# block 1

### Met3 routing, block 1

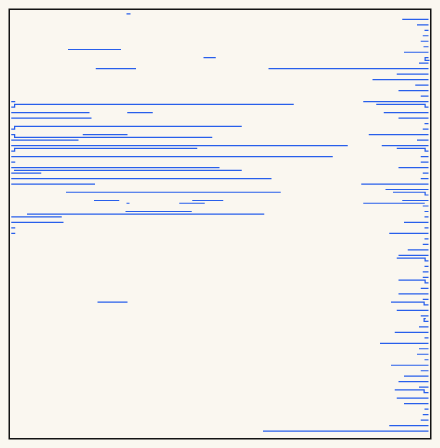

$ cat src/rtl/rv_mem_arbiter.sv
// Two-port arbiter sharing one single-transfer memory bus between instruction fetch and load/store.
// Data has priority, fetch gets an anti-starvation slot, and a watchdog turns a hung transfer into an error.
module rv_mem_arbiter #(
  parameter int IADDR_SPACE_BITS = 16,
  parameter int ADDR_BITS        = 32,
  parameter int DATA_STREAK_MAX  = 4,
  parameter int TIMEOUT_CYCLES   = 255
) (
  input  logic                        i_clk,
  input  logic                        i_reset,
  input  logic [IADDR_SPACE_BITS-1:0] i_ibus_addr,
  input  logic                        i_ibus_cyc,
  output logic [31:0]                 o_ibus_data,
  output logic                        o_ibus_ack,
  output logic                        o_ibus_err,
  input  logic [ADDR_BITS-1:0]        i_dbus_addr,
  input  logic                        i_dbus_cyc,
  input  logic                        i_dbus_we,
  input  logic [3:0]                  i_dbus_sel,
  input  logic [31:0]                 i_dbus_wdata,
  output logic [31:0]                 o_dbus_data,
  output logic                        o_dbus_ack,
  output logic                        o_dbus_err,
  output logic [ADDR_BITS-1:0]        o_bus_addr,
  output logic                        o_bus_cyc,
  output logic                        o_bus_we,
  output logic [3:0]                  o_bus_sel,
  output logic [31:0]                 o_bus_wdata,
  input  logic [31:0]                 i_bus_data,
  input  logic                        i_bus_ack
);

  typedef enum logic [1:0] {
    IDLE  = 2'd0,
    GNT_I = 2'd1,
    GNT_D = 2'd2
  } state_t;

  localparam logic [3:0]  STREAK_MAX = 4'(DATA_STREAK_MAX);
  localparam logic [15:0] TMO_LAST   = 16'(TIMEOUT_CYCLES - 1);

  state_t      r_state, w_state_nxt;
  logic [3:0]  r_streak, w_streak_nxt;
  logic [15:0] r_tcnt, w_tcnt_nxt;
  logic        w_gnt_i, w_gnt_d, w_req, w_ack, w_tmo, w_pick_d, w_pick_i;

  function automatic logic [3:0] streak_sat_inc(input logic [3:0] v);
    return (v >= STREAK_MAX) ? STREAK_MAX : v + 4'd1;
  endfunction

  assign w_gnt_i  = (r_state == GNT_I);
  assign w_gnt_d  = (r_state == GNT_D);
  // A granted requester that has dropped cyc is treated as an abort: no ack, no err.
  assign w_req    = (w_gnt_i && i_ibus_cyc) || (w_gnt_d && i_dbus_cyc);
  assign w_ack    = w_req && i_bus_ack;
  assign w_tmo    = w_req && !i_bus_ack && (r_tcnt >= TMO_LAST);
  assign w_pick_d = i_dbus_cyc && !(i_ibus_cyc && (r_streak == STREAK_MAX));
  assign w_pick_i = !w_pick_d && i_ibus_cyc;

  always_comb begin
    w_state_nxt  = r_state;
    w_streak_nxt = r_streak;
    w_tcnt_nxt   = r_tcnt;
    if (r_state == IDLE || w_ack) begin
      w_tcnt_nxt = '0;
      if (w_pick_d) begin
        w_state_nxt  = GNT_D;
        w_streak_nxt = i_ibus_cyc ? streak_sat_inc(r_streak) : 4'd0;
      end else if (w_pick_i) begin
        w_state_nxt  = GNT_I;
        w_streak_nxt = '0;
      end else begin
        w_state_nxt  = IDLE;
        w_streak_nxt = '0;
      end
    end else if (!w_req || w_tmo) begin
      // Abort or watchdog expiry: release the bus for one cycle, then arbitrate from IDLE.
      w_state_nxt = IDLE;
      w_tcnt_nxt  = '0;
    end else begin
      w_tcnt_nxt = r_tcnt + 16'd1;
    end
  end

  always_ff @(posedge i_clk or posedge i_reset) begin
    if (i_reset) begin
      r_state  <= IDLE;
      r_streak <= '0;
      r_tcnt   <= '0;
    end else begin
      r_state  <= w_state_nxt;
      r_streak <= w_streak_nxt;
      r_tcnt   <= w_tcnt_nxt;
    end
  end

  // Outputs are forced low combinationally during reset so the bus cycle drops mid-transfer.
  always_comb begin
    o_ibus_data = '0;
    o_ibus_ack  = 1'b0;
    o_ibus_err  = 1'b0;
    o_dbus_data = '0;
    o_dbus_ack  = 1'b0;
    o_dbus_err  = 1'b0;
    o_bus_addr  = '0;
    o_bus_cyc   = 1'b0;
    o_bus_we    = 1'b0;
    o_bus_sel   = '0;
    o_bus_wdata = '0;
    if (!i_reset) begin
      o_ibus_data = i_bus_data;
      o_dbus_data = i_bus_data;
      o_ibus_ack  = w_gnt_i && w_ack;
      o_ibus_err  = w_gnt_i && w_tmo;
      o_dbus_ack  = w_gnt_d && w_ack;
      o_dbus_err  = w_gnt_d && w_tmo;
      case (r_state)
        GNT_I: begin
          o_bus_addr  = ADDR_BITS'(i_ibus_addr);
          o_bus_cyc   = i_ibus_cyc;
          o_bus_sel   = 4'hF;
        end
        GNT_D: begin
          o_bus_addr  = i_dbus_addr;
          o_bus_cyc   = i_dbus_cyc;
          o_bus_we    = i_dbus_we;
          o_bus_sel   = i_dbus_sel;
          o_bus_wdata = i_dbus_wdata;
        end
        default: ;
      endcase
    end
  end

endmodule

$ cat config.mk
export PLATFORM = sky130hd
export DESIGN_NAME = rv_mem_arbiter
export DESIGN_NICKNAME = d
export VERILOG_FILES = /design/src/rtl/rv_mem_arbiter.sv
export SDC_FILE = /design/constraint.sdc
export NUM_CORES = 1
export LEC_CHECK = 0
export CORE_AREA = 4 4 100 102
export DETAILED_ROUTE_END_ITERATION = 10
export DIE_AREA = 0 0 104 106
export PLACE_DENSITY_LB_ADDON = 0.12
export SYNTH_ARGS = -nofsm -noshare
export SYNTH_HDL_FRONTEND = slang
export SYNTH_SLANG_ARGS = --single-unit
$ cat constraint.sdc
create_clock -name i_clk -period 4.7 [get_ports i_clk]
set_input_delay 0.94 -clock i_clk [delete_from_list [all_inputs] [get_ports i_clk]]
set_output_delay 0.94 -clock i_clk [all_outputs]
set_load 0.05 [all_outputs]
# block 2

File: src/rtl/cdbus_csr_master.sv
// CSR-side master for a CDBUS controller: polls INT_FLAG, streams RX pages out,
// streams TX bytes into REG_TX, and clears error flags.
module cdbus_csr_master #(
  parameter int         MAX_FRAME    = 256,
  parameter logic [7:0] INT_MASK_VAL = 8'h4E
) (
  input  logic       clk,
  input  logic       reset,
  output logic [4:0] csr_address,
  output logic       csr_read,
  input  logic [7:0] csr_readdata,
  output logic       csr_write,
  output logic [7:0] csr_writedata,
  input  logic       irq,
  input  logic       tx_valid,
  output logic       tx_ready,
  input  logic [7:0] tx_data,
  input  logic       tx_last,
  output logic       rx_valid,
  input  logic       rx_ready,
  output logic [7:0] rx_data,
  output logic       rx_last,
  output logic       err,
  output logic       busy
);

  localparam logic [4:0] A_INT_FLAG = 5'h09;
  localparam logic [4:0] A_INT_MASK = 5'h0A;
  localparam logic [4:0] A_RX       = 5'h0B;
  localparam logic [4:0] A_TX       = 5'h0C;
  localparam logic [4:0] A_RX_CTRL  = 5'h0D;
  localparam logic [4:0] A_TX_CTRL  = 5'h0E;
  localparam logic [4:0] A_RX_ADDR  = 5'h0F;
  localparam logic [8:0] MAX_CNT    = 9'(MAX_FRAME);

  typedef enum logic [3:0] {
    S_INIT, S_IDLE, S_POLL, S_ERR_CLR, S_RX_LEN, S_RX_REWIND,
    S_RX_DATA, S_RX_DONE, S_TX_DATA, S_TX_SWITCH, S_TX_DROP
  } state_t;

  state_t     state_q;
  logic       rd_q, wr_q;
  logic [4:0] addr_q;
  logic [7:0] wdata_q;
  logic       tx_ready_q;
  logic       rx_valid_q, rx_last_q;
  logic [7:0] rx_data_q;
  logic       err_q, busy_q;
  logic [8:0] cnt_q;
  logic       step_q;
  logic       cd_pend_q;

  logic       tx_acc, tx_wr, rx_rd, rx_acc;
  logic [8:0] tx_cnt_d;

  // Both streams use valid/ready: a byte transfers on a rising edge where valid
  // and ready are both high; valid and its payload hold until that edge.
  assign tx_acc   = (state_q == S_TX_DATA || state_q == S_TX_DROP) && tx_valid && tx_ready_q;
  assign tx_wr    = (state_q == S_TX_DATA) && tx_valid && tx_ready_q;
  assign rx_rd    = (state_q == S_RX_DATA) && (cnt_q != 9'd0) && (!rx_valid_q || rx_ready);
  assign rx_acc   = rx_valid_q && rx_ready;
  assign tx_cnt_d = cnt_q + 9'd1;

  // Scheduled accesses are registered; only the streaming REG_TX write and
  // REG_RX read are combinational so they line up with their handshakes.
  assign csr_read      = rd_q | rx_rd;
  assign csr_write     = wr_q | tx_wr;
  assign csr_address   = tx_wr ? A_TX : (rx_rd ? A_RX : addr_q);
  assign csr_writedata = tx_wr ? tx_data : wdata_q;

  assign tx_ready = tx_ready_q;
  assign rx_valid = rx_valid_q;
  assign rx_data  = rx_data_q;
  assign rx_last  = rx_last_q;
  assign err      = err_q;
  assign busy     = busy_q;

  always_ff @(posedge clk or posedge reset) begin
    if (reset) begin
      state_q    <= S_INIT;
      rd_q       <= 1'b0;
      wr_q       <= 1'b0;
      addr_q     <= '0;
      wdata_q    <= '0;
      tx_ready_q <= 1'b0;
      rx_valid_q <= 1'b0;
      rx_last_q  <= 1'b0;
      rx_data_q  <= '0;
      err_q      <= 1'b0;
      busy_q     <= 1'b0;
      cnt_q      <= '0;
      step_q     <= 1'b0;
      cd_pend_q  <= 1'b0;
    end else begin
      rd_q  <= 1'b0;
      wr_q  <= 1'b0;
      err_q <= 1'b0;
      case (state_q)
        S_INIT: begin
          wr_q    <= 1'b1;
          addr_q  <= A_INT_MASK;
          wdata_q <= INT_MASK_VAL;
          state_q <= S_IDLE;
          busy_q  <= 1'b0;
        end
        S_IDLE: begin
          if (irq || tx_valid) begin
            rd_q    <= 1'b1;
            addr_q  <= A_INT_FLAG;
            state_q <= S_POLL;
            busy_q  <= 1'b1;
          end
        end
        S_POLL: begin
          if (csr_readdata[2] || csr_readdata[3] || csr_readdata[6]) begin
            wr_q      <= 1'b1;
            cd_pend_q <= (csr_readdata[2] || csr_readdata[3]) && csr_readdata[6];
            if (csr_readdata[2] || csr_readdata[3]) begin
              addr_q  <= A_RX_CTRL;
              wdata_q <= 8'h0C;
            end else begin
              addr_q  <= A_TX_CTRL;
              wdata_q <= 8'h08;
            end
            state_q <= S_ERR_CLR;
          end else if (csr_readdata[1]) begin
            wr_q    <= 1'b1;
            addr_q  <= A_RX_ADDR;
            wdata_q <= 8'h02;
            step_q  <= 1'b0;
            state_q <= S_RX_LEN;
          end else if (tx_valid && csr_readdata[4]) begin
            tx_ready_q <= 1'b1;
            cnt_q      <= '0;
            state_q    <= S_TX_DATA;
          end else begin
            state_q <= S_IDLE;
            busy_q  <= 1'b0;
          end
        end
        S_ERR_CLR: begin
          if (cd_pend_q) begin
            wr_q      <= 1'b1;
            addr_q    <= A_TX_CTRL;
            wdata_q   <= 8'h08;
            cd_pend_q <= 1'b0;
          end else begin
            err_q   <= 1'b1;
            rd_q    <= 1'b1;
            addr_q  <= A_INT_FLAG;
            state_q <= S_POLL;
          end
        end
        S_RX_LEN: begin
          if (!step_q) begin
            rd_q   <= 1'b1;
            addr_q <= A_RX;
            step_q <= 1'b1;
          end else begin
            // Page length byte excludes the 3-byte header.
            cnt_q   <= {1'b0, csr_readdata} + 9'd3;
            wr_q    <= 1'b1;
            addr_q  <= A_RX_ADDR;
            wdata_q <= 8'h00;
            state_q <= S_RX_REWIND;
          end
        end
        S_RX_REWIND: begin
          state_q <= S_RX_DATA;
        end
        S_RX_DATA: begin
          if (rx_rd) begin
            rx_data_q  <= csr_readdata;
            rx_valid_q <= 1'b1;
            rx_last_q  <= (cnt_q == 9'd1);
            cnt_q      <= cnt_q - 9'd1;
          end else if (rx_acc) begin
            rx_valid_q <= 1'b0;
            rx_last_q  <= 1'b0;
            if (cnt_q == 9'd0) begin
              wr_q    <= 1'b1;
              addr_q  <= A_RX_CTRL;
              wdata_q <= 8'h02;
              state_q <= S_RX_DONE;
            end
          end
        end
        S_RX_DONE: begin
          state_q <= S_IDLE;
          busy_q  <= 1'b0;
        end
        S_TX_DATA: begin
          if (tx_acc) begin
            cnt_q <= tx_cnt_d;
            if (tx_last) begin
              tx_ready_q <= 1'b0;
              wr_q       <= 1'b1;
              addr_q     <= A_TX_CTRL;
              wdata_q    <= 8'h02;
              state_q    <= S_TX_SWITCH;
            end else if (tx_cnt_d == MAX_CNT) begin
              // Oversized frame: rewind the TX buffer without switching it out.
              wr_q    <= 1'b1;
              addr_q  <= A_TX_CTRL;
              wdata_q <= 8'h01;
              err_q   <= 1'b1;
              state_q <= S_TX_DROP;
            end
          end
        end
        S_TX_SWITCH: begin
          state_q <= S_IDLE;
          busy_q  <= 1'b0;
        end
        S_TX_DROP: begin
          if (tx_acc && tx_last) begin
            tx_ready_q <= 1'b0;
            state_q    <= S_IDLE;
            busy_q     <= 1'b0;
          end
        end
        default: begin
          state_q <= S_INIT;
        end
      endcase
    end
  end

endmodule

File: config.mk
export PLATFORM = sky130hd
export DESIGN_NAME = cdbus_csr_master
export DESIGN_NICKNAME = d
export VERILOG_FILES = /design/src/rtl/cdbus_csr_master.sv
export SDC_FILE = /design/constraint.sdc
export NUM_CORES = 1
export LEC_CHECK = 0
export ABC_AREA = 1
export ABC_CLOCK_PERIOD_IN_PS = 3000
export CAP_MARGIN = 20
export CORE_ASPECT_RATIO = 1.4
export CORE_MARGIN = 2
export CORE_UTILIZATION = 55
export DETAILED_ROUTE_END_ITERATION = 8
export PLACE_DENSITY = 0.83
export REMOVE_ABC_BUFFERS = 1
export SYNTH_ARGS = -nofsm -noshare
export SYNTH_HDL_FRONTEND = slang
export SYNTH_SLANG_ARGS = --single-unit
export TNS_END_PERCENT = 30
File: constraint.sdc
create_clock -name clk -period 3 [get_ports clk]
set_input_delay 0.75 -clock clk [delete_from_list [all_inputs] [get_ports clk]]
set_output_delay 0.75 -clock clk [all_outputs]
set_load 0.01 [all_outputs]
# block 3

===== config.mk =====
export PLATFORM = sky130hd
export DESIGN_NAME = fmap_stream_reader
export DESIGN_NICKNAME = d
export VERILOG_FILES = /design/src/rtl/fmap_stream_reader.sv
export SDC_FILE = /design/constraint.sdc
export NUM_CORES = 1
export LEC_CHECK = 0
export CELL_PAD_IN_SITES_DETAIL_PLACEMENT = 1
export CELL_PAD_IN_SITES_GLOBAL_PLACEMENT = 1
export CORE_MARGIN = 2
export CORE_UTILIZATION = 42
export CTS_BUF_LIST = sky130_fd_sc_hd__clkbuf_4
export DETAILED_ROUTE_END_ITERATION = 10
export PLACE_DENSITY_LB_ADDON = 0.15
export SLEW_MARGIN = 20
export SYNTH_ARGS = -nofsm -noshare
export SYNTH_HDL_FRONTEND = slang
export SYNTH_SLANG_ARGS = --single-unit

===== constraint.sdc =====
create_clock -name clk -period 2.74 [get_ports clk]
set_input_delay 0.548 -clock clk [delete_from_list [all_inputs] [get_ports clk]]
set_output_delay 0.548 -clock clk [all_outputs]
set_load 0.02 [all_outputs]

===== src/rtl/fmap_stream_reader.sv =====
// Read-side sequencer for the output feature-map buffer: scans the read bank
// channel-major and emits the elements as a valid/ready stream.
module fmap_stream_reader #(
    parameter int DATA_WIDTH = 8,
    parameter int OUT_H      = 64,
    parameter int OUT_W      = 64,
    parameter int OUT_C      = 16
) (
    input  logic                  clk,
    input  logic                  rst,
    input  logic                  start,
    output logic                  busy,
    output logic                  done,
    output logic                  buf_read_en,
    output logic [3:0]            buf_read_ch,
    output logic [5:0]            buf_read_h,
    output logic [5:0]            buf_read_w,
    input  logic [DATA_WIDTH-1:0] buf_data_out,
    output logic                  m_valid,
    input  logic                  m_ready,
    output logic [DATA_WIDTH-1:0] m_data,
    output logic                  m_ch_last,
    output logic                  m_last
);

    localparam logic [3:0] C_MAX = 4'(OUT_C - 1);
    localparam logic [5:0] H_MAX = 6'(OUT_H - 1);
    localparam logic [5:0] W_MAX = 6'(OUT_W - 1);

    typedef enum logic [1:0] {
        IDLE,
        RUN,
        DRAIN
    } state_t;

    state_t state_q, state_d;

    logic [3:0] c_q;
    logic [5:0] h_q;
    logic [5:0] w_q;

    logic                  inflight_q;
    logic                  inf_chl_q;
    logic                  inf_last_q;
    logic                  done_q;

    logic [DATA_WIDTH-1:0] fifo_data_q [2];
    logic [1:0]            fifo_chl_q;
    logic [1:0]            fifo_last_q;
    logic [1:0]            count_q;
    logic                  rd_ptr_q;
    logic                  wr_ptr_q;

    logic       pop;
    logic       issue;
    logic       accept;
    logic [2:0] credit;
    logic       w_max;
    logic       h_max;
    logic       tag_chl;
    logic       tag_last;

    assign m_valid   = (count_q != 2'd0);
    assign m_data    = fifo_data_q[rd_ptr_q];
    assign m_ch_last = fifo_chl_q[rd_ptr_q];
    assign m_last    = fifo_last_q[rd_ptr_q];
    assign pop       = m_valid && m_ready;

    assign w_max    = (w_q == W_MAX);
    assign h_max    = (h_q == H_MAX);
    assign tag_chl  = w_max && h_max;
    assign tag_last = tag_chl && (c_q == C_MAX);

    // Occupancy counts words already queued plus the one still in the buffer pipe.
    assign credit = {1'b0, count_q} + {2'b00, inflight_q};
    assign issue  = (state_q == RUN) &&
                    ((credit <= 3'd1) || ((credit == 3'd2) && pop));

    // A start coinciding with done is dropped.
    assign accept = (state_q == IDLE) && start && !done_q;

    assign busy        = (state_q != IDLE);
    assign done        = done_q;
    assign buf_read_en = issue;
    assign buf_read_ch = c_q;
    assign buf_read_h  = h_q;
    assign buf_read_w  = w_q;

    always_comb begin
        state_d = state_q;
        unique case (state_q)
            IDLE:    if (accept) state_d = RUN;
            RUN:     if (issue && tag_last) state_d = DRAIN;
            DRAIN:   if (pop && m_last) state_d = IDLE;
            default: state_d = IDLE;
        endcase
    end

    always_ff @(posedge clk) begin
        if (!rst) begin
            state_q <= IDLE;
            done_q  <= 1'b0;
        end else begin
            state_q <= state_d;
            done_q  <= (state_q == DRAIN) && pop && m_last;
        end
    end

    always_ff @(posedge clk) begin
        if (!rst) begin
            c_q <= '0;
            h_q <= '0;
            w_q <= '0;
        end else if (accept) begin
            c_q <= '0;
            h_q <= '0;
            w_q <= '0;
        end else if (issue && !tag_last) begin
            unique case (1'b1)
                !w_max: w_q <= w_q + 6'd1;
                w_max && !h_max: begin
                    w_q <= '0;
                    h_q <= h_q + 6'd1;
                end
                w_max && h_max: begin
                    w_q <= '0;
                    h_q <= '0;
                    c_q <= c_q + 4'd1;
                end
                default: ;
            endcase
        end
    end

    // Tags travel beside the read so the FIFO entry is self-describing.
    always_ff @(posedge clk) begin
        if (!rst) begin
            inflight_q <= 1'b0;
            inf_chl_q  <= 1'b0;
            inf_last_q <= 1'b0;
        end else begin
            inflight_q <= issue;
            inf_chl_q  <= tag_chl;
            inf_last_q <= tag_last;
        end
    end

    always_ff @(posedge clk) begin
        if (!rst) begin
            for (int i = 0; i < 2; i++) fifo_data_q[i] <= '0;
            fifo_chl_q  <= '0;
            fifo_last_q <= '0;
            count_q     <= '0;
            rd_ptr_q    <= 1'b0;
            wr_ptr_q    <= 1'b0;
        end else begin
            if (inflight_q) begin
                fifo_data_q[wr_ptr_q] <= buf_data_out;
                fifo_chl_q[wr_ptr_q]  <= inf_chl_q;
                fifo_last_q[wr_ptr_q] <= inf_last_q;
                wr_ptr_q              <= ~wr_ptr_q;
            end
            if (pop) rd_ptr_q <= ~rd_ptr_q;
            count_q <= count_q + 2'(inflight_q) - 2'(pop);
        end
    end

endmodule

# block 4

File: src/rtl/interrupt_sequence_controller.sv
// Priority resolver and two-pulse INTA sequencer for an 8259A-style PIC in 8086 mode.
// Owns the ISR, raises INT, freezes/clears the request latch and drives the vector bus.
module interrupt_sequence_controller #(
  parameter int unsigned IR_COUNT = 8
) (
  input  logic                clock,
  input  logic                reset_n,
  input  logic [IR_COUNT-1:0] interrupt_request_register,
  input  logic [IR_COUNT-1:0] interrupt_mask,
  input  logic [4:0]          interrupt_vector_base,
  input  logic                auto_eoi_config,
  input  logic                end_of_interrupt,
  input  logic                interrupt_acknowledge_n,
  output logic                freeze,
  output logic [IR_COUNT-1:0] clear_interrupt_request,
  output logic                interrupt_to_cpu,
  output logic [IR_COUNT-1:0] in_service_register,
  output logic [7:0]          interrupt_vector_out,
  output logic                interrupt_vector_out_enable
);

  typedef enum logic [1:0] {StIdle, StAck1, StWait2, StAck2} state_e;

  // Index of the lowest set bit; 8 means no bit set, which also orders below every line.
  function automatic logic [3:0] lowest_set(input logic [IR_COUNT-1:0] v);
    logic [3:0] idx;
    idx = 4'd8;
    for (int i = IR_COUNT - 1; i >= 0; i--) begin
      if (v[i]) idx = 4'(i);
    end
    return idx;
  endfunction

  state_e              r_state, w_state_next;
  logic                r_inta;
  logic [IR_COUNT-1:0] r_isr, w_isr_next;
  logic [2:0]          r_index, w_index_next;
  logic                r_spurious, w_spurious_next;
  logic                r_freeze, w_freeze_next;
  logic [IR_COUNT-1:0] r_clear, w_clear_next;
  logic                r_int, w_int_next;
  logic [7:0]          r_vector, w_vector_next;
  logic                r_vector_en, w_vector_en_next;

  logic [3:0]          w_req_low;
  logic [3:0]          w_isr_low;
  logic [3:0]          w_isr_eoi_low;
  logic [IR_COUNT-1:0] w_isr_eoi;
  logic                w_int_pending;
  logic                w_ack_pending;
  logic                w_fall;
  logic                w_rise;

  assign w_fall = r_inta & ~interrupt_acknowledge_n;
  assign w_rise = ~r_inta & interrupt_acknowledge_n;

  always_comb begin
    w_req_low = lowest_set(interrupt_request_register & ~interrupt_mask);
    w_isr_low = lowest_set(r_isr);
    w_isr_eoi = r_isr;
    if (end_of_interrupt && !w_isr_low[3]) begin
      w_isr_eoi[w_isr_low[2:0]] = 1'b0;
    end
    w_isr_eoi_low = lowest_set(w_isr_eoi);
    w_int_pending = (w_req_low < w_isr_low);
    // The acknowledge decision sees the ISR after a coincident EOI has been applied.
    w_ack_pending = (w_req_low < w_isr_eoi_low);
  end

  always_comb begin
    w_state_next     = r_state;
    w_isr_next       = w_isr_eoi;
    w_index_next     = r_index;
    w_spurious_next  = r_spurious;
    w_freeze_next    = r_freeze;
    w_clear_next     = '0;
    w_int_next       = 1'b0;
    w_vector_next    = r_vector;
    w_vector_en_next = r_vector_en;
    unique case (r_state)
      StIdle: begin
        w_int_next = w_int_pending;
        if (w_fall) begin
          w_int_next      = 1'b0;
          w_freeze_next   = 1'b1;
          w_spurious_next = ~w_ack_pending;
          w_state_next    = StAck1;
          if (w_ack_pending) begin
            w_index_next                  = w_req_low[2:0];
            w_isr_next[w_req_low[2:0]]    = 1'b1;
            w_clear_next[w_req_low[2:0]]  = 1'b1;
          end else begin
            w_index_next = 3'd7;
          end
        end
      end
      StAck1: begin
        if (w_rise) w_state_next = StWait2;
      end
      StWait2: begin
        if (w_fall) begin
          w_vector_next    = {interrupt_vector_base, r_index};
          w_vector_en_next = 1'b1;
          w_state_next     = StAck2;
        end
      end
      StAck2: begin
        if (w_rise) begin
          w_vector_next    = '0;
          w_vector_en_next = 1'b0;
          w_freeze_next    = 1'b0;
          w_state_next     = StIdle;
          if (auto_eoi_config && !r_spurious) begin
            w_isr_next[r_index] = 1'b0;
          end
        end
      end
      default: w_state_next = StIdle;
    endcase
  end

  always_ff @(posedge clock or negedge reset_n) begin
    if (!reset_n) begin
      r_state     <= StIdle;
      r_inta      <= 1'b1;
      r_isr       <= '0;
      r_index     <= '0;
      r_spurious  <= 1'b0;
      r_freeze    <= 1'b0;
      r_clear     <= '0;
      r_int       <= 1'b0;
      r_vector    <= '0;
      r_vector_en <= 1'b0;
    end else begin
      r_state     <= w_state_next;
      r_inta      <= interrupt_acknowledge_n;
      r_isr       <= w_isr_next;
      r_index     <= w_index_next;
      r_spurious  <= w_spurious_next;
      r_freeze    <= w_freeze_next;
      r_clear     <= w_clear_next;
      r_int       <= w_int_next;
      r_vector    <= w_vector_next;
      r_vector_en <= w_vector_en_next;
    end
  end

  assign freeze                      = r_freeze;
  assign clear_interrupt_request     = r_clear;
  assign interrupt_to_cpu            = r_int;
  assign in_service_register         = r_isr;
  assign interrupt_vector_out        = r_vector;
  assign interrupt_vector_out_enable = r_vector_en;

endmodule
File: config.mk
export PLATFORM = sky130hd
export DESIGN_NAME = interrupt_sequence_controller
export DESIGN_NICKNAME = d
export VERILOG_FILES = /design/src/rtl/interrupt_sequence_controller.sv
export SDC_FILE = /design/constraint.sdc
export NUM_CORES = 1
export LEC_CHECK = 0
export CORE_UTILIZATION = 45
export CTS_CLUSTER_DIAMETER = 80
export DETAILED_ROUTE_END_ITERATION = 8
export PLACE_DENSITY = 0.77
export SLEW_MARGIN = 20
export SYNTH_ARGS = -nofsm -noshare
export SYNTH_HDL_FRONTEND = slang
export SYNTH_SLANG_ARGS = --single-unit
File: constraint.sdc
create_clock -name clock -period 2.85 [get_ports clock]
set_input_delay 0.57 -clock clock [delete_from_list [all_inputs] [get_ports clock]]
set_output_delay 0.57 -clock clock [all_outputs]
set_load 0.01 [all_outputs]
### Met3 routing, block 4

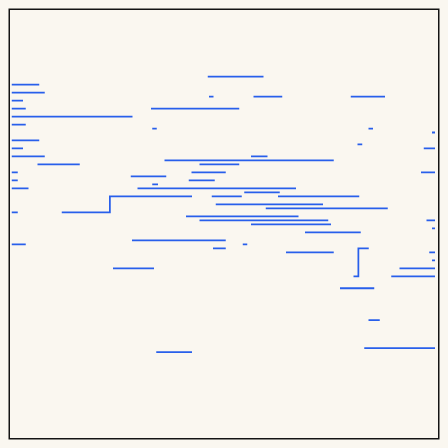
share of all routed wire: 6.2%
longest straight run: 28.5 um
nets with wire on the layer: 48
GRT met3 Usage: 6.22%
DR vias: 2409
routed wire length: 6620 um

==> ci_impl_report.md, block 4 <==
## PnR job results

| Metric | Value |
|---|---|
| Met3 wire len | `408 um` |
| Clock tree buffer depth | `2` |
| Dpl ws | `-0.647 ns` |
| CP delay by family, top | `AND-OR/OR-AND gates` |
| Synth top cells by count | `dfrtp_1, nand2_1, nor2_1` |
| Post CTS Setup Buffer Count | `3` |
| Register Area | `856 sq um` |
| Clock buffers | `5` |
| Met1 Usage GRT | `32.3%` |
| Met2 GRT Util | `45.2%` |
| Chip area | `5310 sq um` |
| Max Cap Violations | `0` |
| Met2 routed WL | `3360 um` |
| Reg power frac | `30.2%` |
| Comb area share | `42.6%` |
| Status | `finished clean` |
## block 4: stage by stage
step / area, sq um / std cells / hold WS, ns / TNS, ns / utilization, %
final: 3400 / 424 / 0.546 / 0 / 71.0
after global routing: 3400 / 424 / 0.573 / -0.0447 / 71.0
after CTS: 3240 / 421 / 0.542 / -0.0149 / 67.6
after detailed placement: 3040 / 410 / 0.522 / -10.93 / 63.6
after global placement: 3040 / 410 / 0.494 / -9.83 / 63.6
after floorplan: 2260 / 267 / 0.274 / -0.182 / -
## block 4: path summary, 6_finish.rpt
| path | end | from |
|---|---|---|
| worst max register to register | r_index[1]$_DFFE_PN0P_ | in_service_register[2]$_DFF_PN0_ |
| worst min register to register | interrupt_vector_out_enable$_DFFE_PN0P_ | interrupt_vector_out_enable$_DFFE_PN0P_ |
| worst max-delay path | r_index[1]$_DFFE_PN0P_ | in_service_register[2]$_DFF_PN0_ |
| worst min-delay path | interrupt_vector_out_enable$_DFFE_PN0P_ | interrupt_vector_out_enable$_DFFE_PN0P_ |
| min in group asynchronous | freeze$_DFFE_PN0P_ | reset_n |
| max in group asynchronous | r_inta$_DFF_PN1_ | reset_n |
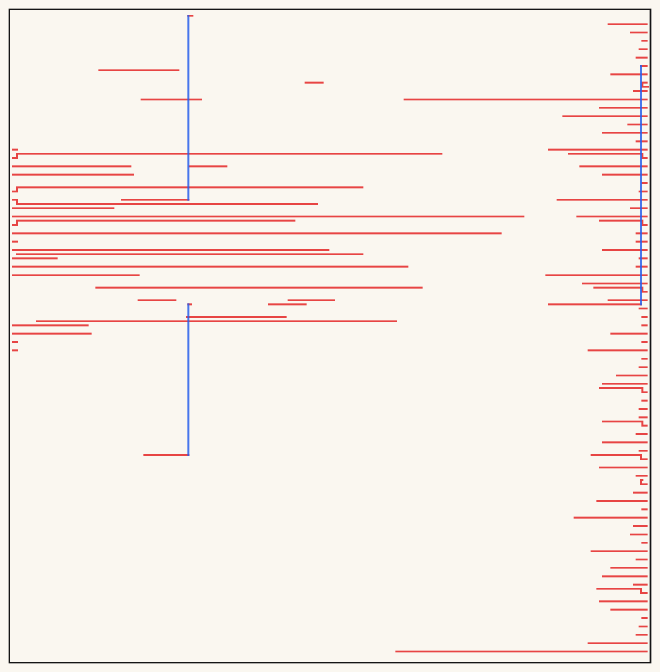
*Signal wires by layer, block 1*
Only two layers are drawn.
| colour | layer | wire length |
|---|---|---|
| blue | metal 4 | 93.2 um |
| red | metal 3 | 1330 um |

## Picture notes: 'Met3 routing' of block 1
wire length on this layer: 1330 um
share of all routed wire: 11%
nets with wire on the layer: 106
longest straight run: 83.0 um
main direction: horizontal
routed wire length: 11700 um
DR vias: 2713

==> ci_impl_report.md, block 1 <==
## PnR job results

| Metric | Value |
|---|---|
| Sw Ratio | `40.8%` |
| Slowest stage delay, CP | `0.86 ns` |
| Internal power | `574 uW` |
| Met1 wire length | `4170 um` |
| Sw Pwr | `396 uW` |
| Comb power frac | `60.8%` |
| Starting DRT DRC Count | `187` |
| Synth warnings | `0` |
| Yosys stat area | `2150 sq um` |
| Width of the die | `104 um` |
| Status | `finished clean` |
| Met2 GRT Util | `36.4%` |
| Adder-cell share of the synthesized area | `4.08%` |
| Clock Sink Count | `22` |
| Sequential area share after synthesis | `25.6%` |
| R2r worst-path depth | `6` |
| Worst path depth | `4` |
| Area of the mapped netlist | `2150 sq um` |
| DRC | `0` |
| XOR/XNOR share of the synthesized area | `1.22%` |
| First-pass GRT wire length | `17400 um` |
| Port buffer count | `259` |
==> block 1: registers in the layout, indices dropped and copies added, names as in the netlist <==
signal    count
r_streak      4
r_state       2
r_tcnt       16
==> block 1: how the worst max path moves through the flow <==
stage                           end  slack, ns
CTS                 o_dbus_data[21]       0.73
floorplan             o_bus_addr[0]       1.30
detailed placement  o_dbus_data[21]       0.73
global placement    o_ibus_data[21]       0.80
finish              o_ibus_data[20]       0.76
global route        o_dbus_data[21]       0.65
==> block 1: metrics by stage <==
step	util (%)	hold WS, ns
floorplan	-	0.483
global placement	57.8	0.511
detailed placement	57.8	0.522
CTS	58.6	0.541
global route	58.6	0.579
finish	58.6	0.534
==> block 1: synthesized netlist by cell type (all sizes together) <==
library cell / count
a211oi: 4
a21boi: 1
a21oi: 5
a221oi: 1
a22o: 1
a22oi: 17
and2: 50
and3: 2
and4: 1
buf: 35
clkbuf: 12
conb: 1
dfrtp: 22
ha: 7
inv: 10
mux2: 2
nand2: 4
nand3: 5
nand4: 3
nand4b: 1
nand4bb: 1
nor2: 25
nor2b: 33
nor3: 6
nor3b: 1
nor4: 2
o211ai: 2
o21ai: 5
o2bb2ai: 1
o32ai: 1
or3: 4
xnor2: 2
xor2: 1
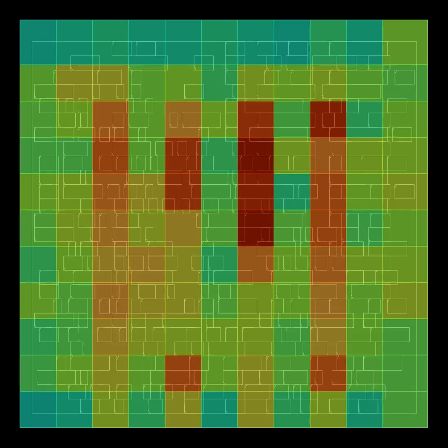
*Routing congestion, block 3*
fin util: 55.3%
Global Route Usage Sum: 18.7%
routed len/inst: 15.7 um

==> ci_impl_report.md, block 3 <==
## PnR job results

| Metric | Value |
|---|---|
| Mapped Cells | `211` |
| CP arrival | `1.97 ns` |
| Syn-to-layout area delta | `26.0%` |
| Avg Cell Area, Syn | `10.8 sq um` |
| Final ANT Viol Nets | `0` |
| Hold WC Path Type | `register to register` |
| Most common cell on crit path | `ha_1` |
| Sequential area share after synthesis | `48.5%` |
| Cts hold-fix bufs | `0` |
| Reg2reg start | `count_q[0]$_SDFF_PN0_` |
| Leak | `1.05 nW` |
| Clock tree buffer depth | `2` |
| Status | `finished clean` |
| Cts repair resizes | `3` |
| AO/OA Area Share | `10.2%` |
| Hold wc startpoint | `inf_chl_q$_SDFF_PN0_` |
[block 3: registers in the layout, summed over array words and instances (netlist names), named ones only]
| name | count |
|---|---|
| fifo_data_q | 16 |
| buf_read_h | 6 |
| buf_read_w | 6 |
| buf_read_ch | 4 |
| count_q | 2 |
| fifo_chl_q | 2 |
| fifo_last_q | 2 |
| state_q | 2 |
| done | 1 |
| inf_chl_q | 1 |
| inf_last_q | 1 |
| inflight_q | 1 |
| rd_ptr_q | 1 |
| wr_ptr_q | 1 |
[block 3: worst max-delay path, delay by kind of cell (launching register included)]
kind / cells / cell delay [ns]
adder cells (fa/ha/maj): 2 / 0.47
flip-flops: 1 / 0.38
AND-OR/OR-AND: 1 / 0.26
AND/OR/NAND/NOR: 2 / 0.25
buffers and inverters: 2 / 0.22
[block 3: final cells by class]
cell class              instances  area share, %
clock inverters                 3          0.700
clock buffers                   5           1.31
inverters                       6          0.787
multi-input cells             153           39.6
flip-flops and latches         47           38.5
repair buffers                 48           16.0
well taps                      70           3.06
[block 3: layer usage]
layer	share of wire, %	vias up	GRT usage (%)
met2	53	28	33.5
li1	-	847	-
met3	2.6	6	3.95
met5	0	-	0
met1	43	842	21.6
met4	1.2	0	7.50
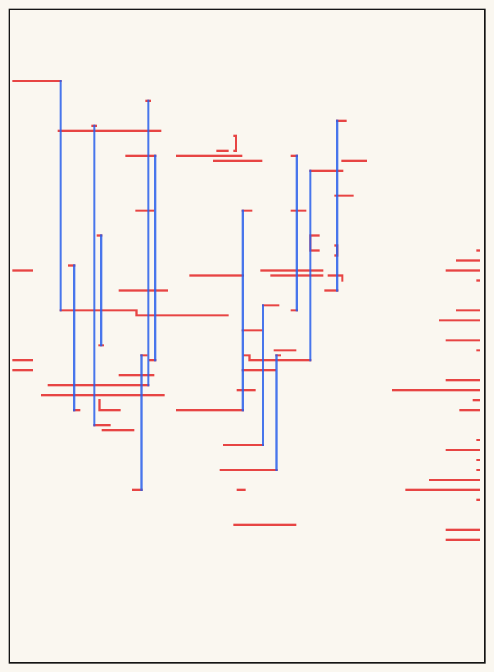
*Signal wires by layer, block 2*
Only two layers are drawn.
| colour | layer | wire length |
|---|---|---|
| blue | metal 4 | 324 um |
| red | metal 3 | 307 um |
routed wire length: 7920 um
DR vias: 2999
routed len/inst: 14.4 um

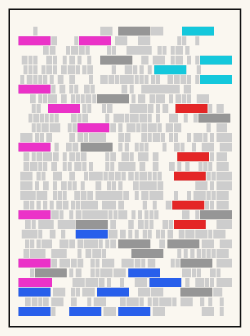
*Sequential cells coloured by netlist name, block 2*
| colour | name in the netlist | flops |
|---|---|---|
| red | wdata_q | 5 |
| magenta | cnt_q | 9 |
| blue | rx_data | 8 |
| cyan | state_q | 4 |
not coloured: 13
Seq area share: 27.6%
sequential power: 947 uW
Register Area: 977 sq um
fin util: 72.1%

==> ci_impl_report.md, block 2 <==
## PnR job results

| Metric | Value |
|---|---|
| Die Y | `88.9 um` |
| Count of final hold-check violations | `0` |
| Sequential area share after synthesis | `34.5%` |
| Maximum fanout along the worst path | `6` |
| Internal power | `1.84 mW` |
| Hold path cells | `2` |
| IO Pins | `50` |
| Status | `finished clean` |
| Worst Setup EP | `csr_writedata[2]` |
| Mapped Cells | `429` |
| Initial antenna violation count | `0` |
| R2r worst-path depth | `11` |
| Area of the mapped netlist | `2830 sq um` |
| Global route total overflow | `0` |
| Cell type with the largest total area | `dfrtp_1` |
| Top cells excl fill/tap | `nand2_1, nand3_1, inv_1, clkdlybuf4s50_1, dfrtp_1` |
| Hold wc startpoint | `wdata_q[1]$_DFFE_PP0P_` |
| PD cells | `984 nW/um^2` |
| Setup crit end kind | `output port` |
| Fmax | `334 MHz` |
| Area after DPL | `3410 sq um` |
| Clock tree buffer depth | `2` |
| Finished Cell Area | `3540 sq um` |
| Slew Viols, Final | `0` |
| First-pass GRT wire length | `13500 um` |
| Critical path required time | `2.25 ns` |
| H-tree depth | `2` |
| Highest metal used | `met4` |
| Row cnt | `30` |
## block 2: final cells by class
type	count	area [sq um]	share of cell area (%)
Clock buffer	6	82.6	2.33
Clock inverter	2	35.0	0.989
Inverter	53	201	5.69
Multi-Input combinational cell	329	1610	45.3
Sequential cell	39	977	27.6
Tap cell	64	80.1	2.26
Timing Repair Buffer	57	561	15.8
## block 2: kinds of logic after synthesis
group | share of synthesized area [%]
flip-flops | 34.5
AND/OR/NAND/NOR | 42.0
adder cells (fa/ha/maj) | 2.21
AND-OR/OR-AND | 11.7
other | 0.132
buffers and inverters | 8.88
XOR/XNOR | 0.619
## block 2: sequential cells by signal (all words and copies together) (netlist names), 4 cells and up
register / count
state_q: 4
cnt_q: 9
wdata_q: 5
rx_data: 8
addr_q: 4
## block 2: what timing repair did
| action | CTS | global route |
|---|---|---|
| resized | 4 | 9 |
| endpoints found under the setup margin | 13 | 12 |
| pin swaps | 1 | 1 |
## block 2: critical path: stages
cell,delay (ns)
clkdlybuf4s50_1,0.50
nand2_1,0.09
nor2_2,0.13
buf_4,0.16
nand2_1,0.05
nand2_1,0.06
clkdlybuf4s50_1,0.52

==> screenshots <==
I/O pins on the die edge.
Pins as bars across the die edge, other pins in grey.
panel A
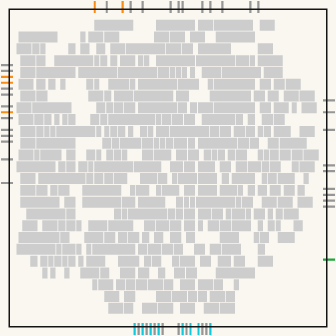
panel B
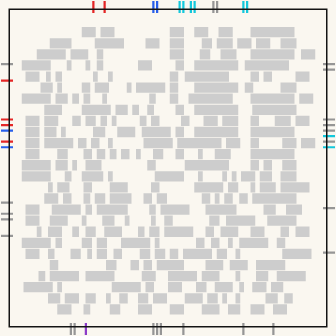
panel C
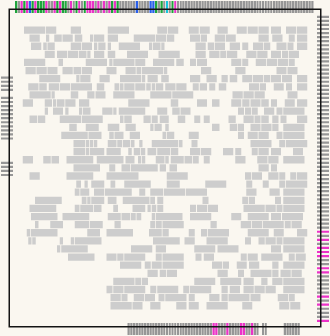
panel D
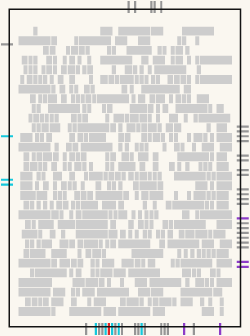
Of these, most pins: panel C
Panel C is block 1.
Panel D is block 2.
Panel A is block 4.
Panel B is block 3.

Key to panel C:
| colour | port | pins | direction | edge |
|---|---|---|---|---|
| magenta | i_dbus_addr | 32 | input | 16 north, 10 east, 6 south |
| green | i_ibus_addr | 16 | input | north |
| cyan | o_ibus_ack | 1 | output | north |
| blue | o_bus_sel | 4 | output | north |
all pins by edge: 109 north, 76 east, 56 south, 19 west


# block 5

### Sequential cells coloured by netlist name, block 5

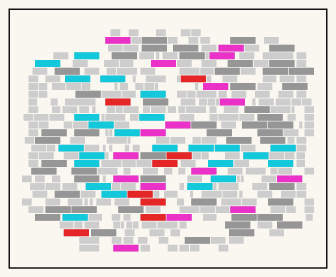

`src/rtl/pipe_rc_adder_pkg.sv`:
```
// Shared types and helpers for the pipelined ripple-carry adder.
// Optional saturation is enabled with PIPE_RC_ADDER_SAT_EN.
package pipe_rc_adder_pkg;

  localparam logic MODE_ADD = 1'b0;
  localparam logic MODE_SUB = 1'b1;

  typedef struct packed {
    logic v;
    logic c;
  } stage_cv_t;

  function automatic int num_stages(
    input int width,
    input int stage_w
  );
    return width / stage_w;
  endfunction

endpackage

```
`src/rtl/pipe_rc_adder_stage.sv`:
```
// One STAGE_W-bit ripple chunk with its sum, carry and valid
// registers; everything holds while en is low.
module pipe_rc_adder_stage
  import pipe_rc_adder_pkg::*;
#(
  parameter int STAGE_W = 4
) (
  input  logic               clk,
  input  logic               rst_n,
  input  logic               en,
  input  logic [STAGE_W-1:0] a,
  input  logic [STAGE_W-1:0] b,
  input  stage_cv_t          prev,
  output logic [STAGE_W-1:0] s,
  output stage_cv_t          cv
);

  logic [STAGE_W-1:0] sn;
  logic               c;

  // Bit-serial carry ripple across the chunk
  always_comb begin
    sn = '0;
    c  = prev.c;
    for (int i = 0; i < STAGE_W; i++) begin
      sn[i] = a[i] ^ b[i] ^ c;
      c     = (a[i] & b[i]) | (c & (a[i] ^ b[i]));
    end
  end

  // Capture chunk sum, carry-out and slot valid
  always_ff @(posedge clk or negedge rst_n) begin
    if (!rst_n) begin
      s  <= '0;
      cv <= '0;
    end else if (en) begin
      s  <= sn;
      cv <= '{v: prev.v, c: c};
    end
  end

endmodule

```
`src/rtl/pipe_rc_adder.sv`:
```
// Pipelined WIDTH-bit add/subtract, one chunk per register stage.
// Define PIPE_RC_ADDER_SAT_EN to clamp overflowed sums.
module pipe_rc_adder
  import pipe_rc_adder_pkg::*;
#(
  parameter int WIDTH   = 16,
  parameter int STAGE_W = 4
) (
  input  logic             clk,
  input  logic             rst_n,
  input  logic             in_valid,
  output logic             in_ready,
  input  logic [WIDTH-1:0] a,
  input  logic [WIDTH-1:0] b,
  input  logic             cin,
  input  logic             sub,
  output logic             out_valid,
  input  logic             out_ready,
  output logic [WIDTH-1:0] sum,
  output logic             cout,
  output logic             ovf
);

  localparam int NS = num_stages(WIDTH, STAGE_W);
  localparam int SW = STAGE_W;

  logic             adv;
  logic [WIDTH-1:0] beff;
  logic [WIDTH-1:0] raw;
  logic             am;
  logic             bm;

  assign adv      = !out_valid || out_ready;
  assign in_ready = adv;
  assign beff     = (sub == MODE_ADD) ? b : ~b;

  for (genvar k = 0; k < NS; k++) begin : g
    logic [(NS-k)*SW-1:0] ua;
    logic [(NS-k)*SW-1:0] ub;
    logic [(k+1)*SW-1:0]  res;
    logic [SW-1:0]        s;
    stage_cv_t            prev;
    stage_cv_t            cv;

    if (k == 0) begin : head
      assign ua   = a;
      assign ub   = beff;
      assign res  = s;
      assign prev = '{
        v: in_valid,
        c: (sub == MODE_SUB) ? 1'b1 : cin
      };
    end else begin : body
      logic [k*SW-1:0] lo;

      // Skew pending upper chunks, de-skew finished lower sums
      always_ff @(posedge clk or negedge rst_n) begin
        if (!rst_n) begin
          ua <= '0;
          ub <= '0;
          lo <= '0;
        end else if (adv) begin
          ua <= g[k-1].ua[(NS-k+1)*SW-1:SW];
          ub <= g[k-1].ub[(NS-k+1)*SW-1:SW];
          lo <= g[k-1].res;
        end
      end

      assign prev = g[k-1].cv;
      assign res  = {s, lo};
    end

    pipe_rc_adder_stage #(
      .STAGE_W(SW)
    ) u_stage (
      .clk  (clk),
      .rst_n(rst_n),
      .en   (adv),
      .a    (ua[SW-1:0]),
      .b    (ub[SW-1:0]),
      .prev (prev),
      .s    (s),
      .cv   (cv)
    );
  end

  // Keep operand sign bits beside the final chunk for ovf
  always_ff @(posedge clk or negedge rst_n) begin
    if (!rst_n) begin
      am <= 1'b0;
      bm <= 1'b0;
    end else if (adv) begin
      am <= g[NS-1].ua[SW-1];
      bm <= g[NS-1].ub[SW-1];
    end
  end

  assign out_valid = g[NS-1].cv.v;
  assign cout      = g[NS-1].cv.c;
  assign raw       = g[NS-1].res;
  assign ovf       = (am == bm) && (raw[WIDTH-1] != am);

`ifdef PIPE_RC_ADDER_SAT_EN
  assign sum = ovf ? {am, {(WIDTH-1){~am}}} : raw;
`else
  assign sum = raw;
`endif

endmodule
```
`config.mk`:
```
export PLATFORM = sky130hd
export DESIGN_NAME = pipe_rc_adder
export DESIGN_NICKNAME = d
export VERILOG_FILES = /design/src/rtl/pipe_rc_adder_pkg.sv /design/src/rtl/pipe_rc_adder_stage.sv /design/src/rtl/pipe_rc_adder.sv
export SDC_FILE = /design/constraint.sdc
export NUM_CORES = 1
export LEC_CHECK = 0
export ABC_AREA = 0
export CORE_ASPECT_RATIO = 0.8
export CORE_MARGIN = 4
export CORE_UTILIZATION = 55
export CTS_BUF_LIST = sky130_fd_sc_hd__clkbuf_8
export CTS_CLUSTER_DIAMETER = 120
export DETAILED_ROUTE_END_ITERATION = 7
export HOLD_SLACK_MARGIN = 0.02
export PLACE_DENSITY = 0.87
export SLEW_MARGIN = 20
export SYNTH_ARGS = -nofsm -noshare
export SYNTH_HDL_FRONTEND = slang
export SYNTH_SLANG_ARGS = --single-unit
```
`constraint.sdc`:
```
create_clock -name clk -period 2.5 [get_ports clk]
set_input_delay 0.25 -clock clk [delete_from_list [all_inputs] [get_ports clk]]
set_output_delay 0.25 -clock clk [all_outputs]
set_load 0.05 [all_outputs]
```
# block 6

**src/rtl/mc6847_gen4.sv**
```systemverilog
// mc6847_gen4: MC6847-style bitmap graphics (256x192, 1bpp/2bpp) scanned out on a 640x480 VGA raster.
// Ports: clk_25 pixel clock; reset_n async active-low; gm/css/inv mode select (sampled at pixel 0);
//        DD/DA synchronous video memory (1-cycle latency); R/G/B colour; HSYNC/VSYNC active-low;
//        FS field sync, present only when VDG_FS_EN is defined.
module mc6847_gen4 #(
  parameter int H_ACTIVE = 640,
  parameter int H_FP     = 16,
  parameter int H_SYNC   = 96,
  parameter int H_BP     = 48,
  parameter int V_ACTIVE = 480,
  parameter int V_FP     = 10,
  parameter int V_SYNC   = 2,
  parameter int V_BP     = 33,
  parameter int VIRT_W   = 256,
  parameter int VIRT_H   = 192,
  parameter int X_SCALE  = 2,
  parameter int Y_SCALE  = 2,
  parameter int ADDR_W   = 14
) (
  input  logic              clk_25,
  input  logic              reset_n,
  input  logic              gm,
  input  logic              css,
  input  logic              inv,
  input  logic [7:0]        DD,
  output logic [ADDR_W-1:0] DA,
  output logic              R,
  output logic              G,
  output logic              B,
  output logic              HSYNC,
  output logic              VSYNC
`ifdef VDG_FS_EN
  , output logic            FS
`endif
);
  localparam int H_TOTAL = H_ACTIVE + H_FP + H_SYNC + H_BP;
  localparam int V_TOTAL = V_ACTIVE + V_FP + V_SYNC + V_BP;
  localparam int HW = $clog2(H_TOTAL);
  localparam int VW = $clog2(V_TOTAL);
  localparam int BYTE_PX = 8 * X_SCALE;
  localparam int BW = $clog2(BYTE_PX);
  localparam int X_START = (H_ACTIVE - VIRT_W * X_SCALE) / 2;
  localparam int Y_START = (V_ACTIVE - VIRT_H * Y_SCALE) / 2;
  localparam logic [HW-1:0] H_LAST = HW'(H_TOTAL - 1);
  localparam logic [HW-1:0] XS = HW'(X_START);
  localparam logic [HW-1:0] XE = HW'(X_START + VIRT_W * X_SCALE);
  localparam logic [HW-1:0] HA = HW'(H_ACTIVE);
  localparam logic [HW-1:0] HS0 = HW'(H_ACTIVE + H_FP);
  localparam logic [HW-1:0] HS1 = HW'(H_ACTIVE + H_FP + H_SYNC);
  localparam logic [VW-1:0] V_LAST = VW'(V_TOTAL - 1);
  localparam logic [VW-1:0] YS = VW'(Y_START);
  localparam logic [VW-1:0] YE = VW'(Y_START + VIRT_H * Y_SCALE);
  localparam logic [VW-1:0] VA = VW'(V_ACTIVE);
  localparam logic [VW-1:0] VS0 = VW'(V_ACTIVE + V_FP);
  localparam logic [VW-1:0] VS1 = VW'(V_ACTIVE + V_FP + V_SYNC);
  typedef struct packed {
    logic          vis;
    logic          win;
    logic          hs;
    logic          vs;
    logic [BW-1:0] sub;
    logic [2:0]    m;
  } stage_t;
  localparam stage_t IDLE = '{vis: 1'b0, win: 1'b0, hs: 1'b1, vs: 1'b1, sub: '0, m: '0};
  logic [HW-1:0]     pc_q, pc_d, hx;
  logic [VW-1:0]     lc_q, lc_d, vy;
  logic [2:0]        lm_q, lm_d, rgb_q, rgb_d, p1;
  logic [1:0]        p2;
  logic [ADDR_W-1:0] da_q, da_d;
  logic              hs_q, vs_q, win;
  stage_t            s1_q, s1_d, s2_q;
  function automatic logic [2:0] pal(input logic c, input logic [1:0] p);
    return c ? (p == 2'd0 ? 3'b111 : p == 2'd1 ? 3'b011 : p == 2'd2 ? 3'b101 : 3'b110)
             : (p == 2'd0 ? 3'b010 : p == 2'd1 ? 3'b110 : p == 2'd2 ? 3'b001 : 3'b100);
  endfunction
  always_comb begin
    pc_d = pc_q == H_LAST ? '0 : pc_q + HW'(1);
    lc_d = pc_q != H_LAST ? lc_q : lc_q == V_LAST ? '0 : lc_q + VW'(1);
    // Mode is taken from the pins only at pixel 0, so a whole line shares one mode.
    lm_d = pc_q == '0 ? {gm, css, inv} : lm_q;
    hx = pc_q - XS;
    vy = lc_q - YS;
    win = pc_q >= XS && pc_q < XE && lc_q >= YS && lc_q < YE;
    // Address of the byte under this pixel; held outside the window so DA moves once per byte.
    da_d = win ? ADDR_W'(32'(vy) / Y_SCALE * (VIRT_W / 8) + 32'(hx) / BYTE_PX) : da_q;
    s1_d = '{vis: pc_q < HA && lc_q < VA, win: win, hs: !(pc_q >= HS0 && pc_q < HS1),
             vs: !(lc_q >= VS0 && lc_q < VS1), sub: hx[BW-1:0], m: lm_d};
    // DD now holds the byte addressed two cycles ago, i.e. the one for the stage-2 pixel.
    p1 = 3'(32'(s2_q.sub) / X_SCALE);
    p2 = 2'(32'(s2_q.sub) / (2 * X_SCALE));
    rgb_d = !s2_q.vis ? 3'b000
          : s2_q.m[2] ? pal(s2_q.m[1], s2_q.win ? {DD[{~p2, 1'b1}], DD[{~p2, 1'b0}]} : 2'b00)
          : (s2_q.win && (DD[~p1] ^ s2_q.m[0])) ? (s2_q.m[1] ? 3'b111 : 3'b010) : 3'b000;
  end
  always_ff @(posedge clk_25 or negedge reset_n) begin
    if (!reset_n) begin
      pc_q <= '0;
      lc_q <= '0;
      lm_q <= '0;
      da_q <= '0;
      s1_q <= IDLE;
      s2_q <= IDLE;
      rgb_q <= '0;
      hs_q <= 1'b1;
      vs_q <= 1'b1;
    end else begin
      pc_q <= pc_d;
      lc_q <= lc_d;
      lm_q <= lm_d;
      da_q <= da_d;
      s1_q <= s1_d;
      s2_q <= s1_q;
      rgb_q <= rgb_d;
      hs_q <= s2_q.hs;
      vs_q <= s2_q.vs;
    end
  end
`ifdef VDG_FS_EN
  logic fs1_q, fs2_q, fs_q;
  always_ff @(posedge clk_25 or negedge reset_n) begin
    if (!reset_n) begin
      fs1_q <= 1'b1;
      fs2_q <= 1'b1;
      fs_q <= 1'b1;
    end else begin
      fs1_q <= lc_q < VA;
      fs2_q <= fs1_q;
      fs_q <= fs2_q;
    end
  end
  assign FS = fs_q;
`endif
  assign DA = da_q;
  assign {R, G, B} = rgb_q;
  assign HSYNC = hs_q;
  assign VSYNC = vs_q;
endmodule
```
**config.mk**
```make
export PLATFORM = sky130hd
export DESIGN_NAME = mc6847_gen4
export DESIGN_NICKNAME = d
export VERILOG_FILES = /design/src/rtl/mc6847_gen4.sv
export SDC_FILE = /design/constraint.sdc
export NUM_CORES = 1
export LEC_CHECK = 0
export ABC_AREA = 1
export CORE_MARGIN = 3
export CORE_UTILIZATION = 55
export CTS_CLUSTER_SIZE = 24
export DETAILED_ROUTE_END_ITERATION = 8
export GPL_TIMING_DRIVEN = 0
export PLACE_DENSITY = 0.78
export SYNTH_ARGS = -nofsm -noshare
export SYNTH_HDL_FRONTEND = slang
export SYNTH_SLANG_ARGS = --single-unit
```
**constraint.sdc**
```tcl
create_clock -name clk_25 -period 5.6 [get_ports clk_25]
set_input_delay 1.4 -clock clk_25 [delete_from_list [all_inputs] [get_ports clk_25]]
set_output_delay 1.4 -clock clk_25 [all_outputs]
set_load 0.01 [all_outputs]
```
### Routing congestion, block 5

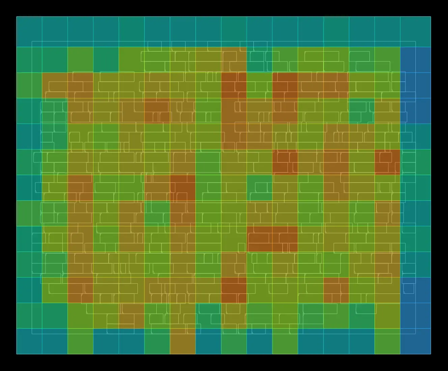
met2 GRT Util: 25.1%
global route hottest layer: met2

About 'Sequential cells coloured by netlist name' of block 5:
| colour | name in the netlist | flops |
|---|---|---|
| cyan | g.ub | 24 |
| magenta | g.u_stage.s | 16 |
| red | g.u_stage.cv | 8 |
not coloured: 50
sequential power: 2.79 mW
Seq area share: 44.2%
Register Area: 2450 sq um
fin util: 68.0%

==> ci_impl_report.md, block 5 <==
## PnR job results

| Metric | Value |
|---|---|
| Status | `finished clean` |
| Fillers | `565` |
| Ys async rst share | `100%` |
| Top-area cell share | `51.8%` |
| Top logic family | `multiplexers` |
| Fmax | `422 MHz` |
| Slew Viols, Final | `0` |
| Synth top cells by count | `dfrtp_1, mux2_4, inv_1` |
| Slew HR | `66.1%` |
| Width of the die | `112 um` |
| Root buffer cell | `clkbuf_8` |
| R2r worst-path depth | `8` |
| AO/OA Area Share | `2.01%` |
| Vias per cell | `4.98` |
| Cts hold-fix bufs | `1` |
| Clk latency of the worst-skew pair | `0.38 ns` |
| CTS tree | `built` |
| Global Route Usage Sum | `16.4%` |
| Critical setup path kind | `input port to register` |
| Cell type with the largest total area | `dfrtp_1` |
| Cts repair resizes | `1` |
| Clock power frac | `16.3%` |
| Top cells excl fill/tap | `dfrtp_1, mux2_4, clkdlybuf4s50_1` |
| Met3 wire len | `383 um` |
-- block 5: worst min path at each step --
stage / start / endpoint / slack (ns) / depth (start not counted)
floorplan: rst_n / am$_DFFE_PN0P_ / -0.05 / 0
global placement: rst_n / g[1].ua[9]$_DFFE_PN0P_ / 0.17 / 1
detailed placement: rst_n / g[2].ua[4]$_DFFE_PN0P_ / 0.17 / 1
CTS: rst_n / g[0].u_stage.s[0]$_DFFE_PN0P_ / 0.30 / 2
global route: rst_n / g[0].u_stage.s[0]$_DFFE_PN0P_ / 0.31 / 2
finish: rst_n / g[2].body.lo[0]$_DFFE_PN0P_ / 0.31 / 2
-- block 5: metrics by stage --
stage | std cells | power, mW | utilization, % | TNS, ns
global placement | 442 | 5.98 | 65.0 | -0.645
floorplan | 285 | 5.40 | - | 0
global route | 459 | 7.69 | 68.0 | 0
detailed placement | 442 | 6.12 | 65.0 | -0.760
CTS | 459 | 7.32 | 68.0 | 0
finish | 459 | 7.23 | 68.0 | 0
-- block 5: state kept, by name, indices dropped and copies added, names as in the netlist --
signal / cells
g.u_stage.s: 16
g.u_stage.cv: 8
g.body.lo: 24
bm: 1
g.ua: 24
g.ub: 24
am: 1
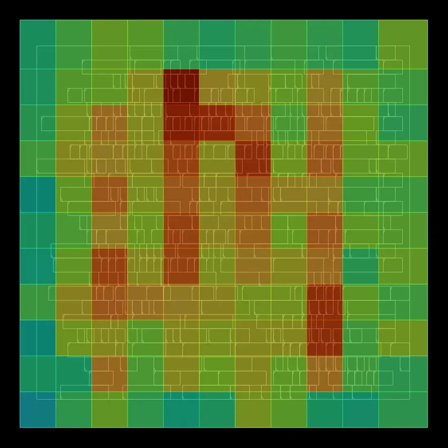
*Routing congestion, block 6*
fin util: 71.3%
met1 Usage GRT: 29.1%
Global Route Usage Sum: 20.8%

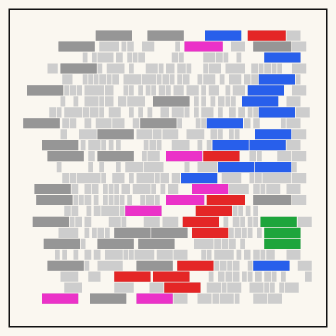
*Sequential cells coloured by netlist name, block 6*
| colour | name in the netlist | flops |
|---|---|---|
| red | s2_q | 10 |
| blue | DA | 14 |
| green | rgb_q | 3 |
| magenta | s1_q | 7 |
not coloured: 25
Register Area: 1480 sq um
Seq area share: 42.7%

==> ci_impl_report.md, block 6 <==
## PnR job results

| Metric | Value |
|---|---|
| Status | `finished clean` |
| Inserted Clock Buffers | `9` |
| Initial antenna violation count | `0` |
| Most used DFF post-synth | `dfrtp_1` |
| Sequential power | `431 uW` |
| Fmax | `363 MHz` |
| Final period util | `49.3%` |
| Syn-to-layout area delta | `20.5%` |
| DRC | `0` |
| Critical Path Start Type | `register` |
| Avg Cell Area, Syn | `9.04 sq um` |
| AO/OA Area Share | `6.46%` |
| Layout cells sized above 1 | `11.7%` |
| DR vias | `2206` |
| Highest metal used | `met4` |
| CTS tree | `built` |
| Adder-cell share of the synthesized area | `6.07%` |
| Post CTS Setup Buffer Count | `0` |
[block 6: kinds of logic after synthesis]
logic type / Yosys count
and+or+nand+nor: 147
buffers and inverters: 47
DFF: 59
AOI/OAI and AO/OA: 33
xor gates and xnor gates: 16
adders and majority gates: 14
muxes: 3
[block 6: path summary, 6_finish.rpt]
kind / startpoint / endpoint / depth (start not counted)
max: VSYNC$_DFF_PN1_ / VSYNC / 1
min: s1_q[5]$_DFF_PN0_ / s2_q[5]$_DFF_PN0_ / 0
max reg2reg: pc_q[6]$_DFF_PN0_ / DA[13]$_DFFE_PN0P_ / 12
min reg2reg: s1_q[5]$_DFF_PN0_ / s2_q[5]$_DFF_PN0_ / 0
max in group asynchronous: reset_n / s1_q[8]$_DFF_PN1_ / 2
min in group asynchronous: reset_n / DA[0]$_DFFE_PN0P_ / 1
[block 6: cell type report]
| type | instances | area [sq um] |
|---|---|---|
| Buffer | 3 | 15.0 |
| Clock buffer | 14 | 173 |
| Clock inverter | 2 | 10.0 |
| Fill cell | 398 | 1400 |
| Inverter | 44 | 165 |
| Multi-Input combinational cell | 213 | 1220 |
| Sequential cell | 59 | 1480 |
| Tap cell | 67 | 83.8 |
| Timing Repair Buffer | 32 | 325 |

==> notes/layouts.md <==
Pictures saved along the way, in no particular order.

I/O pins on the die edge.
Pins as bars across the die edge, other pins in grey.
picture 1
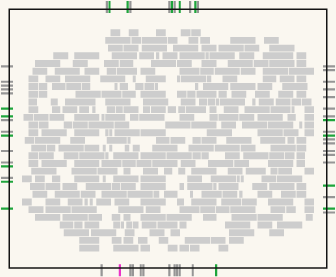
picture 2
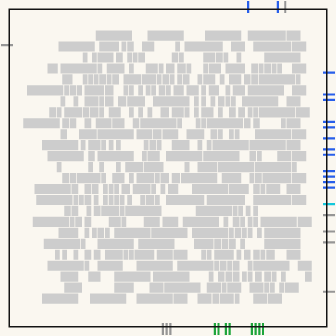
Of these, most pins: picture 1
Block 5 is picture 1.
Block 6 is picture 2.

Key to picture 2:
| colour | port | pins | direction | edge |
|---|---|---|---|---|
| blue | DA | 14 | output | 12 east, 2 north |
| green | DD | 8 | input | south |
| cyan | HSYNC | 1 | output | east |


# block 7

### Sequential cells coloured by netlist name, block 7

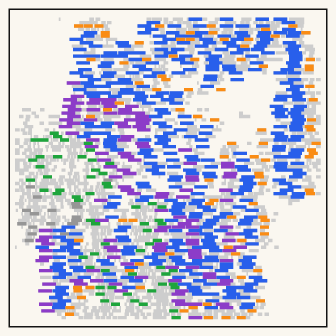

$ cat src/rtl/if_prefetch_queue_pkg.sv
// Shared types for the instruction prefetch queue: fetch entry payload,
// prefetch FSM states and word-alignment helper.
package if_pkg;

    localparam int unsigned INSTR_BYTES = 4;

    typedef struct packed {
        logic [63:0] pc;
        logic [31:0] instr;
    } fetch_entry_t;

    typedef enum logic [0:0] {
        PF_FETCH = 1'b0,
        PF_DRAIN = 1'b1
    } pf_state_e;

    function automatic logic [63:0] word_align(input logic [63:0] addr);
        return {addr[63:2], 2'b00};
    endfunction

endpackage

$ cat src/rtl/if_prefetch_queue_sync_fifo.sv
// Synchronous FIFO with combinational head read, flush, and entry count.
// Push on full is legal only together with a pop.
module sync_fifo
    import if_pkg::*;
#(
    parameter int unsigned WIDTH = 8,
    parameter int unsigned DEPTH = 4,
    localparam int unsigned AW = (DEPTH > 1) ? $clog2(DEPTH) : 1,
    localparam int unsigned CW = $clog2(DEPTH + 1)
) (
    input  logic             clk,
    input  logic             rst,
    input  logic             clear,
    input  logic             push,
    input  logic [WIDTH-1:0] wr_data,
    input  logic             pop,
    output logic [WIDTH-1:0] rd_data,
    output logic [CW-1:0]    count,
    output logic             full,
    output logic             empty
);

    logic [WIDTH-1:0] mem [DEPTH];
    logic [AW-1:0]    wr_ptr;
    logic [AW-1:0]    rd_ptr;

    // Explicit wrap keeps non-power-of-two depths (tag FIFO) correct.
    function automatic logic [AW-1:0] ptr_inc(input logic [AW-1:0] p);
        return (p == AW'(DEPTH - 1)) ? '0 : p + AW'(1);
    endfunction

    assign rd_data = mem[rd_ptr];
    assign empty   = (count == '0);
    assign full    = (count == CW'(DEPTH));

    always_ff @(posedge clk) begin
        if (rst || clear) begin
            wr_ptr <= '0;
            rd_ptr <= '0;
            count  <= '0;
        end else begin
            if (push) wr_ptr <= ptr_inc(wr_ptr);
            if (pop)  rd_ptr <= ptr_inc(rd_ptr);
            case ({push, pop})
                2'b10:   count <= count + CW'(1);
                2'b01:   count <= count - CW'(1);
                default: count <= count;
            endcase
        end
    end

    always_ff @(posedge clk) begin
        if (push && !clear) mem[wr_ptr] <= wr_data;
    end

endmodule

$ cat src/rtl/if_prefetch_queue.sv
// Instruction prefetch queue feeding IF/ID: owns the fetch PC, issues imem
// requests under a credit rule, buffers {pc, instr} and flushes on redirect.
// Optional IF_PREFETCH_BYPASS_EN: zero-latency response bypass when empty.
module if_prefetch_queue
    import if_pkg::*;
#(
    parameter int unsigned DEPTH     = 4,
    parameter int unsigned MAX_OUTST = 2,
    parameter logic [63:0] RESET_PC  = 64'h0,
    localparam int unsigned OCC_W    = $clog2(DEPTH) + 1
) (
    input  logic             clk,
    input  logic             rst,
    input  logic             redirect_valid,
    input  logic [63:0]      redirect_pc,
    output logic             imem_req,
    output logic [63:0]      imem_addr,
    input  logic             imem_gnt,
    input  logic             imem_rvalid,
    input  logic [31:0]      imem_rdata,
    output logic             out_valid,
    output logic [31:0]      out_instr,
    output logic [63:0]      out_pc,
    input  logic             out_ready,
    output logic [OCC_W-1:0] occupancy
);

    localparam int unsigned OUT_W   = $clog2(MAX_OUTST + 1);
    localparam int unsigned ENTRY_W = $bits(fetch_entry_t);
    localparam logic [0:0] ST_FETCH = PF_FETCH;
    localparam logic [0:0] ST_DRAIN = PF_DRAIN;

    logic [0:0]       state;
    logic [0:0]       state_nxt;
    logic [63:0]      fetch_pc;
    logic [OUT_W-1:0] outstanding;
    logic [OUT_W-1:0] outst_nxt;
    logic [OUT_W-1:0] drop;
    logic [OUT_W-1:0] drop_nxt;

    logic credit_ok;
    logic granted;
    logic resp_any;
    logic resp_take;
    logic bypass;
    logic fire;
    logic entry_push;
    logic entry_pop;
    logic entry_empty;
    logic entry_full;

    fetch_entry_t head;
    fetch_entry_t resp_entry;
    fetch_entry_t out_entry;
    fetch_entry_t last_entry;

    logic [63:0]      tag_pc;
    logic [OUT_W-1:0] tag_count;
    logic             tag_full;
    logic             tag_empty;
    logic             unused_bits;

    // Credit rule: every request in flight already owns a FIFO slot.
    assign credit_ok = (32'(outstanding) < MAX_OUTST) &&
                       (32'(occupancy) + 32'(outstanding) < DEPTH);

    assign imem_req  = !rst && !redirect_valid && (state == ST_FETCH) && credit_ok;
    assign imem_addr = fetch_pc;
    assign granted   = imem_req && imem_gnt;

    // Responses with nothing in flight (e.g. after reset) are ignored.
    assign resp_any  = imem_rvalid && (outstanding != '0);
    assign resp_take = resp_any && (state == ST_FETCH) && !redirect_valid;
    assign resp_entry = '{pc: tag_pc, instr: imem_rdata};

`ifdef IF_PREFETCH_BYPASS_EN
    assign bypass = resp_take && entry_empty && out_ready;
`else
    assign bypass = 1'b0;
`endif

    // Hold the last delivered entry on out_* while the queue is empty.
    assign out_entry  = bypass ? resp_entry : (entry_empty ? last_entry : head);
    assign out_valid  = !rst && !redirect_valid && (!entry_empty || bypass);
    assign out_pc     = out_entry.pc;
    assign out_instr  = out_entry.instr;
    assign fire       = out_valid && out_ready;
    assign entry_pop  = fire && !bypass;
    assign entry_push = resp_take && !bypass;

    sync_fifo #(
        .WIDTH (ENTRY_W),
        .DEPTH (DEPTH)
    ) u_entry_fifo (
        .clk     (clk),
        .rst     (rst),
        .clear   (redirect_valid),
        .push    (entry_push),
        .wr_data (resp_entry),
        .pop     (entry_pop),
        .rd_data (head),
        .count   (occupancy),
        .full    (entry_full),
        .empty   (entry_empty)
    );

    // Address of each granted request, consumed in response order.
    sync_fifo #(
        .WIDTH (64),
        .DEPTH (MAX_OUTST)
    ) u_tag_fifo (
        .clk     (clk),
        .rst     (rst),
        .clear   (redirect_valid),
        .push    (granted),
        .wr_data (fetch_pc),
        .pop     (resp_take),
        .rd_data (tag_pc),
        .count   (tag_count),
        .full    (tag_full),
        .empty   (tag_empty)
    );

    assign unused_bits = ^{tag_count, tag_full, tag_empty, entry_full, redirect_pc[1:0]};

    // Next state and in-flight bookkeeping; drop mirrors stale requests.
    always_comb begin
        state_nxt = state;
        drop_nxt  = drop;
        outst_nxt = outstanding + OUT_W'(granted) - OUT_W'(resp_any);
        if (redirect_valid) begin
            drop_nxt  = outst_nxt;
            state_nxt = (outst_nxt != '0) ? ST_DRAIN : ST_FETCH;
        end else if (state == ST_DRAIN) begin
            if (resp_any) drop_nxt = drop - OUT_W'(1);
            if (drop_nxt == '0) state_nxt = ST_FETCH;
        end
    end

    always_ff @(posedge clk) begin
        if (rst) state <= ST_FETCH;
        else     state <= state_nxt;
    end

    always_ff @(posedge clk) begin
        if (rst) begin
            fetch_pc    <= RESET_PC;
            outstanding <= '0;
            drop        <= '0;
            last_entry  <= '0;
        end else begin
            outstanding <= outst_nxt;
            drop        <= drop_nxt;
            if (redirect_valid)   fetch_pc <= word_align(redirect_pc);
            else if (granted)     fetch_pc <= fetch_pc + 64'(INSTR_BYTES);
            if (fire)             last_entry <= out_entry;
        end
    end

endmodule

$ cat config.mk
export PLATFORM = sky130hd
export DESIGN_NAME = if_prefetch_queue
export DESIGN_NICKNAME = d
export VERILOG_FILES = /design/src/rtl/if_prefetch_queue_pkg.sv /design/src/rtl/if_prefetch_queue_sync_fifo.sv /design/src/rtl/if_prefetch_queue.sv
export SDC_FILE = /design/constraint.sdc
export NUM_CORES = 1
export LEC_CHECK = 0
export CAP_MARGIN = 25
export CORE_MARGIN = 4
export CORE_UTILIZATION = 45
export CTS_CLUSTER_SIZE = 30
export DETAILED_ROUTE_END_ITERATION = 7
export PLACE_DENSITY = 0.76
export SLEW_MARGIN = 5
export SYNTH_ARGS = -nofsm -noshare
export SYNTH_HDL_FRONTEND = slang
export SYNTH_HIERARCHICAL = 1
export SYNTH_SLANG_ARGS = --single-unit
$ cat constraint.sdc
create_clock -name clk -period 8.5 [get_ports clk]
set_clock_uncertainty 0.2 [all_clocks]
set_input_delay 1.275 -clock clk [delete_from_list [all_inputs] [get_ports clk]]
set_output_delay 1.275 -clock clk [all_outputs]
set_load 0.1 [all_outputs]
# block 8

===== src/rtl/tanque_sim.sv =====
// tanque_sim: deterministic water-tank plant driving a thermometer level-sensor bus.
// Define TANK_FAULT_EN to let falla_i force individual sensors to 0.
module tanque_sim #(
    parameter int LEVEL_W   = 8,
    parameter int FILL_DIV  = 16,
    parameter int DRAIN_DIV = 16,
    parameter int TH0       = 32,
    parameter int TH1       = 128,
    parameter int TH2       = 224,
    parameter int NIVEL_INI = 0
) (
    input  logic               ck,
    input  logic               rst_i,
    input  logic               bomba_i,
    input  logic [1:0]         demanda_i,
    input  logic [2:0]         falla_i,
    output logic [2:0]         sensores_o,
    output logic [LEVEL_W-1:0] nivel_o,
    output logic               vacio_o,
    output logic               derrame_o
);
    localparam int FW = (FILL_DIV > 1) ? $clog2(FILL_DIV) : 1;
    localparam int DW = $clog2(DRAIN_DIV);
    localparam logic [FW-1:0] F_LAST = FW'(FILL_DIV - 1);
    localparam logic [DW-1:0] M1 = DW'(DRAIN_DIV - 1);
    localparam logic [DW-1:0] M2 = DW'(DRAIN_DIV / 2 - 1);
    localparam logic [DW-1:0] M3 = DW'(DRAIN_DIV / 4 - 1);
    localparam logic [LEVEL_W-1:0] LMAX = '1;
    localparam logic [LEVEL_W-1:0] T0 = LEVEL_W'(TH0);
    localparam logic [LEVEL_W-1:0] T1 = LEVEL_W'(TH1);
    localparam logic [LEVEL_W-1:0] T2 = LEVEL_W'(TH2);
    localparam logic [LEVEL_W-1:0] INI = LEVEL_W'(NIVEL_INI);

    logic [FW-1:0]      fcnt_q, fcnt_d;
    logic [DW-1:0]      dcnt_q, dcnt_d, dmask;
    logic [LEVEL_W-1:0] nivel_q, nivel_d;
    logic [2:0]         sens_q, sens_d, fmask;
    logic               vacio_q, vacio_d, derrame_q, derrame_d;
    logic               fill_tick, drain_tick;

`ifdef TANK_FAULT_EN
    assign fmask = falla_i;
`else
    logic unused_falla;
    assign unused_falla = ^falla_i;
    assign fmask = 3'b000;
`endif

    always_comb begin
        fill_tick  = bomba_i && (fcnt_q == F_LAST);
        fcnt_d     = (bomba_i && !fill_tick) ? fcnt_q + 1'b1 : '0;
        dcnt_d     = dcnt_q + 1'b1;
        dmask      = (demanda_i == 2'd1) ? M1 : (demanda_i == 2'd2) ? M2 : M3;
        drain_tick = (demanda_i != 2'd0) && ((dcnt_q & dmask) == dmask);
        // Coincident fill and drain cancel; each direction saturates at its rail.
        nivel_d    = (fill_tick && !drain_tick && nivel_q != LMAX) ? nivel_q + 1'b1 :
                     (drain_tick && !fill_tick && nivel_q != '0)   ? nivel_q - 1'b1 : nivel_q;
        derrame_d  = derrame_q | (fill_tick && nivel_q == LMAX);
        sens_d     = {nivel_q >= T2, nivel_q >= T1, nivel_q >= T0} & ~fmask;
        vacio_d    = (nivel_q == '0);
    end

    always_ff @(posedge ck) begin
        if (rst_i) begin
            fcnt_q    <= '0;
            dcnt_q    <= '0;
            nivel_q   <= INI;
            sens_q    <= 3'b000;
            vacio_q   <= 1'b0;
            derrame_q <= 1'b0;
        end else begin
            fcnt_q    <= fcnt_d;
            dcnt_q    <= dcnt_d;
            nivel_q   <= nivel_d;
            sens_q    <= sens_d;
            vacio_q   <= vacio_d;
            derrame_q <= derrame_d;
        end
    end

    assign nivel_o    = nivel_q;
    assign sensores_o = sens_q;
    assign vacio_o    = vacio_q;
    assign derrame_o  = derrame_q;
endmodule


===== config.mk =====
export PLATFORM = sky130hd
export DESIGN_NAME = tanque_sim
export DESIGN_NICKNAME = d
export VERILOG_FILES = /design/src/rtl/tanque_sim.sv
export SDC_FILE = /design/constraint.sdc
export NUM_CORES = 1
export LEC_CHECK = 0
export CAP_MARGIN = 5
export CELL_PAD_IN_SITES_DETAIL_PLACEMENT = 1
export CELL_PAD_IN_SITES_GLOBAL_PLACEMENT = 1
export CORE_MARGIN = 4
export CORE_UTILIZATION = 52
export CTS_BUF_LIST = sky130_fd_sc_hd__clkbuf_4
export CTS_CLUSTER_SIZE = 12
export DETAILED_ROUTE_END_ITERATION = 8
export DONT_BUFFER_PORTS = 1
export PLACE_DENSITY = 0.89
export REMOVE_ABC_BUFFERS = 1
export SYNTH_ARGS = -nofsm -noshare
export SYNTH_HDL_FRONTEND = slang
export SYNTH_SLANG_ARGS = --single-unit

===== constraint.sdc =====
create_clock -name ck -period 7.1 [get_ports ck]
set_input_delay 0.71 -clock ck [delete_from_list [all_inputs] [get_ports ck]]
set_output_delay 0.71 -clock ck [all_outputs]
set_load 0.03 [all_outputs]

# block 9

<file path="src/rtl/fp_pkg.sv">
// Shared single-precision adder definitions.
// Holds binary32 field constants, the bit layout of the 28-bit aligned mantissa sum
// and the post-adder FSM state type. Also used by the pre-adder special-case logic.
package fp_pkg;

    localparam logic [7:0]  EXP_MAX = 8'hFF;
    localparam logic [31:0] QNAN    = 32'h7FC0_0000;

    // Bit positions inside the 28-bit mantissa sum.
    localparam int unsigned CARRY_BIT  = 27;
    localparam int unsigned HIDDEN_BIT = 26;
    localparam int unsigned LSB_BIT    = 3;
    localparam int unsigned GUARD_BIT  = 2;
    localparam int unsigned ROUND_BIT  = 1;
    localparam int unsigned STICKY_BIT = 0;

    typedef enum logic [1:0] {
        StIdle,
        StNorm,
        StRound,
        StDone
    } post_state_t;

endpackage

</file>
<file path="src/rtl/round_pack.sv">
// Round-to-nearest-even, post-round renormalize, overflow check and binary32 pack.
// Purely combinational.
//   sign_i   : result sign
//   mant_i   : normalized mantissa, [26] hidden, [25:3] fraction, [2:0] guard/round/sticky
//   exp_i    : biased exponent (wide so an exponent past 255 is still visible)
//   result_o : packed binary32 word
module round_pack
    import fp_pkg::*;
(
    input  logic        sign_i,
    input  logic [26:0] mant_i,
    input  logic [9:0]  exp_i,
    output logic [31:0] result_o
);

    logic        inc;
    logic [24:0] mant_r;
    logic [9:0]  exp_r;
    logic [22:0] frac;

    always_comb begin
        inc    = mant_i[GUARD_BIT] &
                 (mant_i[ROUND_BIT] | mant_i[STICKY_BIT] | mant_i[LSB_BIT]);
        mant_r = {1'b0, mant_i[HIDDEN_BIT:LSB_BIT]} + {24'd0, inc};
        exp_r  = exp_i;
        frac   = mant_r[22:0];

        if (mant_r[24]) begin
            // Increment carried out of the hidden bit: the mantissa is 1.000..., bump exp.
            exp_r = exp_i + 10'd1;
            frac  = mant_r[23:1];
        end else if (!mant_r[23]) begin
            // Still no hidden bit: subnormal, exponent field is 0. A subnormal that rounds
            // up into the hidden bit keeps exp_i (which is 1) and so becomes normal.
            exp_r = 10'd0;
        end

        if (exp_r >= {2'b00, EXP_MAX}) begin
            result_o = {sign_i, EXP_MAX, 23'd0};
        end else begin
            result_o = {sign_i, exp_r[7:0], frac};
        end
    end

endmodule

</file>
<file path="src/rtl/postadder.sv">
// Back end of the single-precision adder: normalize, round, pack.
//   clk, rst          : clock, synchronous active-high reset
//   in_valid/in_ready : input handshake (in_ready is a state decode)
//   sign, exp         : result sign and common biased exponent
//   mantis_sum        : 28-bit aligned sum {carry, hidden, frac[22:0], guard, round, sticky}
//   special_result    : precomputed NaN/Inf/zero result, used when special_case is high
//   out_valid/out_ready, result : output handshake and packed binary32 word
module postadder
    import fp_pkg::*;
(
    input  logic        clk,
    input  logic        rst,
    input  logic        in_valid,
    output logic        in_ready,
    input  logic        sign,
    input  logic [7:0]  exp,
    input  logic [27:0] mantis_sum,
    input  logic [31:0] special_result,
    input  logic        special_case,
    output logic        out_valid,
    input  logic        out_ready,
    output logic [31:0] result
);

    post_state_t state_q, state_d;
    logic [27:0] m_q, m_d;
    logic [9:0]  e_q, e_d;
    logic        sign_q, sign_d;
    logic [31:0] result_q, result_d;
    logic [31:0] rounded;

    round_pack u_round_pack (
        .sign_i   (sign_q),
        .mant_i   (m_q[26:0]),
        .exp_i    (e_q),
        .result_o (rounded)
    );

    always_comb begin
        state_d  = state_q;
        m_d      = m_q;
        e_d      = e_q;
        sign_d   = sign_q;
        result_d = result_q;

        unique case (state_q)
            StIdle: begin
                if (in_valid) begin
                    sign_d = sign;
                    m_d    = mantis_sum;
                    e_d    = {2'b00, exp};
                    if (special_case) begin
                        result_d = special_result;
                        state_d  = StDone;
                    end else if (mantis_sum == 28'd0) begin
                        result_d = {sign, 31'd0};
                        state_d  = StDone;
                    end else if (mantis_sum[CARRY_BIT] ||
                                 (!mantis_sum[HIDDEN_BIT] && exp > 8'd1)) begin
                        state_d = StNorm;
                    end else begin
                        // Already normalized (or subnormal at exp 1): nothing to shift.
                        state_d = StRound;
                    end
                end
            end
            StNorm: begin
                if (m_q[CARRY_BIT]) begin
                    // Shifted-out bit folds into sticky.
                    m_d     = {1'b0, m_q[27:2], m_q[1] | m_q[0]};
                    e_d     = e_q + 10'd1;
                    state_d = StRound;
                end else begin
                    m_d = {m_q[26:0], 1'b0};
                    e_d = e_q - 10'd1;
                    // Look ahead so the last shift also moves on to ROUND: stop when the
                    // shifted value has its hidden bit or the exponent reaches 1.
                    if (m_q[HIDDEN_BIT-1] || e_q <= 10'd2) begin
                        state_d = StRound;
                    end
                end
            end
            StRound: begin
                result_d = rounded;
                state_d  = StDone;
            end
            StDone: begin
                if (out_ready) begin
                    state_d = StIdle;
                end
            end
            default: state_d = StIdle;
        endcase
    end

    always_ff @(posedge clk) begin
        if (rst) begin
            state_q  <= StIdle;
            m_q      <= 28'd0;
            e_q      <= 10'd0;
            sign_q   <= 1'b0;
            result_q <= 32'd0;
        end else begin
            state_q  <= state_d;
            m_q      <= m_d;
            e_q      <= e_d;
            sign_q   <= sign_d;
            result_q <= result_d;
        end
    end

    assign in_ready  = (state_q == StIdle);
    assign out_valid = (state_q == StDone);
    assign result    = result_q;

endmodule

</file>
<file path="config.mk">
export PLATFORM = sky130hd
export DESIGN_NAME = postadder
export DESIGN_NICKNAME = d
export VERILOG_FILES = /design/src/rtl/fp_pkg.sv /design/src/rtl/round_pack.sv /design/src/rtl/postadder.sv
export SDC_FILE = /design/constraint.sdc
export NUM_CORES = 1
export LEC_CHECK = 0
export ABC_AREA = 1
export CAP_MARGIN = 20
export CORE_MARGIN = 4
export CORE_UTILIZATION = 45
export DETAILED_ROUTE_END_ITERATION = 8
export HOLD_SLACK_MARGIN = 0.02
export PLACE_DENSITY = 0.72
export SLEW_MARGIN = 10
export SYNTH_ARGS = -nofsm -noshare
export SYNTH_HDL_FRONTEND = slang
export SYNTH_SLANG_ARGS = --single-unit
</file>
<file path="constraint.sdc">
create_clock -name clk -period 2.7 [get_ports clk]
set_clock_uncertainty 0.05 [all_clocks]
set_input_delay 0.54 -clock clk [delete_from_list [all_inputs] [get_ports clk]]
set_output_delay 0.54 -clock clk [all_outputs]
set_load 0.02 [all_outputs]
</file>
### Sequential cells coloured by netlist name, block 9

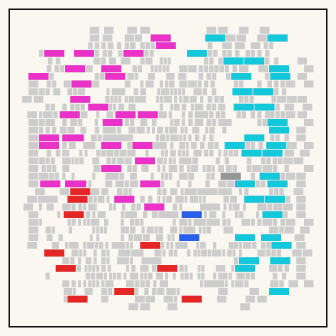
| colour | name in the netlist | flops |
|---|---|---|
| red | e_q | 10 |
| blue | state_q | 2 |
| cyan | result | 32 |
| magenta | m_q | 28 |
not coloured: 1

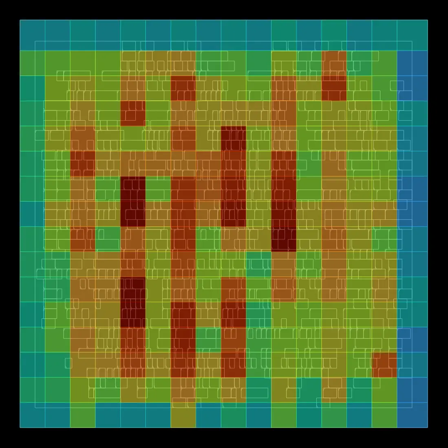
*Routing congestion, block 9*
GRT met3 Usage: 4.46%
Global Route Usage Sum: 23.0%
met1 Usage GRT: 33.9%
global route hottest layer: met2
met2 GRT Util: 34.1%

==> ci_impl_report.md, block 9 <==
## PnR job results

| Metric | Value |
|---|---|
| Status | `finished clean` |
| Largest net degree at the start of global routing | `65` |
| Nets@finish | `889` |
| Final ANT Viol Nets | `0` |
| Cell total in the yosys stat output | `722` |
| Syn-to-layout area delta | `29.6%` |
| Top-count cell post-synth | `a21oi_1` |
| Reg clk slew, reported paths | `0.09 ns` |
| Post-synth area hogs | `dfxtp_1, a21oi_1, nand2_1` |
| Most common cell on crit path | `nand2_1` |
| First-pass GRT wire length | `24300 um` |
| 1st-pass router iterations | `5` |
| Vias per cell | `5.69` |
| Top power group | `combinational logic` |
| Global route total overflow | `0` |
| Routed len/inst | `15.8 um` |
| Dpl hpwl | `10900 um` |
| Clock power frac | `14.1%` |
| Area of the mapped netlist | `4860 sq um` |
| Die Y | `112 um` |
| Area after DPL | `6100 sq um` |
| # placed instances | `932` |
| Setup crit end kind | `register` |
-- block 9: final cells by class --
type,count,area [sq um],share of cell area [%]
multi-input combinational,540,2950,46.9
sequential,73,1460,23.2
clock inverter,6,67.6,1.07
inverter,54,205,3.26
tap,136,170,2.70
timing repair buffer,129,1310,20.8
clock buffer,10,128,2.03
-- block 9: worst register-to-register path, cell delays in order, from the launching register on --
cell and delay (ns):
dfxtp_1 0.47, nand2_1 0.15, inv_1 0.07, nand2_1 0.07
nor2_2 0.28, nand3_1 0.17, nand2_2 0.20, nand3_1 0.09
nand2_1 0.13, nand2_1 0.09, nor2_2 0.11, nand2_2 0.07
buf_12 0.17, nand4_1 0.13, a21oi_1 0.08
-- block 9: routing by layer --
layer / up-vias / part of all wire, % / track usage [%]
li1: 2687 / - / -
met1: 2437 / 47 / 33.9
met2: 249 / 43 / 34.1
met3: 21 / 8.8 / 4.46
met4: 0 / 1.3 / 6.33
met5: - / 0 / 0
-- block 9: repair_timing --
item	in CTS	in global routing
setup endpoints to repair	0	31
buffers inserted	0	0
resized	0	4
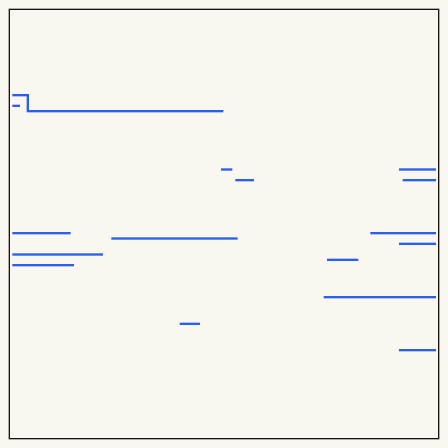
*Met3 routing, block 8*
main direction: horizontal
nets with wire on the layer: 14
wire length on this layer: 120 um
longest straight run: 24.8 um
share of all routed wire: 5.0%

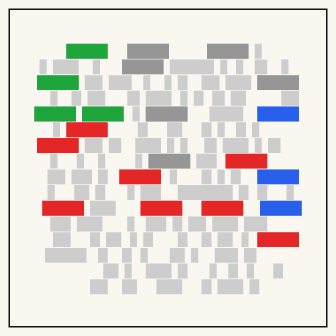
*Sequential cells coloured by netlist name, block 8*
| colour | name in the netlist | flops |
|---|---|---|
| red | nivel_o | 8 |
| blue | sensores_o | 3 |
| green | fcnt_q | 4 |

==> ci_impl_report.md, block 8 <==
## PnR job results

| Metric | Value |
|---|---|
| Syn-to-layout area delta | `4.74%` |
| Cell Type Count | `30` |
| Global route hottest layer | `met2` |
| Worst Setup EP | `nivel_o[7]$_SDFFE_PP0P_` |
| Crit path time final | `3.24 ns` |
| Cell total in the yosys stat output | `124` |
| Non-Clock Buffer Count | `0` |
| Met2 GRT Util | `33.3%` |
| Slack of the critical path | `3.86 ns` |
| Yosys stat area | `1140 sq um` |
| Power Combinational | `8.13 uW` |
| Fp util | `56.2%` |
| FF-to-FF End | `nivel_o[7]$_SDFFE_PP0P_` |
| Sw Ratio | `23.6%` |
| Status | `finished clean` |
| Non-clock buffering overhead | `0%` |
| Post CTS Setup Buffer Count | `0` |
| Comb power frac | `4.3%` |
==> block 8: kinds of logic after synthesis <==
group                    synth area share [%]
flip-flops                               37.0
AND/OR/NAND/NOR                          22.5
XOR/XNOR                                 5.40
buffers and inverters                    2.31
adder cells (fa/ha/maj)                  12.8
multiplexers                             5.40
AND-OR/OR-AND                            14.6
==> block 8: worst min path at each step <==
stage | slack [ns] | cells past startpoint | end
after floorplan | 0.42 | 1 | dcnt_q[0]$_SDFF_PP0_
after global placement | 0.43 | 1 | dcnt_q[0]$_SDFF_PP0_
after detailed placement | 0.44 | 1 | dcnt_q[0]$_SDFF_PP0_
after CTS | 0.43 | 1 | dcnt_q[0]$_SDFF_PP0_
after global routing | 0.42 | 1 | dcnt_q[1]$_SDFF_PP0_
final | 0.44 | 1 | dcnt_q[0]$_SDFF_PP0_
==> block 8: registers in the layout, summed over array words and instances (netlist names) <==
name	cells
sensores_o	3
dcnt_q	4
vacio_o	1
derrame_o	1
nivel_o	8
fcnt_q	4
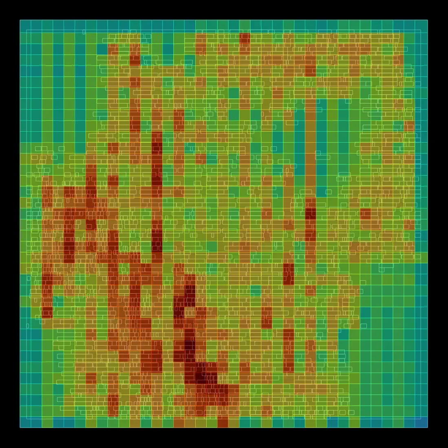
*Routing congestion, block 7*
met2 GRT Util: 34.5%
routed len/inst: 24.1 um
global route hottest layer: met2
met1 Usage GRT: 27.2%

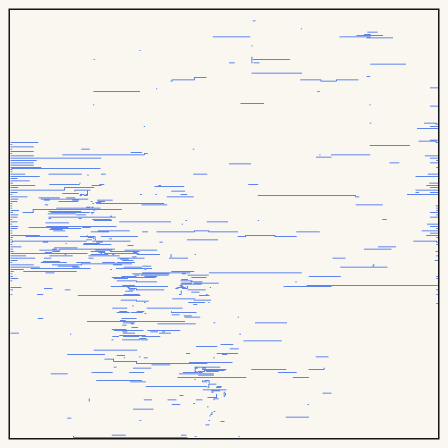
*Met3 routing, block 7*
longest straight run: 78.4 um
nets with wire on the layer: 286
main direction: horizontal
wire length on this layer: 4520 um

Notes on 'Sequential cells coloured by netlist name' of block 7 above:
| colour | name in the netlist | flops |
|---|---|---|
| blue | u_entry_fifo/mem | 384 |
| purple | u_tag_fifo/mem | 128 |
| green | imem_addr | 62 |
| orange | last_entry | 96 |
not coloured: 17

==> ci_impl_report.md, block 7 <==
## PnR job results

| Metric | Value |
|---|---|
| Sw Ratio | `23.7%` |
| Tap cells | `782` |
| Comb area share | `25.0%` |
| CP arrival | `4.27 ns` |
| Non-clock buffering overhead | `8.64%` |
| Measured slew at the worst slew-check pin | `1.09 ns` |
| Clock power frac | `41.8%` |
| Largest net degree at the start of global routing | `95` |
| Clock Sink Count | `687` |
| Port buffer count | `262` |
| Top reg by flops | `u_entry_fifo/mem` |
| Syn-to-layout area delta | `21.1%` |
| Global route total overflow | `0` |
| Top power group | `sequential cells` |
| CP delay by family, top | `buffers and inverters` |
| CTS tree | `built` |
| Final cell count without fillers | `2859` |
| # placed instances | `2719` |
| Sw Pwr | `1.78 mW` |
| Reg clk slew, reported paths | `0.05 ns` |
| Inverters | `21` |
| Fp util | `45.8%` |
| Synth warnings | `6` |
| Non-Clock Buffer Count | `291` |
| Status | `finished clean` |
| Multi-input gate area | `8400 sq um` |
| IO Pins | `267` |
-- block 7: layout by cell type, fill, tap and decap left out, types with 8 or more instances in the layout --
cell               n
o211ai_1          23
nor3_1            16
a31oi_1           24
a211oi_1           8
o21ai_0           21
and2_1            11
a21oi_1           14
clkdlybuf4s50_1  260
or4_1             16
mux2_2           163
clkinv_1          10
nor2_1           143
clkbuf_16         74
a22oi_1            8
clkbuf_1          21
bufinv_16          8
xor2_1            10
nand4_1           29
nand2_1           67
inv_1             19
nor4_1            16
edfxtp_1         512
nand3_1           39
ha_1              10
or3_1             12
and3_1            20
clkinv_2           9
mux2i_1          102
mux4_2            96
xnor2_1            8
buf_4             21
dfxtp_1          172
-- block 7: layer usage --
| layer | track usage [%] | vias to the layer above | wire length [um] |
|---|---|---|---|
| met3 | 3.46 | 135 | 4520 |
| met5 | 0 | - | 0 |
| li1 | - | 7384 | - |
| met4 | 7.67 | 0 | 2140 |
| met2 | 34.5 | 730 | 34200 |
| met1 | 27.2 | 8539 | 28100 |

==> gallery <==
I/O pins on the die edge.
Pins as bars across the die edge, other pins in grey.
Plate I
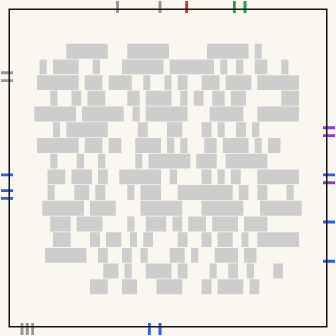
Plate II
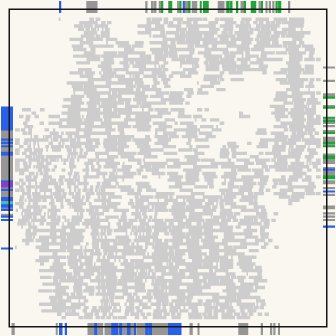
Plate III
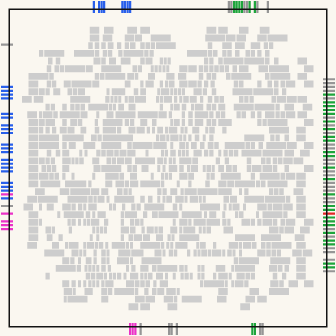
- Plate III = block 9
- Plate II = block 7
- Plate I = block 8
The one with the fewest pins is Plate I.
The one with the most pins is Plate II.


# block 10

`config.mk`:
```
export PLATFORM = sky130hd
export DESIGN_NAME = heartbeat_monitor
export DESIGN_NICKNAME = d
export VERILOG_FILES = /design/src/rtl/heartbeat_monitor.sv
export SDC_FILE = /design/constraint.sdc
export NUM_CORES = 1
export LEC_CHECK = 0
export CORE_MARGIN = 4
export CORE_UTILIZATION = 50
export CTS_BUF_LIST = sky130_fd_sc_hd__clkbuf_4 sky130_fd_sc_hd__clkbuf_8
export CTS_CLUSTER_SIZE = 12
export DETAILED_ROUTE_END_ITERATION = 7
export HOLD_SLACK_MARGIN = 0.03
export PLACE_DENSITY = 0.71
export SETUP_SLACK_MARGIN = 0.15
export SYNTH_ARGS = -nofsm -noshare
export SYNTH_HDL_FRONTEND = slang
export SYNTH_SLANG_ARGS = --single-unit
```
`constraint.sdc`:
```
create_clock -name clk -period 3.1 [get_ports clk]
set_input_delay 0.62 -clock clk [delete_from_list [all_inputs] [get_ports clk]]
set_output_delay 0.62 -clock clk [all_outputs]
set_load 0.01 [all_outputs]
```
`src/rtl/heartbeat_monitor.sv`:
```
// Heartbeat receiver: measures beat-to-beat period, declares lock, flags early/missing beats.
// Optional last-period capture register enabled by defining HEARTBEAT_PERIOD_CAPTURE_EN.
module heartbeat_monitor #(
  parameter int EXPECTED_COUNTS = 50_000_000,
  parameter int TOLERANCE       = 0,
  parameter int LOCK_BEATS      = 4
) (
  input  logic                                          clk,
  input  logic                                          reset,
  input  logic                                          enable,
  input  logic                                          beat,
  output logic                                          locked,
  output logic                                          fault_early,
  output logic                                          fault_missing,
  output logic [7:0]                                    fault_count,
  output logic [$clog2(EXPECTED_COUNTS+TOLERANCE+2)-1:0] last_period,
  output logic [1:0]                                    dbg_state
);

  localparam int TMO = EXPECTED_COUNTS + TOLERANCE + 1;
  localparam int CW  = $clog2(TMO + 1);
  localparam logic [CW-1:0] TMO_C     = CW'(TMO);
  localparam logic [CW-1:0] WIN_LO    = CW'(EXPECTED_COUNTS - TOLERANCE);
  localparam logic [7:0]    LOCK_LAST = 8'(LOCK_BEATS - 1);

  typedef enum logic [1:0] {IDLE, ACQUIRE, LOCKED, FAULT} state_t;

  state_t          state;
  logic [CW-1:0]   period_cnt;
  logic [7:0]      good_cnt;
  logic            tracking;
  logic            timeout;
  logic            accept;
  logic            early;

  // A beat is only judged while tracking; a timeout in the same cycle overrides it.
  always_comb begin
    tracking = (state == ACQUIRE) || (state == LOCKED);
    timeout  = tracking && (period_cnt == TMO_C);
    accept   = tracking && beat && !timeout;
    early    = accept && (period_cnt < WIN_LO);
  end

  assign dbg_state = state;

  always_ff @(posedge clk) begin
    if (reset) begin
      state         <= IDLE;
      period_cnt    <= '0;
      good_cnt      <= '0;
      locked        <= 1'b0;
      fault_early   <= 1'b0;
      fault_missing <= 1'b0;
      fault_count   <= '0;
    end else if (!enable) begin
      state         <= IDLE;
      period_cnt    <= '0;
      good_cnt      <= '0;
      locked        <= 1'b0;
      fault_early   <= 1'b0;
      fault_missing <= 1'b0;
    end else begin
      fault_early   <= early;
      fault_missing <= timeout;
      if ((early || timeout) && (fault_count != 8'hFF))
        fault_count <= fault_count + 8'd1;
      case (state)
        IDLE, FAULT: begin
          if (beat) begin
            state      <= ACQUIRE;
            period_cnt <= CW'(1);
            good_cnt   <= '0;
          end
        end
        ACQUIRE, LOCKED: begin
          if (timeout) begin
            state  <= FAULT;
            locked <= 1'b0;
          end else if (accept) begin
            period_cnt <= CW'(1);
            if (early) begin
              state    <= ACQUIRE;
              good_cnt <= '0;
              locked   <= 1'b0;
            end else if (state == ACQUIRE) begin
              good_cnt <= good_cnt + 8'd1;
              if (good_cnt == LOCK_LAST) begin
                state  <= LOCKED;
                locked <= 1'b1;
              end
            end
          end else begin
            period_cnt <= period_cnt + CW'(1);
          end
        end
        default: state <= IDLE;
      endcase
    end
  end

`ifdef HEARTBEAT_PERIOD_CAPTURE_EN
  always_ff @(posedge clk) begin
    if (reset || !enable)
      last_period <= '0;
    else if (accept)
      last_period <= period_cnt;
  end
`else
  assign last_period = '0;
`endif

endmodule

```
# block 11

## config.mk

```make
export PLATFORM = sky130hd
export DESIGN_NAME = alu_issue_ctrl_flat
export DESIGN_NICKNAME = d
export VERILOG_FILES = /design/src/rtl/alu_issue_pkg.sv /design/src/rtl/alu_issue_ctrl_if.sv /design/src/rtl/alu_issue_regfile.sv /design/src/rtl/alu_issue_ctrl.sv /design/src/flat_wrapper.sv
export SDC_FILE = /design/constraint.sdc
export NUM_CORES = 1
export LEC_CHECK = 0
export CORE_UTILIZATION = 55
export CTS_CLUSTER_SIZE = 30
export DETAILED_ROUTE_END_ITERATION = 8
export PLACE_DENSITY_LB_ADDON = 0.15
export SLEW_MARGIN = 20
export SYNTH_ARGS = -nofsm -noshare
export SYNTH_HDL_FRONTEND = slang
export SYNTH_SLANG_ARGS = --single-unit
```

## constraint.sdc

```tcl
create_clock -name clk -period 4.9 [get_ports clk]
set_input_delay 0.98 -clock clk [delete_from_list [all_inputs] [get_ports clk]]
set_output_delay 0.98 -clock clk [all_outputs]
set_load 0.01 [all_outputs]
```

## src/rtl/alu_issue_pkg.sv

```systemverilog
// Shared types and constants for the ALU issue/writeback controller.
package alu_issue_pkg;

  localparam int DW    = 8;
  localparam int NREGS = 4;
  localparam int AW    = 2;

  typedef enum logic [1:0] {
    ST_IDLE  = 2'd0,
    ST_ISSUE = 2'd1,
    ST_WRITE = 2'd2
  } state_e;

  // Encodings shared with alu_8bit.
  localparam logic [2:0] OP_ADD = 3'b000;
  localparam logic [2:0] OP_SUB = 3'b001;
  localparam logic [2:0] OP_AND = 3'b010;
  localparam logic [2:0] OP_OR  = 3'b011;
  localparam logic [2:0] OP_XOR = 3'b100;
  localparam logic [2:0] OP_NOT = 3'b101;
  localparam logic [2:0] OP_SHL = 3'b110;
  localparam logic [2:0] OP_SHR = 3'b111;

endpackage

```

## src/rtl/alu_issue_ctrl_if.sv

```systemverilog
// Decoded-instruction channel into alu_issue_ctrl.
// Handshake: a transfer happens on a rising edge where instr_valid and instr_ready are both 1;
// instr_ready never depends on instr_valid, and fields only need to be stable in that cycle.
interface alu_issue_ctrl_if;
  import alu_issue_pkg::*;

  logic          instr_valid;
  logic          instr_ready;
  logic          instr_ldi;
  logic [2:0]    instr_op;
  logic [AW-1:0] instr_rd;
  logic [AW-1:0] instr_rs1;
  logic [AW-1:0] instr_rs2;
  logic [DW-1:0] instr_imm;

  modport master (
    output instr_valid, instr_ldi, instr_op, instr_rd, instr_rs1, instr_rs2, instr_imm,
    input  instr_ready
  );

  modport slave (
    input  instr_valid, instr_ldi, instr_op, instr_rd, instr_rs1, instr_rs2, instr_imm,
    output instr_ready
  );
endinterface

```

## src/rtl/alu_issue_regfile.sv

```systemverilog
// 4 x 8 register file: two read ports sampled into flops on rd_en, one write port,
// and a combinational debug read port. Everything clears on async active-low reset.
module alu_issue_regfile
  import alu_issue_pkg::*;
(
  input  logic          clk,
  input  logic          rst_n,
  input  logic          rd_en,
  input  logic [AW-1:0] rs1_addr,
  input  logic [AW-1:0] rs2_addr,
  output logic [DW-1:0] rs1_data,
  output logic [DW-1:0] rs2_data,
  input  logic          we,
  input  logic [AW-1:0] wr_addr,
  input  logic [DW-1:0] wr_data,
  input  logic [AW-1:0] dbg_addr,
  output logic [DW-1:0] dbg_data
);

  logic [NREGS-1:0][DW-1:0] regs_q, regs_d;
  logic [DW-1:0]            rs1_q, rs1_d;
  logic [DW-1:0]            rs2_q, rs2_d;

  // Read ports see the pre-write contents, so rs == rd uses the old value.
  always_comb begin
    regs_d = regs_q;
    rs1_d  = rs1_q;
    rs2_d  = rs2_q;
    if (we) regs_d[wr_addr] = wr_data;
    if (rd_en) begin
      rs1_d = regs_q[rs1_addr];
      rs2_d = regs_q[rs2_addr];
    end
  end

  always_ff @(posedge clk or negedge rst_n) begin
    if (!rst_n) begin
      regs_q <= '0;
      rs1_q  <= '0;
      rs2_q  <= '0;
    end else begin
      regs_q <= regs_d;
      rs1_q  <= rs1_d;
      rs2_q  <= rs2_d;
    end
  end

  assign rs1_data = rs1_q;
  assign rs2_data = rs2_q;
  assign dbg_data = regs_q[dbg_addr];

endmodule

```

## src/rtl/alu_issue_ctrl.sv

```systemverilog
// Issue/writeback controller in front of alu_8bit: IDLE -> ISSUE -> WRITE for ALU ops, IDLE -> WRITE for LDI.
// Build option ALU_ISSUE_FLAGS_EN: when defined, carry/zero flag registers exist; otherwise flags read 0.
module alu_issue_ctrl
  import alu_issue_pkg::*;
(
  input  logic            clk,
  input  logic            rst_n,
  alu_issue_ctrl_if.slave instr,
  output logic [DW-1:0]   alu_a,
  output logic [DW-1:0]   alu_b,
  output logic [2:0]      alu_sel,
  input  logic [DW-1:0]   alu_out,
  input  logic            carry_out,
  output logic            done,
  output logic            flag_c,
  output logic            flag_z,
  input  logic [AW-1:0]   dbg_addr,
  output logic [DW-1:0]   dbg_data,
  output state_e          dbg_state
);

  state_e        state_q, state_d;
  logic [2:0]    sel_q, sel_d;
  logic          ldi_q, ldi_d;
  logic [AW-1:0] rd_q, rd_d;
  logic [DW-1:0] imm_q, imm_d;
  logic          rf_rd_en;
  logic          rf_we;
  logic [DW-1:0] rf_wdata;
  logic          accept;

  // Gating with rst_n keeps ready low while reset is held.
  assign instr.instr_ready = (state_q == ST_IDLE) && rst_n;
  assign accept            = instr.instr_valid && instr.instr_ready;

  always_comb begin
    state_d  = state_q;
    sel_d    = sel_q;
    ldi_d    = ldi_q;
    rd_d     = rd_q;
    imm_d    = imm_q;
    rf_rd_en = 1'b0;
    rf_we    = 1'b0;
    rf_wdata = alu_out;
    unique case (state_q)
      ST_IDLE: begin
        if (accept) begin
          ldi_d = instr.instr_ldi;
          rd_d  = instr.instr_rd;
          imm_d = instr.instr_imm;
          if (instr.instr_ldi) begin
            state_d = ST_WRITE;
          end else begin
            sel_d    = instr.instr_op;
            rf_rd_en = 1'b1;
            state_d  = ST_ISSUE;
          end
        end
      end
      ST_ISSUE: state_d = ST_WRITE;
      ST_WRITE: begin
        rf_we    = 1'b1;
        rf_wdata = ldi_q ? imm_q : alu_out;
        state_d  = ST_IDLE;
      end
      default: state_d = ST_IDLE;
    endcase
  end

  always_ff @(posedge clk or negedge rst_n) begin
    if (!rst_n) begin
      state_q <= ST_IDLE;
      sel_q   <= '0;
      ldi_q   <= 1'b0;
      rd_q    <= '0;
      imm_q   <= '0;
    end else begin
      state_q <= state_d;
      sel_q   <= sel_d;
      ldi_q   <= ldi_d;
      rd_q    <= rd_d;
      imm_q   <= imm_d;
    end
  end

  alu_issue_regfile u_regfile (
    .clk      (clk),
    .rst_n    (rst_n),
    .rd_en    (rf_rd_en),
    .rs1_addr (instr.instr_rs1),
    .rs2_addr (instr.instr_rs2),
    .rs1_data (alu_a),
    .rs2_data (alu_b),
    .we       (rf_we),
    .wr_addr  (rd_q),
    .wr_data  (rf_wdata),
    .dbg_addr (dbg_addr),
    .dbg_data (dbg_data)
  );

  assign alu_sel   = sel_q;
  assign done      = (state_q == ST_WRITE);
  assign dbg_state = state_q;

`ifdef ALU_ISSUE_FLAGS_EN
  logic flag_c_q, flag_c_d;
  logic flag_z_q, flag_z_d;

  always_comb begin
    flag_c_d = flag_c_q;
    flag_z_d = flag_z_q;
    if (state_q == ST_WRITE && !ldi_q) begin
      flag_c_d = carry_out;
      flag_z_d = (alu_out == '0);
    end
  end

  always_ff @(posedge clk or negedge rst_n) begin
    if (!rst_n) begin
      flag_c_q <= 1'b0;
      flag_z_q <= 1'b0;
    end else begin
      flag_c_q <= flag_c_d;
      flag_z_q <= flag_z_d;
    end
  end

  assign flag_c = flag_c_q;
  assign flag_z = flag_z_q;
`else
  logic unused_carry;
  assign unused_carry = carry_out;
  assign flag_c       = 1'b0;
  assign flag_z       = 1'b0;
`endif

endmodule

```

## src/flat_wrapper.sv

```systemverilog
// flat-port wrapper written by rule: the top's interface ports become plain ports
module alu_issue_ctrl_flat import alu_issue_pkg::*;
  (clk, rst_n, alu_a, alu_b, alu_sel, alu_out, carry_out, done, flag_c, flag_z, dbg_addr, dbg_data, dbg_state, instr_instr_valid, instr_instr_ldi, instr_instr_op, instr_instr_rd, instr_instr_rs1, instr_instr_rs2, instr_instr_imm, instr_instr_ready);
  alu_issue_ctrl_if instr_i ();
  input  logic clk;
  input  logic rst_n;
  output logic [DW-1:0] alu_a;
  output logic [DW-1:0] alu_b;
  output logic [2:0] alu_sel;
  input  logic [DW-1:0] alu_out;
  input  logic carry_out;
  output logic done;
  output logic flag_c;
  output logic flag_z;
  input  logic [AW-1:0] dbg_addr;
  output logic [DW-1:0] dbg_data;
  output state_e dbg_state;
  input wire logic [$bits(instr_i.instr_valid)-1:0] instr_instr_valid;
  input wire logic [$bits(instr_i.instr_ldi)-1:0] instr_instr_ldi;
  input wire logic [$bits(instr_i.instr_op)-1:0] instr_instr_op;
  input wire logic [$bits(instr_i.instr_rd)-1:0] instr_instr_rd;
  input wire logic [$bits(instr_i.instr_rs1)-1:0] instr_instr_rs1;
  input wire logic [$bits(instr_i.instr_rs2)-1:0] instr_instr_rs2;
  input wire logic [$bits(instr_i.instr_imm)-1:0] instr_instr_imm;
  output wire logic [$bits(instr_i.instr_ready)-1:0] instr_instr_ready;
  assign instr_i.instr_valid = instr_instr_valid;
  assign instr_i.instr_ldi = instr_instr_ldi;
  assign instr_i.instr_op = instr_instr_op;
  assign instr_i.instr_rd = instr_instr_rd;
  assign instr_i.instr_rs1 = instr_instr_rs1;
  assign instr_i.instr_rs2 = instr_instr_rs2;
  assign instr_i.instr_imm = instr_instr_imm;
  assign instr_instr_ready = instr_i.instr_ready;
  alu_issue_ctrl u_core (.clk(clk), .rst_n(rst_n), .instr(instr_i), .alu_a(alu_a), .alu_b(alu_b), .alu_sel(alu_sel), .alu_out(alu_out), .carry_out(carry_out), .done(done), .flag_c(flag_c), .flag_z(flag_z), .dbg_addr(dbg_addr), .dbg_data(dbg_data), .dbg_state(dbg_state));
endmodule
```

### Sequential cells coloured by netlist name, block 10

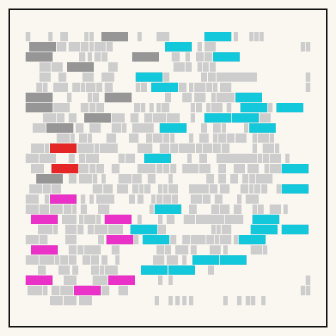
| colour | name in the netlist | flops |
|---|---|---|
| red | dbg_state | 2 |
| cyan | period_cnt | 26 |
| magenta | fault_count | 8 |
not coloured: 11

==> ci_impl_report.md, block 10 <==
## PnR job results

| Metric | Value |
|---|---|
| Number of enable flip-flop cells | `0` |
| Port buffer count | `16` |
| Non-Clock Buffer Count | `24` |
| Worst path slowest cell | `or4_4` |
| GRT met3 Usage | `3.14%` |
| R2r worst-path depth | `6` |
| Internal power | `973 uW` |
| Max Cap Violations | `0` |
| Peak supply drop | `0.239 mV` |
| Largest cell class by area | `logic gates` |
| Top logic family | `simple AND/OR/NAND/NOR gates` |
| Final GP Congestion | `0.839` |
| Critical setup path kind | `register to register` |
| Met2 GRT Util | `29.8%` |
| Status | `finished clean` |
| Finished Cell Area | `3190 sq um` |
| Sequential power | `616 uW` |
| CP startpoint | `dbg_state[0]$_SDFFE_PP0P_` |
block 10: placed cells by master (no fill, tap or decap), types with 4 or more instances in the layout:
| master | netlist | final |
|---|---|---|
| clkbuf_8 | 2 | 5 |
| a21oi_1 | 17 | 17 |
| nand2_1 | 24 | 24 |
| ha_1 | 6 | 6 |
| a41oi_1 | 4 | 4 |
| xor2_1 | 4 | 4 |
| buf_4 | 26 | 8 |
| o21ai_0 | 11 | 11 |
| nand4_1 | 13 | 13 |
| and4_1 | 5 | 5 |
| nand3_1 | 14 | 14 |
| nand2b_1 | 8 | 8 |
| nor4_1 | 10 | 10 |
| nor2b_1 | 9 | 9 |
| dfxtp_1 | 47 | 47 |
| a31oi_1 | 5 | 5 |
| inv_1 | 13 | 13 |
| and3_1 | 6 | 6 |
| conb_1 | 1 | 26 |
| nor2_1 | 38 | 38 |
| mux2_2 | 6 | 6 |
| clkdlybuf4s50_1 | 0 | 16 |
| nor3_1 | 10 | 10 |
| xnor2_1 | 9 | 9 |
block 10: sequential cells by signal, indices dropped and copies added, names as in the netlist:
name	count
fault_early	1
period_cnt	26
locked	1
fault_missing	1
fault_count	8
good_cnt	8
dbg_state	2
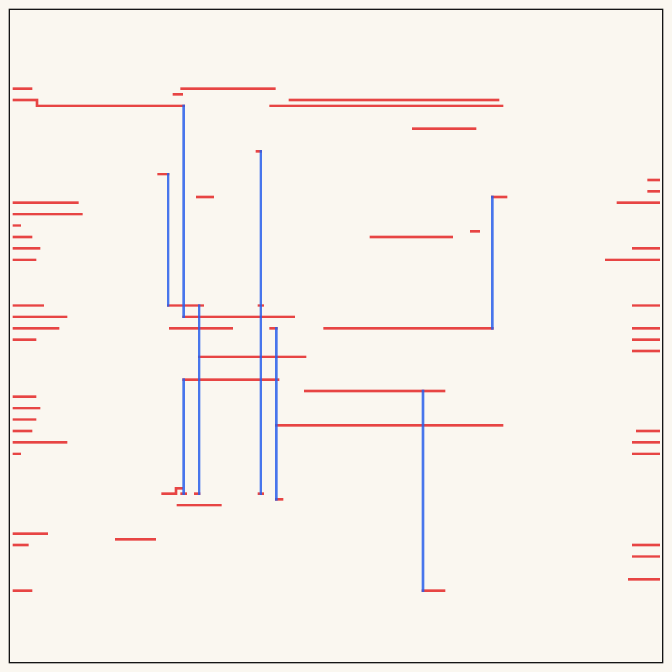
*Signal wires by layer, block 11*
Only two layers are drawn.
| colour | layer | wire length |
|---|---|---|
| blue | metal 4 | 178 um |
| red | metal 3 | 352 um |
routed wire length: 6210 um
Global Route Usage Sum: 22.9%

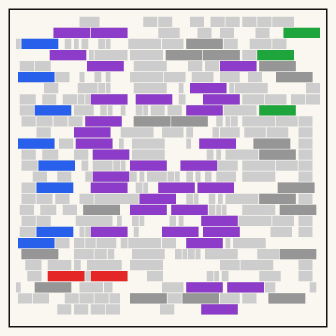
*Sequential cells coloured by netlist name, block 11*
| colour | name in the netlist | flops |
|---|---|---|
| green | u_core.alu_sel | 3 |
| purple | u_core.u_regfile.regs_q | 32 |
| red | u_core.dbg_state | 2 |
| blue | u_core.imm_q | 8 |

==> ci_impl_report.md, block 11 <==
## PnR job results

| Metric | Value |
|---|---|
| Non-Clock Buffer Count | `63` |
| Final period util | `79.6%` |
| Row cnt | `27` |
| Largest cell class by area | `registers` |
| Post CTS Setup Buffer Count | `0` |
| R2R Setup Slk | `2.86 ns` |
| Count of final hold-check violations | `0` |
| Worst path slowest cell | `clkdlybuf4s50_1` |
| Worst Hold End | `u_core.alu_sel[0]$_DFFE_PN0P_` |
| Area after DPL | `3750 sq um` |
| Width of the die | `77.7 um` |
| Vias per cell | `5.67` |
| Sequential power | `931 uW` |
| FF-to-FF End | `u_core.u_regfile.rs1_data[4]$_DFFE_PN0P_` |
| Status | `finished clean` |
| Fillers | `396` |
| GRT met3 Usage | `4.00%` |
| Yosys stat area | `3150 sq um` |
| Flops | `64` |
| Met1 Usage GRT | `28.7%` |
| Reg2reg start | `u_core.dbg_state[0]$_DFFE_PN0P_` |
| Crit path time final | `3.90 ns` |
| Routed len/inst | `17.5 um` |
-- block 11: logic make-up (layout without fill, tap and decap cells) --
| logic type | Yosys count | after routing | synth area share (%) |
|---|---|---|---|
| simple gates | 44 | 44 | 7.34 |
| compound gates | 33 | 33 | 5.24 |
| buf+inv | 19 | 79 | 4.33 |
| mux | 61 | 61 | 32.2 |
| other cells | 1 | 2 | 0.119 |
| flops | 64 | 64 | 50.8 |
-- block 11: metal layers --
metal  vias up  wire, um
li1        918         -
met1       998      2620
met2        79      3060
met3        19       351
met4         0       177
met5         -         0
-- block 11: layout by cell type, fill, tap and decap left out, drive strengths merged --
cell type       n
clkdlybuf4s50  60
nor3b           1
mux4           24
nor4b           1
nand4b          1
o21ai           8
buf             3
nand3b          1
mux2i           8
and4bb          1
nor2b           1
dfrtp          64
mux2           29
and2b           1
clkbuf         14
clkinv          1
bufinv          1
a21oi          25
nor4bb          2
nand2           8
nor2           27
conb            2
-- block 11: flip-flops by register name, summed over array words and instances, names as in the netlist --
register,flops
u_core.alu_sel,3
u_core.imm_q,8
u_core.dbg_state,2
u_core.u_regfile.rs2_data,8
u_core.u_regfile.regs_q,32
u_core.u_regfile.rs1_data,8
u_core.ldi_q,1
u_core.rd_q,2

## Gallery

Routing congestion.
image #1
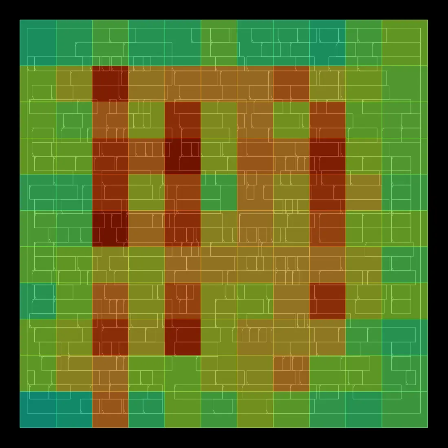
image #2
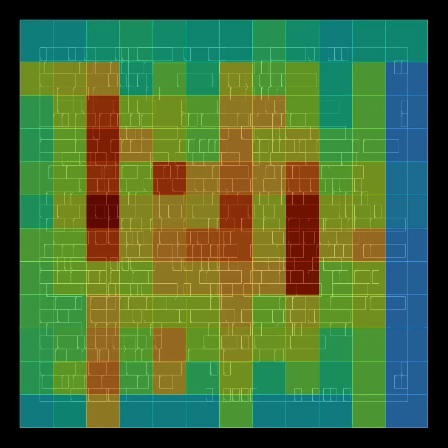
block 11: image #1
block 10: image #2


# block 12

==> src/rtl/lsb_mem_ctrl.sv <==
// rtl/lsb_mem_ctrl.sv - byte-serial RAM/IO responder for LSB loads and ROB committed stores
module lsb_mem_ctrl (
  input  logic        clk,
  input  logic        rst,
  input  logic        rdy,
  input  logic        clear,
  input  logic        if_out_mem,
  input  logic [5:0]  out_mem_size,
  input  logic        out_mem_signed,
  input  logic [31:0] out_mem_addr,
  output logic        if_get_mem,
  output logic [31:0] data_mem,
  input  logic        if_store,
  input  logic [5:0]  store_size,
  input  logic [31:0] store_addr,
  input  logic [31:0] store_data,
  output logic        store_done,
  input  logic [7:0]  mem_din,
  output logic [7:0]  mem_dout,
  output logic [31:0] mem_a,
  output logic        mem_wr,
  input  logic        io_buffer_full
);
  typedef enum logic [1:0] {S_IDLE, S_LOAD, S_STORE} state_t;

  state_t      r_state;
  logic [2:0]  r_cnt, r_len;
  logic [31:0] r_addr, r_data;
  logic        r_sign;
  logic        r_ld_v, r_ld_sign;
  logic [2:0]  r_ld_len;
  logic [31:0] r_ld_addr;
  logic        r_st_v;
  logic [2:0]  r_st_len;
  logic [31:0] r_st_addr, r_st_data;
  logic        r_get, r_done;
  logic [31:0] r_data_mem;

  function automatic logic [2:0] size_len(input logic [5:0] sz);
    case (sz)
      6'd1:    size_len = 3'd1;
      6'd2:    size_len = 3'd2;
      default: size_len = 3'd4;
    endcase
  endfunction

  // A request is served straight from its pulse when idle, otherwise from its pending slot.
  logic        w_st_v, w_ld_v, w_ld_sign;
  logic [2:0]  w_st_len, w_ld_len;
  logic [31:0] w_st_addr, w_st_data, w_ld_addr;
  assign w_st_v    = r_st_v | if_store;
  assign w_st_len  = r_st_v ? r_st_len  : size_len(store_size);
  assign w_st_addr = r_st_v ? r_st_addr : store_addr;
  assign w_st_data = r_st_v ? r_st_data : store_data;
  assign w_ld_v    = ~clear & (r_ld_v | if_out_mem);
  assign w_ld_len  = r_ld_v ? r_ld_len  : size_len(out_mem_size);
  assign w_ld_addr = r_ld_v ? r_ld_addr : out_mem_addr;
  assign w_ld_sign = r_ld_v ? r_ld_sign : out_mem_signed;

  logic [31:0] w_byte_a, w_shift;
  logic        w_stall, w_last_st;
  assign w_byte_a  = r_addr + {29'd0, r_cnt};
  assign w_shift   = r_data >> {r_cnt[1:0], 3'b000};
  assign w_stall   = io_buffer_full && (w_byte_a >= 32'h0003_0000) && (w_byte_a <= 32'h0003_0007);
  assign w_last_st = (r_cnt == r_len - 3'd1);

  assign mem_wr = rdy && (r_state == S_STORE) && !w_stall;

  // While frozen mid-load, re-present the previous byte address so mem_din still holds byte cnt-1 on resume.
  always_comb begin
    mem_a    = 32'd0;
    mem_dout = 8'd0;
    case (r_state)
      S_LOAD:  mem_a = (!rdy && r_cnt != 3'd0) ? w_byte_a - 32'd1 : w_byte_a;
      S_STORE: begin
        mem_a    = w_byte_a;
        mem_dout = w_shift[7:0];
      end
      default: ;
    endcase
  end

  logic [31:0] w_raw, w_ext;
  always_comb begin
    w_raw = r_data;
    case (r_cnt)
      3'd1:    w_raw[7:0]   = mem_din;
      3'd2:    w_raw[15:8]  = mem_din;
      3'd3:    w_raw[23:16] = mem_din;
      3'd4:    w_raw[31:24] = mem_din;
      default: ;
    endcase
    case (r_len)
      3'd1:    w_ext = {{24{r_sign & w_raw[7]}}, w_raw[7:0]};
      3'd2:    w_ext = {{16{r_sign & w_raw[15]}}, w_raw[15:0]};
      default: w_ext = w_raw;
    endcase
  end

  always_ff @(posedge clk or posedge rst) begin
    if (rst) begin
      r_state    <= S_IDLE;
      r_cnt      <= 3'd0;
      r_len      <= 3'd0;
      r_addr     <= 32'd0;
      r_data     <= 32'd0;
      r_sign     <= 1'b0;
      r_ld_v     <= 1'b0;
      r_ld_sign  <= 1'b0;
      r_ld_len   <= 3'd0;
      r_ld_addr  <= 32'd0;
      r_st_v     <= 1'b0;
      r_st_len   <= 3'd0;
      r_st_addr  <= 32'd0;
      r_st_data  <= 32'd0;
      r_get      <= 1'b0;
      r_done     <= 1'b0;
      r_data_mem <= 32'd0;
    end else if (rdy) begin
      r_get  <= 1'b0;
      r_done <= 1'b0;
      if (clear) begin
        r_ld_v     <= 1'b0;
        r_data_mem <= 32'd0;
      end else if (if_out_mem) begin
        r_ld_v    <= 1'b1;
        r_ld_len  <= size_len(out_mem_size);
        r_ld_sign <= out_mem_signed;
        r_ld_addr <= out_mem_addr;
      end
      if (if_store) begin
        r_st_v    <= 1'b1;
        r_st_len  <= size_len(store_size);
        r_st_addr <= store_addr;
        r_st_data <= store_data;
      end
      case (r_state)
        S_IDLE: begin
          r_cnt <= 3'd0;
          if (w_st_v) begin
            r_state <= S_STORE;
            r_len   <= w_st_len;
            r_addr  <= w_st_addr;
            r_data  <= w_st_data;
            r_st_v  <= 1'b0;
          end else if (w_ld_v) begin
            r_state <= S_LOAD;
            r_len   <= w_ld_len;
            r_addr  <= w_ld_addr;
            r_sign  <= w_ld_sign;
            r_data  <= 32'd0;
            r_ld_v  <= 1'b0;
          end
        end
        S_LOAD: begin
          if (clear) begin
            r_state <= S_IDLE;
            r_cnt   <= 3'd0;
          end else begin
            r_data <= w_raw;
            if (r_cnt == r_len) begin
              r_get      <= 1'b1;
              r_data_mem <= w_ext;
              r_state    <= S_IDLE;
              r_cnt      <= 3'd0;
            end else begin
              r_cnt <= r_cnt + 3'd1;
            end
          end
        end
        S_STORE: begin
          if (!w_stall) begin
            if (w_last_st) begin
              r_done  <= 1'b1;
              r_state <= S_IDLE;
              r_cnt   <= 3'd0;
            end else begin
              r_cnt <= r_cnt + 3'd1;
            end
          end
        end
        default: r_state <= S_IDLE;
      endcase
    end
  end

  assign if_get_mem = r_get & rdy;
  assign store_done = r_done & rdy;
  assign data_mem   = r_data_mem;
endmodule

==> config.mk <==
export PLATFORM = sky130hd
export DESIGN_NAME = lsb_mem_ctrl
export DESIGN_NICKNAME = d
export VERILOG_FILES = /design/src/rtl/lsb_mem_ctrl.sv
export SDC_FILE = /design/constraint.sdc
export NUM_CORES = 1
export LEC_CHECK = 0
export ABC_AREA = 1
export CORE_MARGIN = 4
export CORE_UTILIZATION = 61
export CTS_BUF_LIST = sky130_fd_sc_hd__clkbuf_4 sky130_fd_sc_hd__clkbuf_8
export CTS_CLUSTER_DIAMETER = 100
export CTS_CLUSTER_SIZE = 20
export DETAILED_ROUTE_END_ITERATION = 6
export PLACE_DENSITY_LB_ADDON = 0.2
export SYNTH_ARGS = -nofsm -noshare
export SYNTH_HDL_FRONTEND = slang
export SYNTH_SLANG_ARGS = --single-unit
==> constraint.sdc <==
create_clock -name clk -period 14 [get_ports clk]
set_clock_uncertainty 0.15 [all_clocks]
set_input_delay 2.1 -clock clk [delete_from_list [all_inputs] [get_ports clk]]
set_output_delay 2.1 -clock clk [all_outputs]
set_load 0.005 [all_outputs]
==> ci_impl_report.md <==
## PnR job results

| Metric | Value |
|---|---|
| XOR/XNOR share of the synthesized area | `0.396%` |
| Slowest stage delay, CP | `0.80 ns` |
| Hold path cells | `2` |
| Number of enable flip-flop cells | `0` |
| Syn nets | `2076` |
| Failing checks | `DRC` |
| DRC | `1` |
| Status | `complete, but fails checks` |
| Crit path time final | `7.50 ns` |
| Max Cap Violations | `0` |
| Reg power frac | `34.3%` |
| Mux cell area share | `0.942%` |
| Avg Cell Area, Syn | `6.87 sq um` |
| Routed wire length | `40600 um` |
| Chip area | `24200 sq um` |
## power by group through the flow
stage / logic [mW] / registers, mW / clock network, mW
4_1_cts: 1.38 / 0.879 / 0.290
5_1_grt: 1.56 / 0.902 / 0.313
6_report: 1.41 / 0.886 / 0.291
3_5_place_dp: 1.37 / 0.892 / 0
2_1_floorplan: 0.949 / 0.839 / 0
3_3_place_gp: 1.33 / 0.885 / 0
## cell usage in the layout (no fill, tap or decap), drive strengths merged, types with 2 or more instances in the layout
cell type / synthesis / final
o21ai: 314 / 314
o31ai: 2 / 2
nor2: 211 / 211
nand4: 21 / 21
xnor2: 2 / 2
xor2: 4 / 4
a32oi: 2 / 2
nand3: 67 / 67
o21a: 2 / 2
inv: 234 / 235
o211ai: 9 / 9
clkdlybuf4s50: 0 / 198
mux2: 4 / 4
a31oi: 29 / 29
o22ai: 36 / 36
a21oi: 122 / 122
buf: 26 / 11
clkinv: 6 / 6
o221ai: 3 / 3
clkbuf: 75 / 15
nor4: 3 / 3
a221oi: 5 / 5
nand2: 492 / 492
ha: 17 / 17
nor3: 14 / 14
dfrtp: 212 / 212
a211oi: 2 / 2
nand3b: 4 / 4
mux2i: 8 / 8
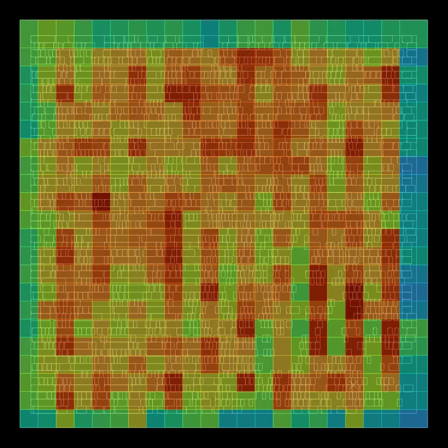
*Routing congestion, block 12*
met2 GRT Util: 48.1%
routed len/inst: 17.4 um

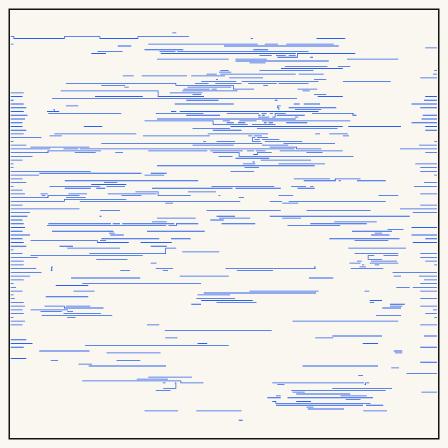
*Met3 routing, block 12*
share of all routed wire: 13%
nets with wire on the layer: 353
longest straight run: 88.8 um
main direction: horizontal



==> layout pictures side by side <==
I/O pins on the die edge.
Pins as bars across the die edge, other pins in grey.
shot_01.png
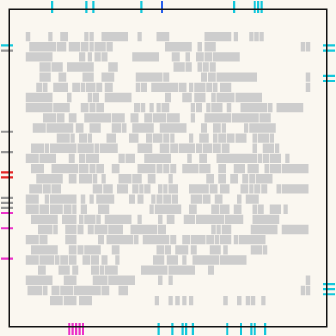
shot_02.png
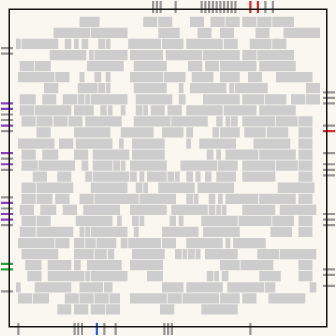
shot_03.png
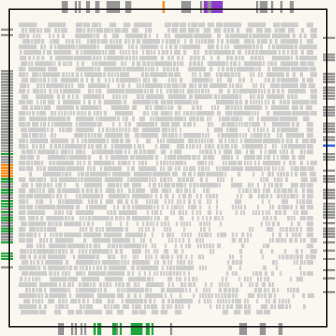
- most pins: shot_03.png
- fewest pins: shot_01.png
| from | picture |
|---|---|
| block 12 | shot_03.png |
| block 10 | shot_01.png |
| block 11 | shot_02.png |


==> gallery <==
Routing congestion.
(a)
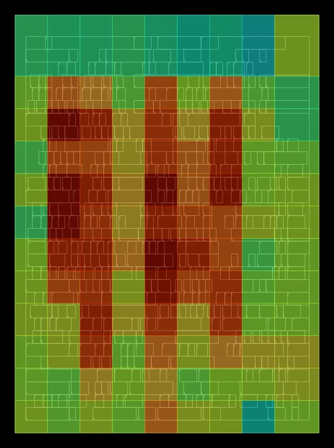
(b)
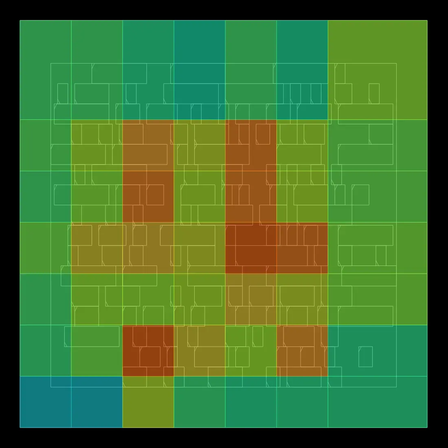
(c)
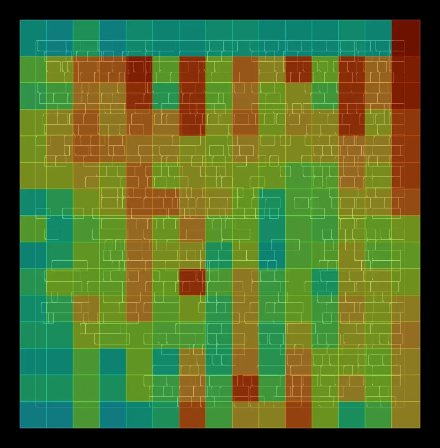
(d)
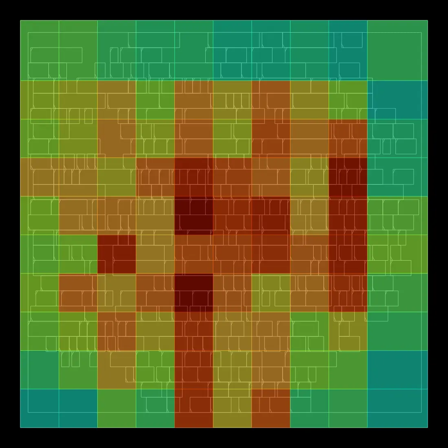
block 8 -> (b)
block 4 -> (d)
block 2 -> (a)
block 1 -> (c)
The one with the highest track usage is (a).
The one with the most wire per cell is (c).

Power figures rest on the tool's default switching activity, not on a simulated workload.
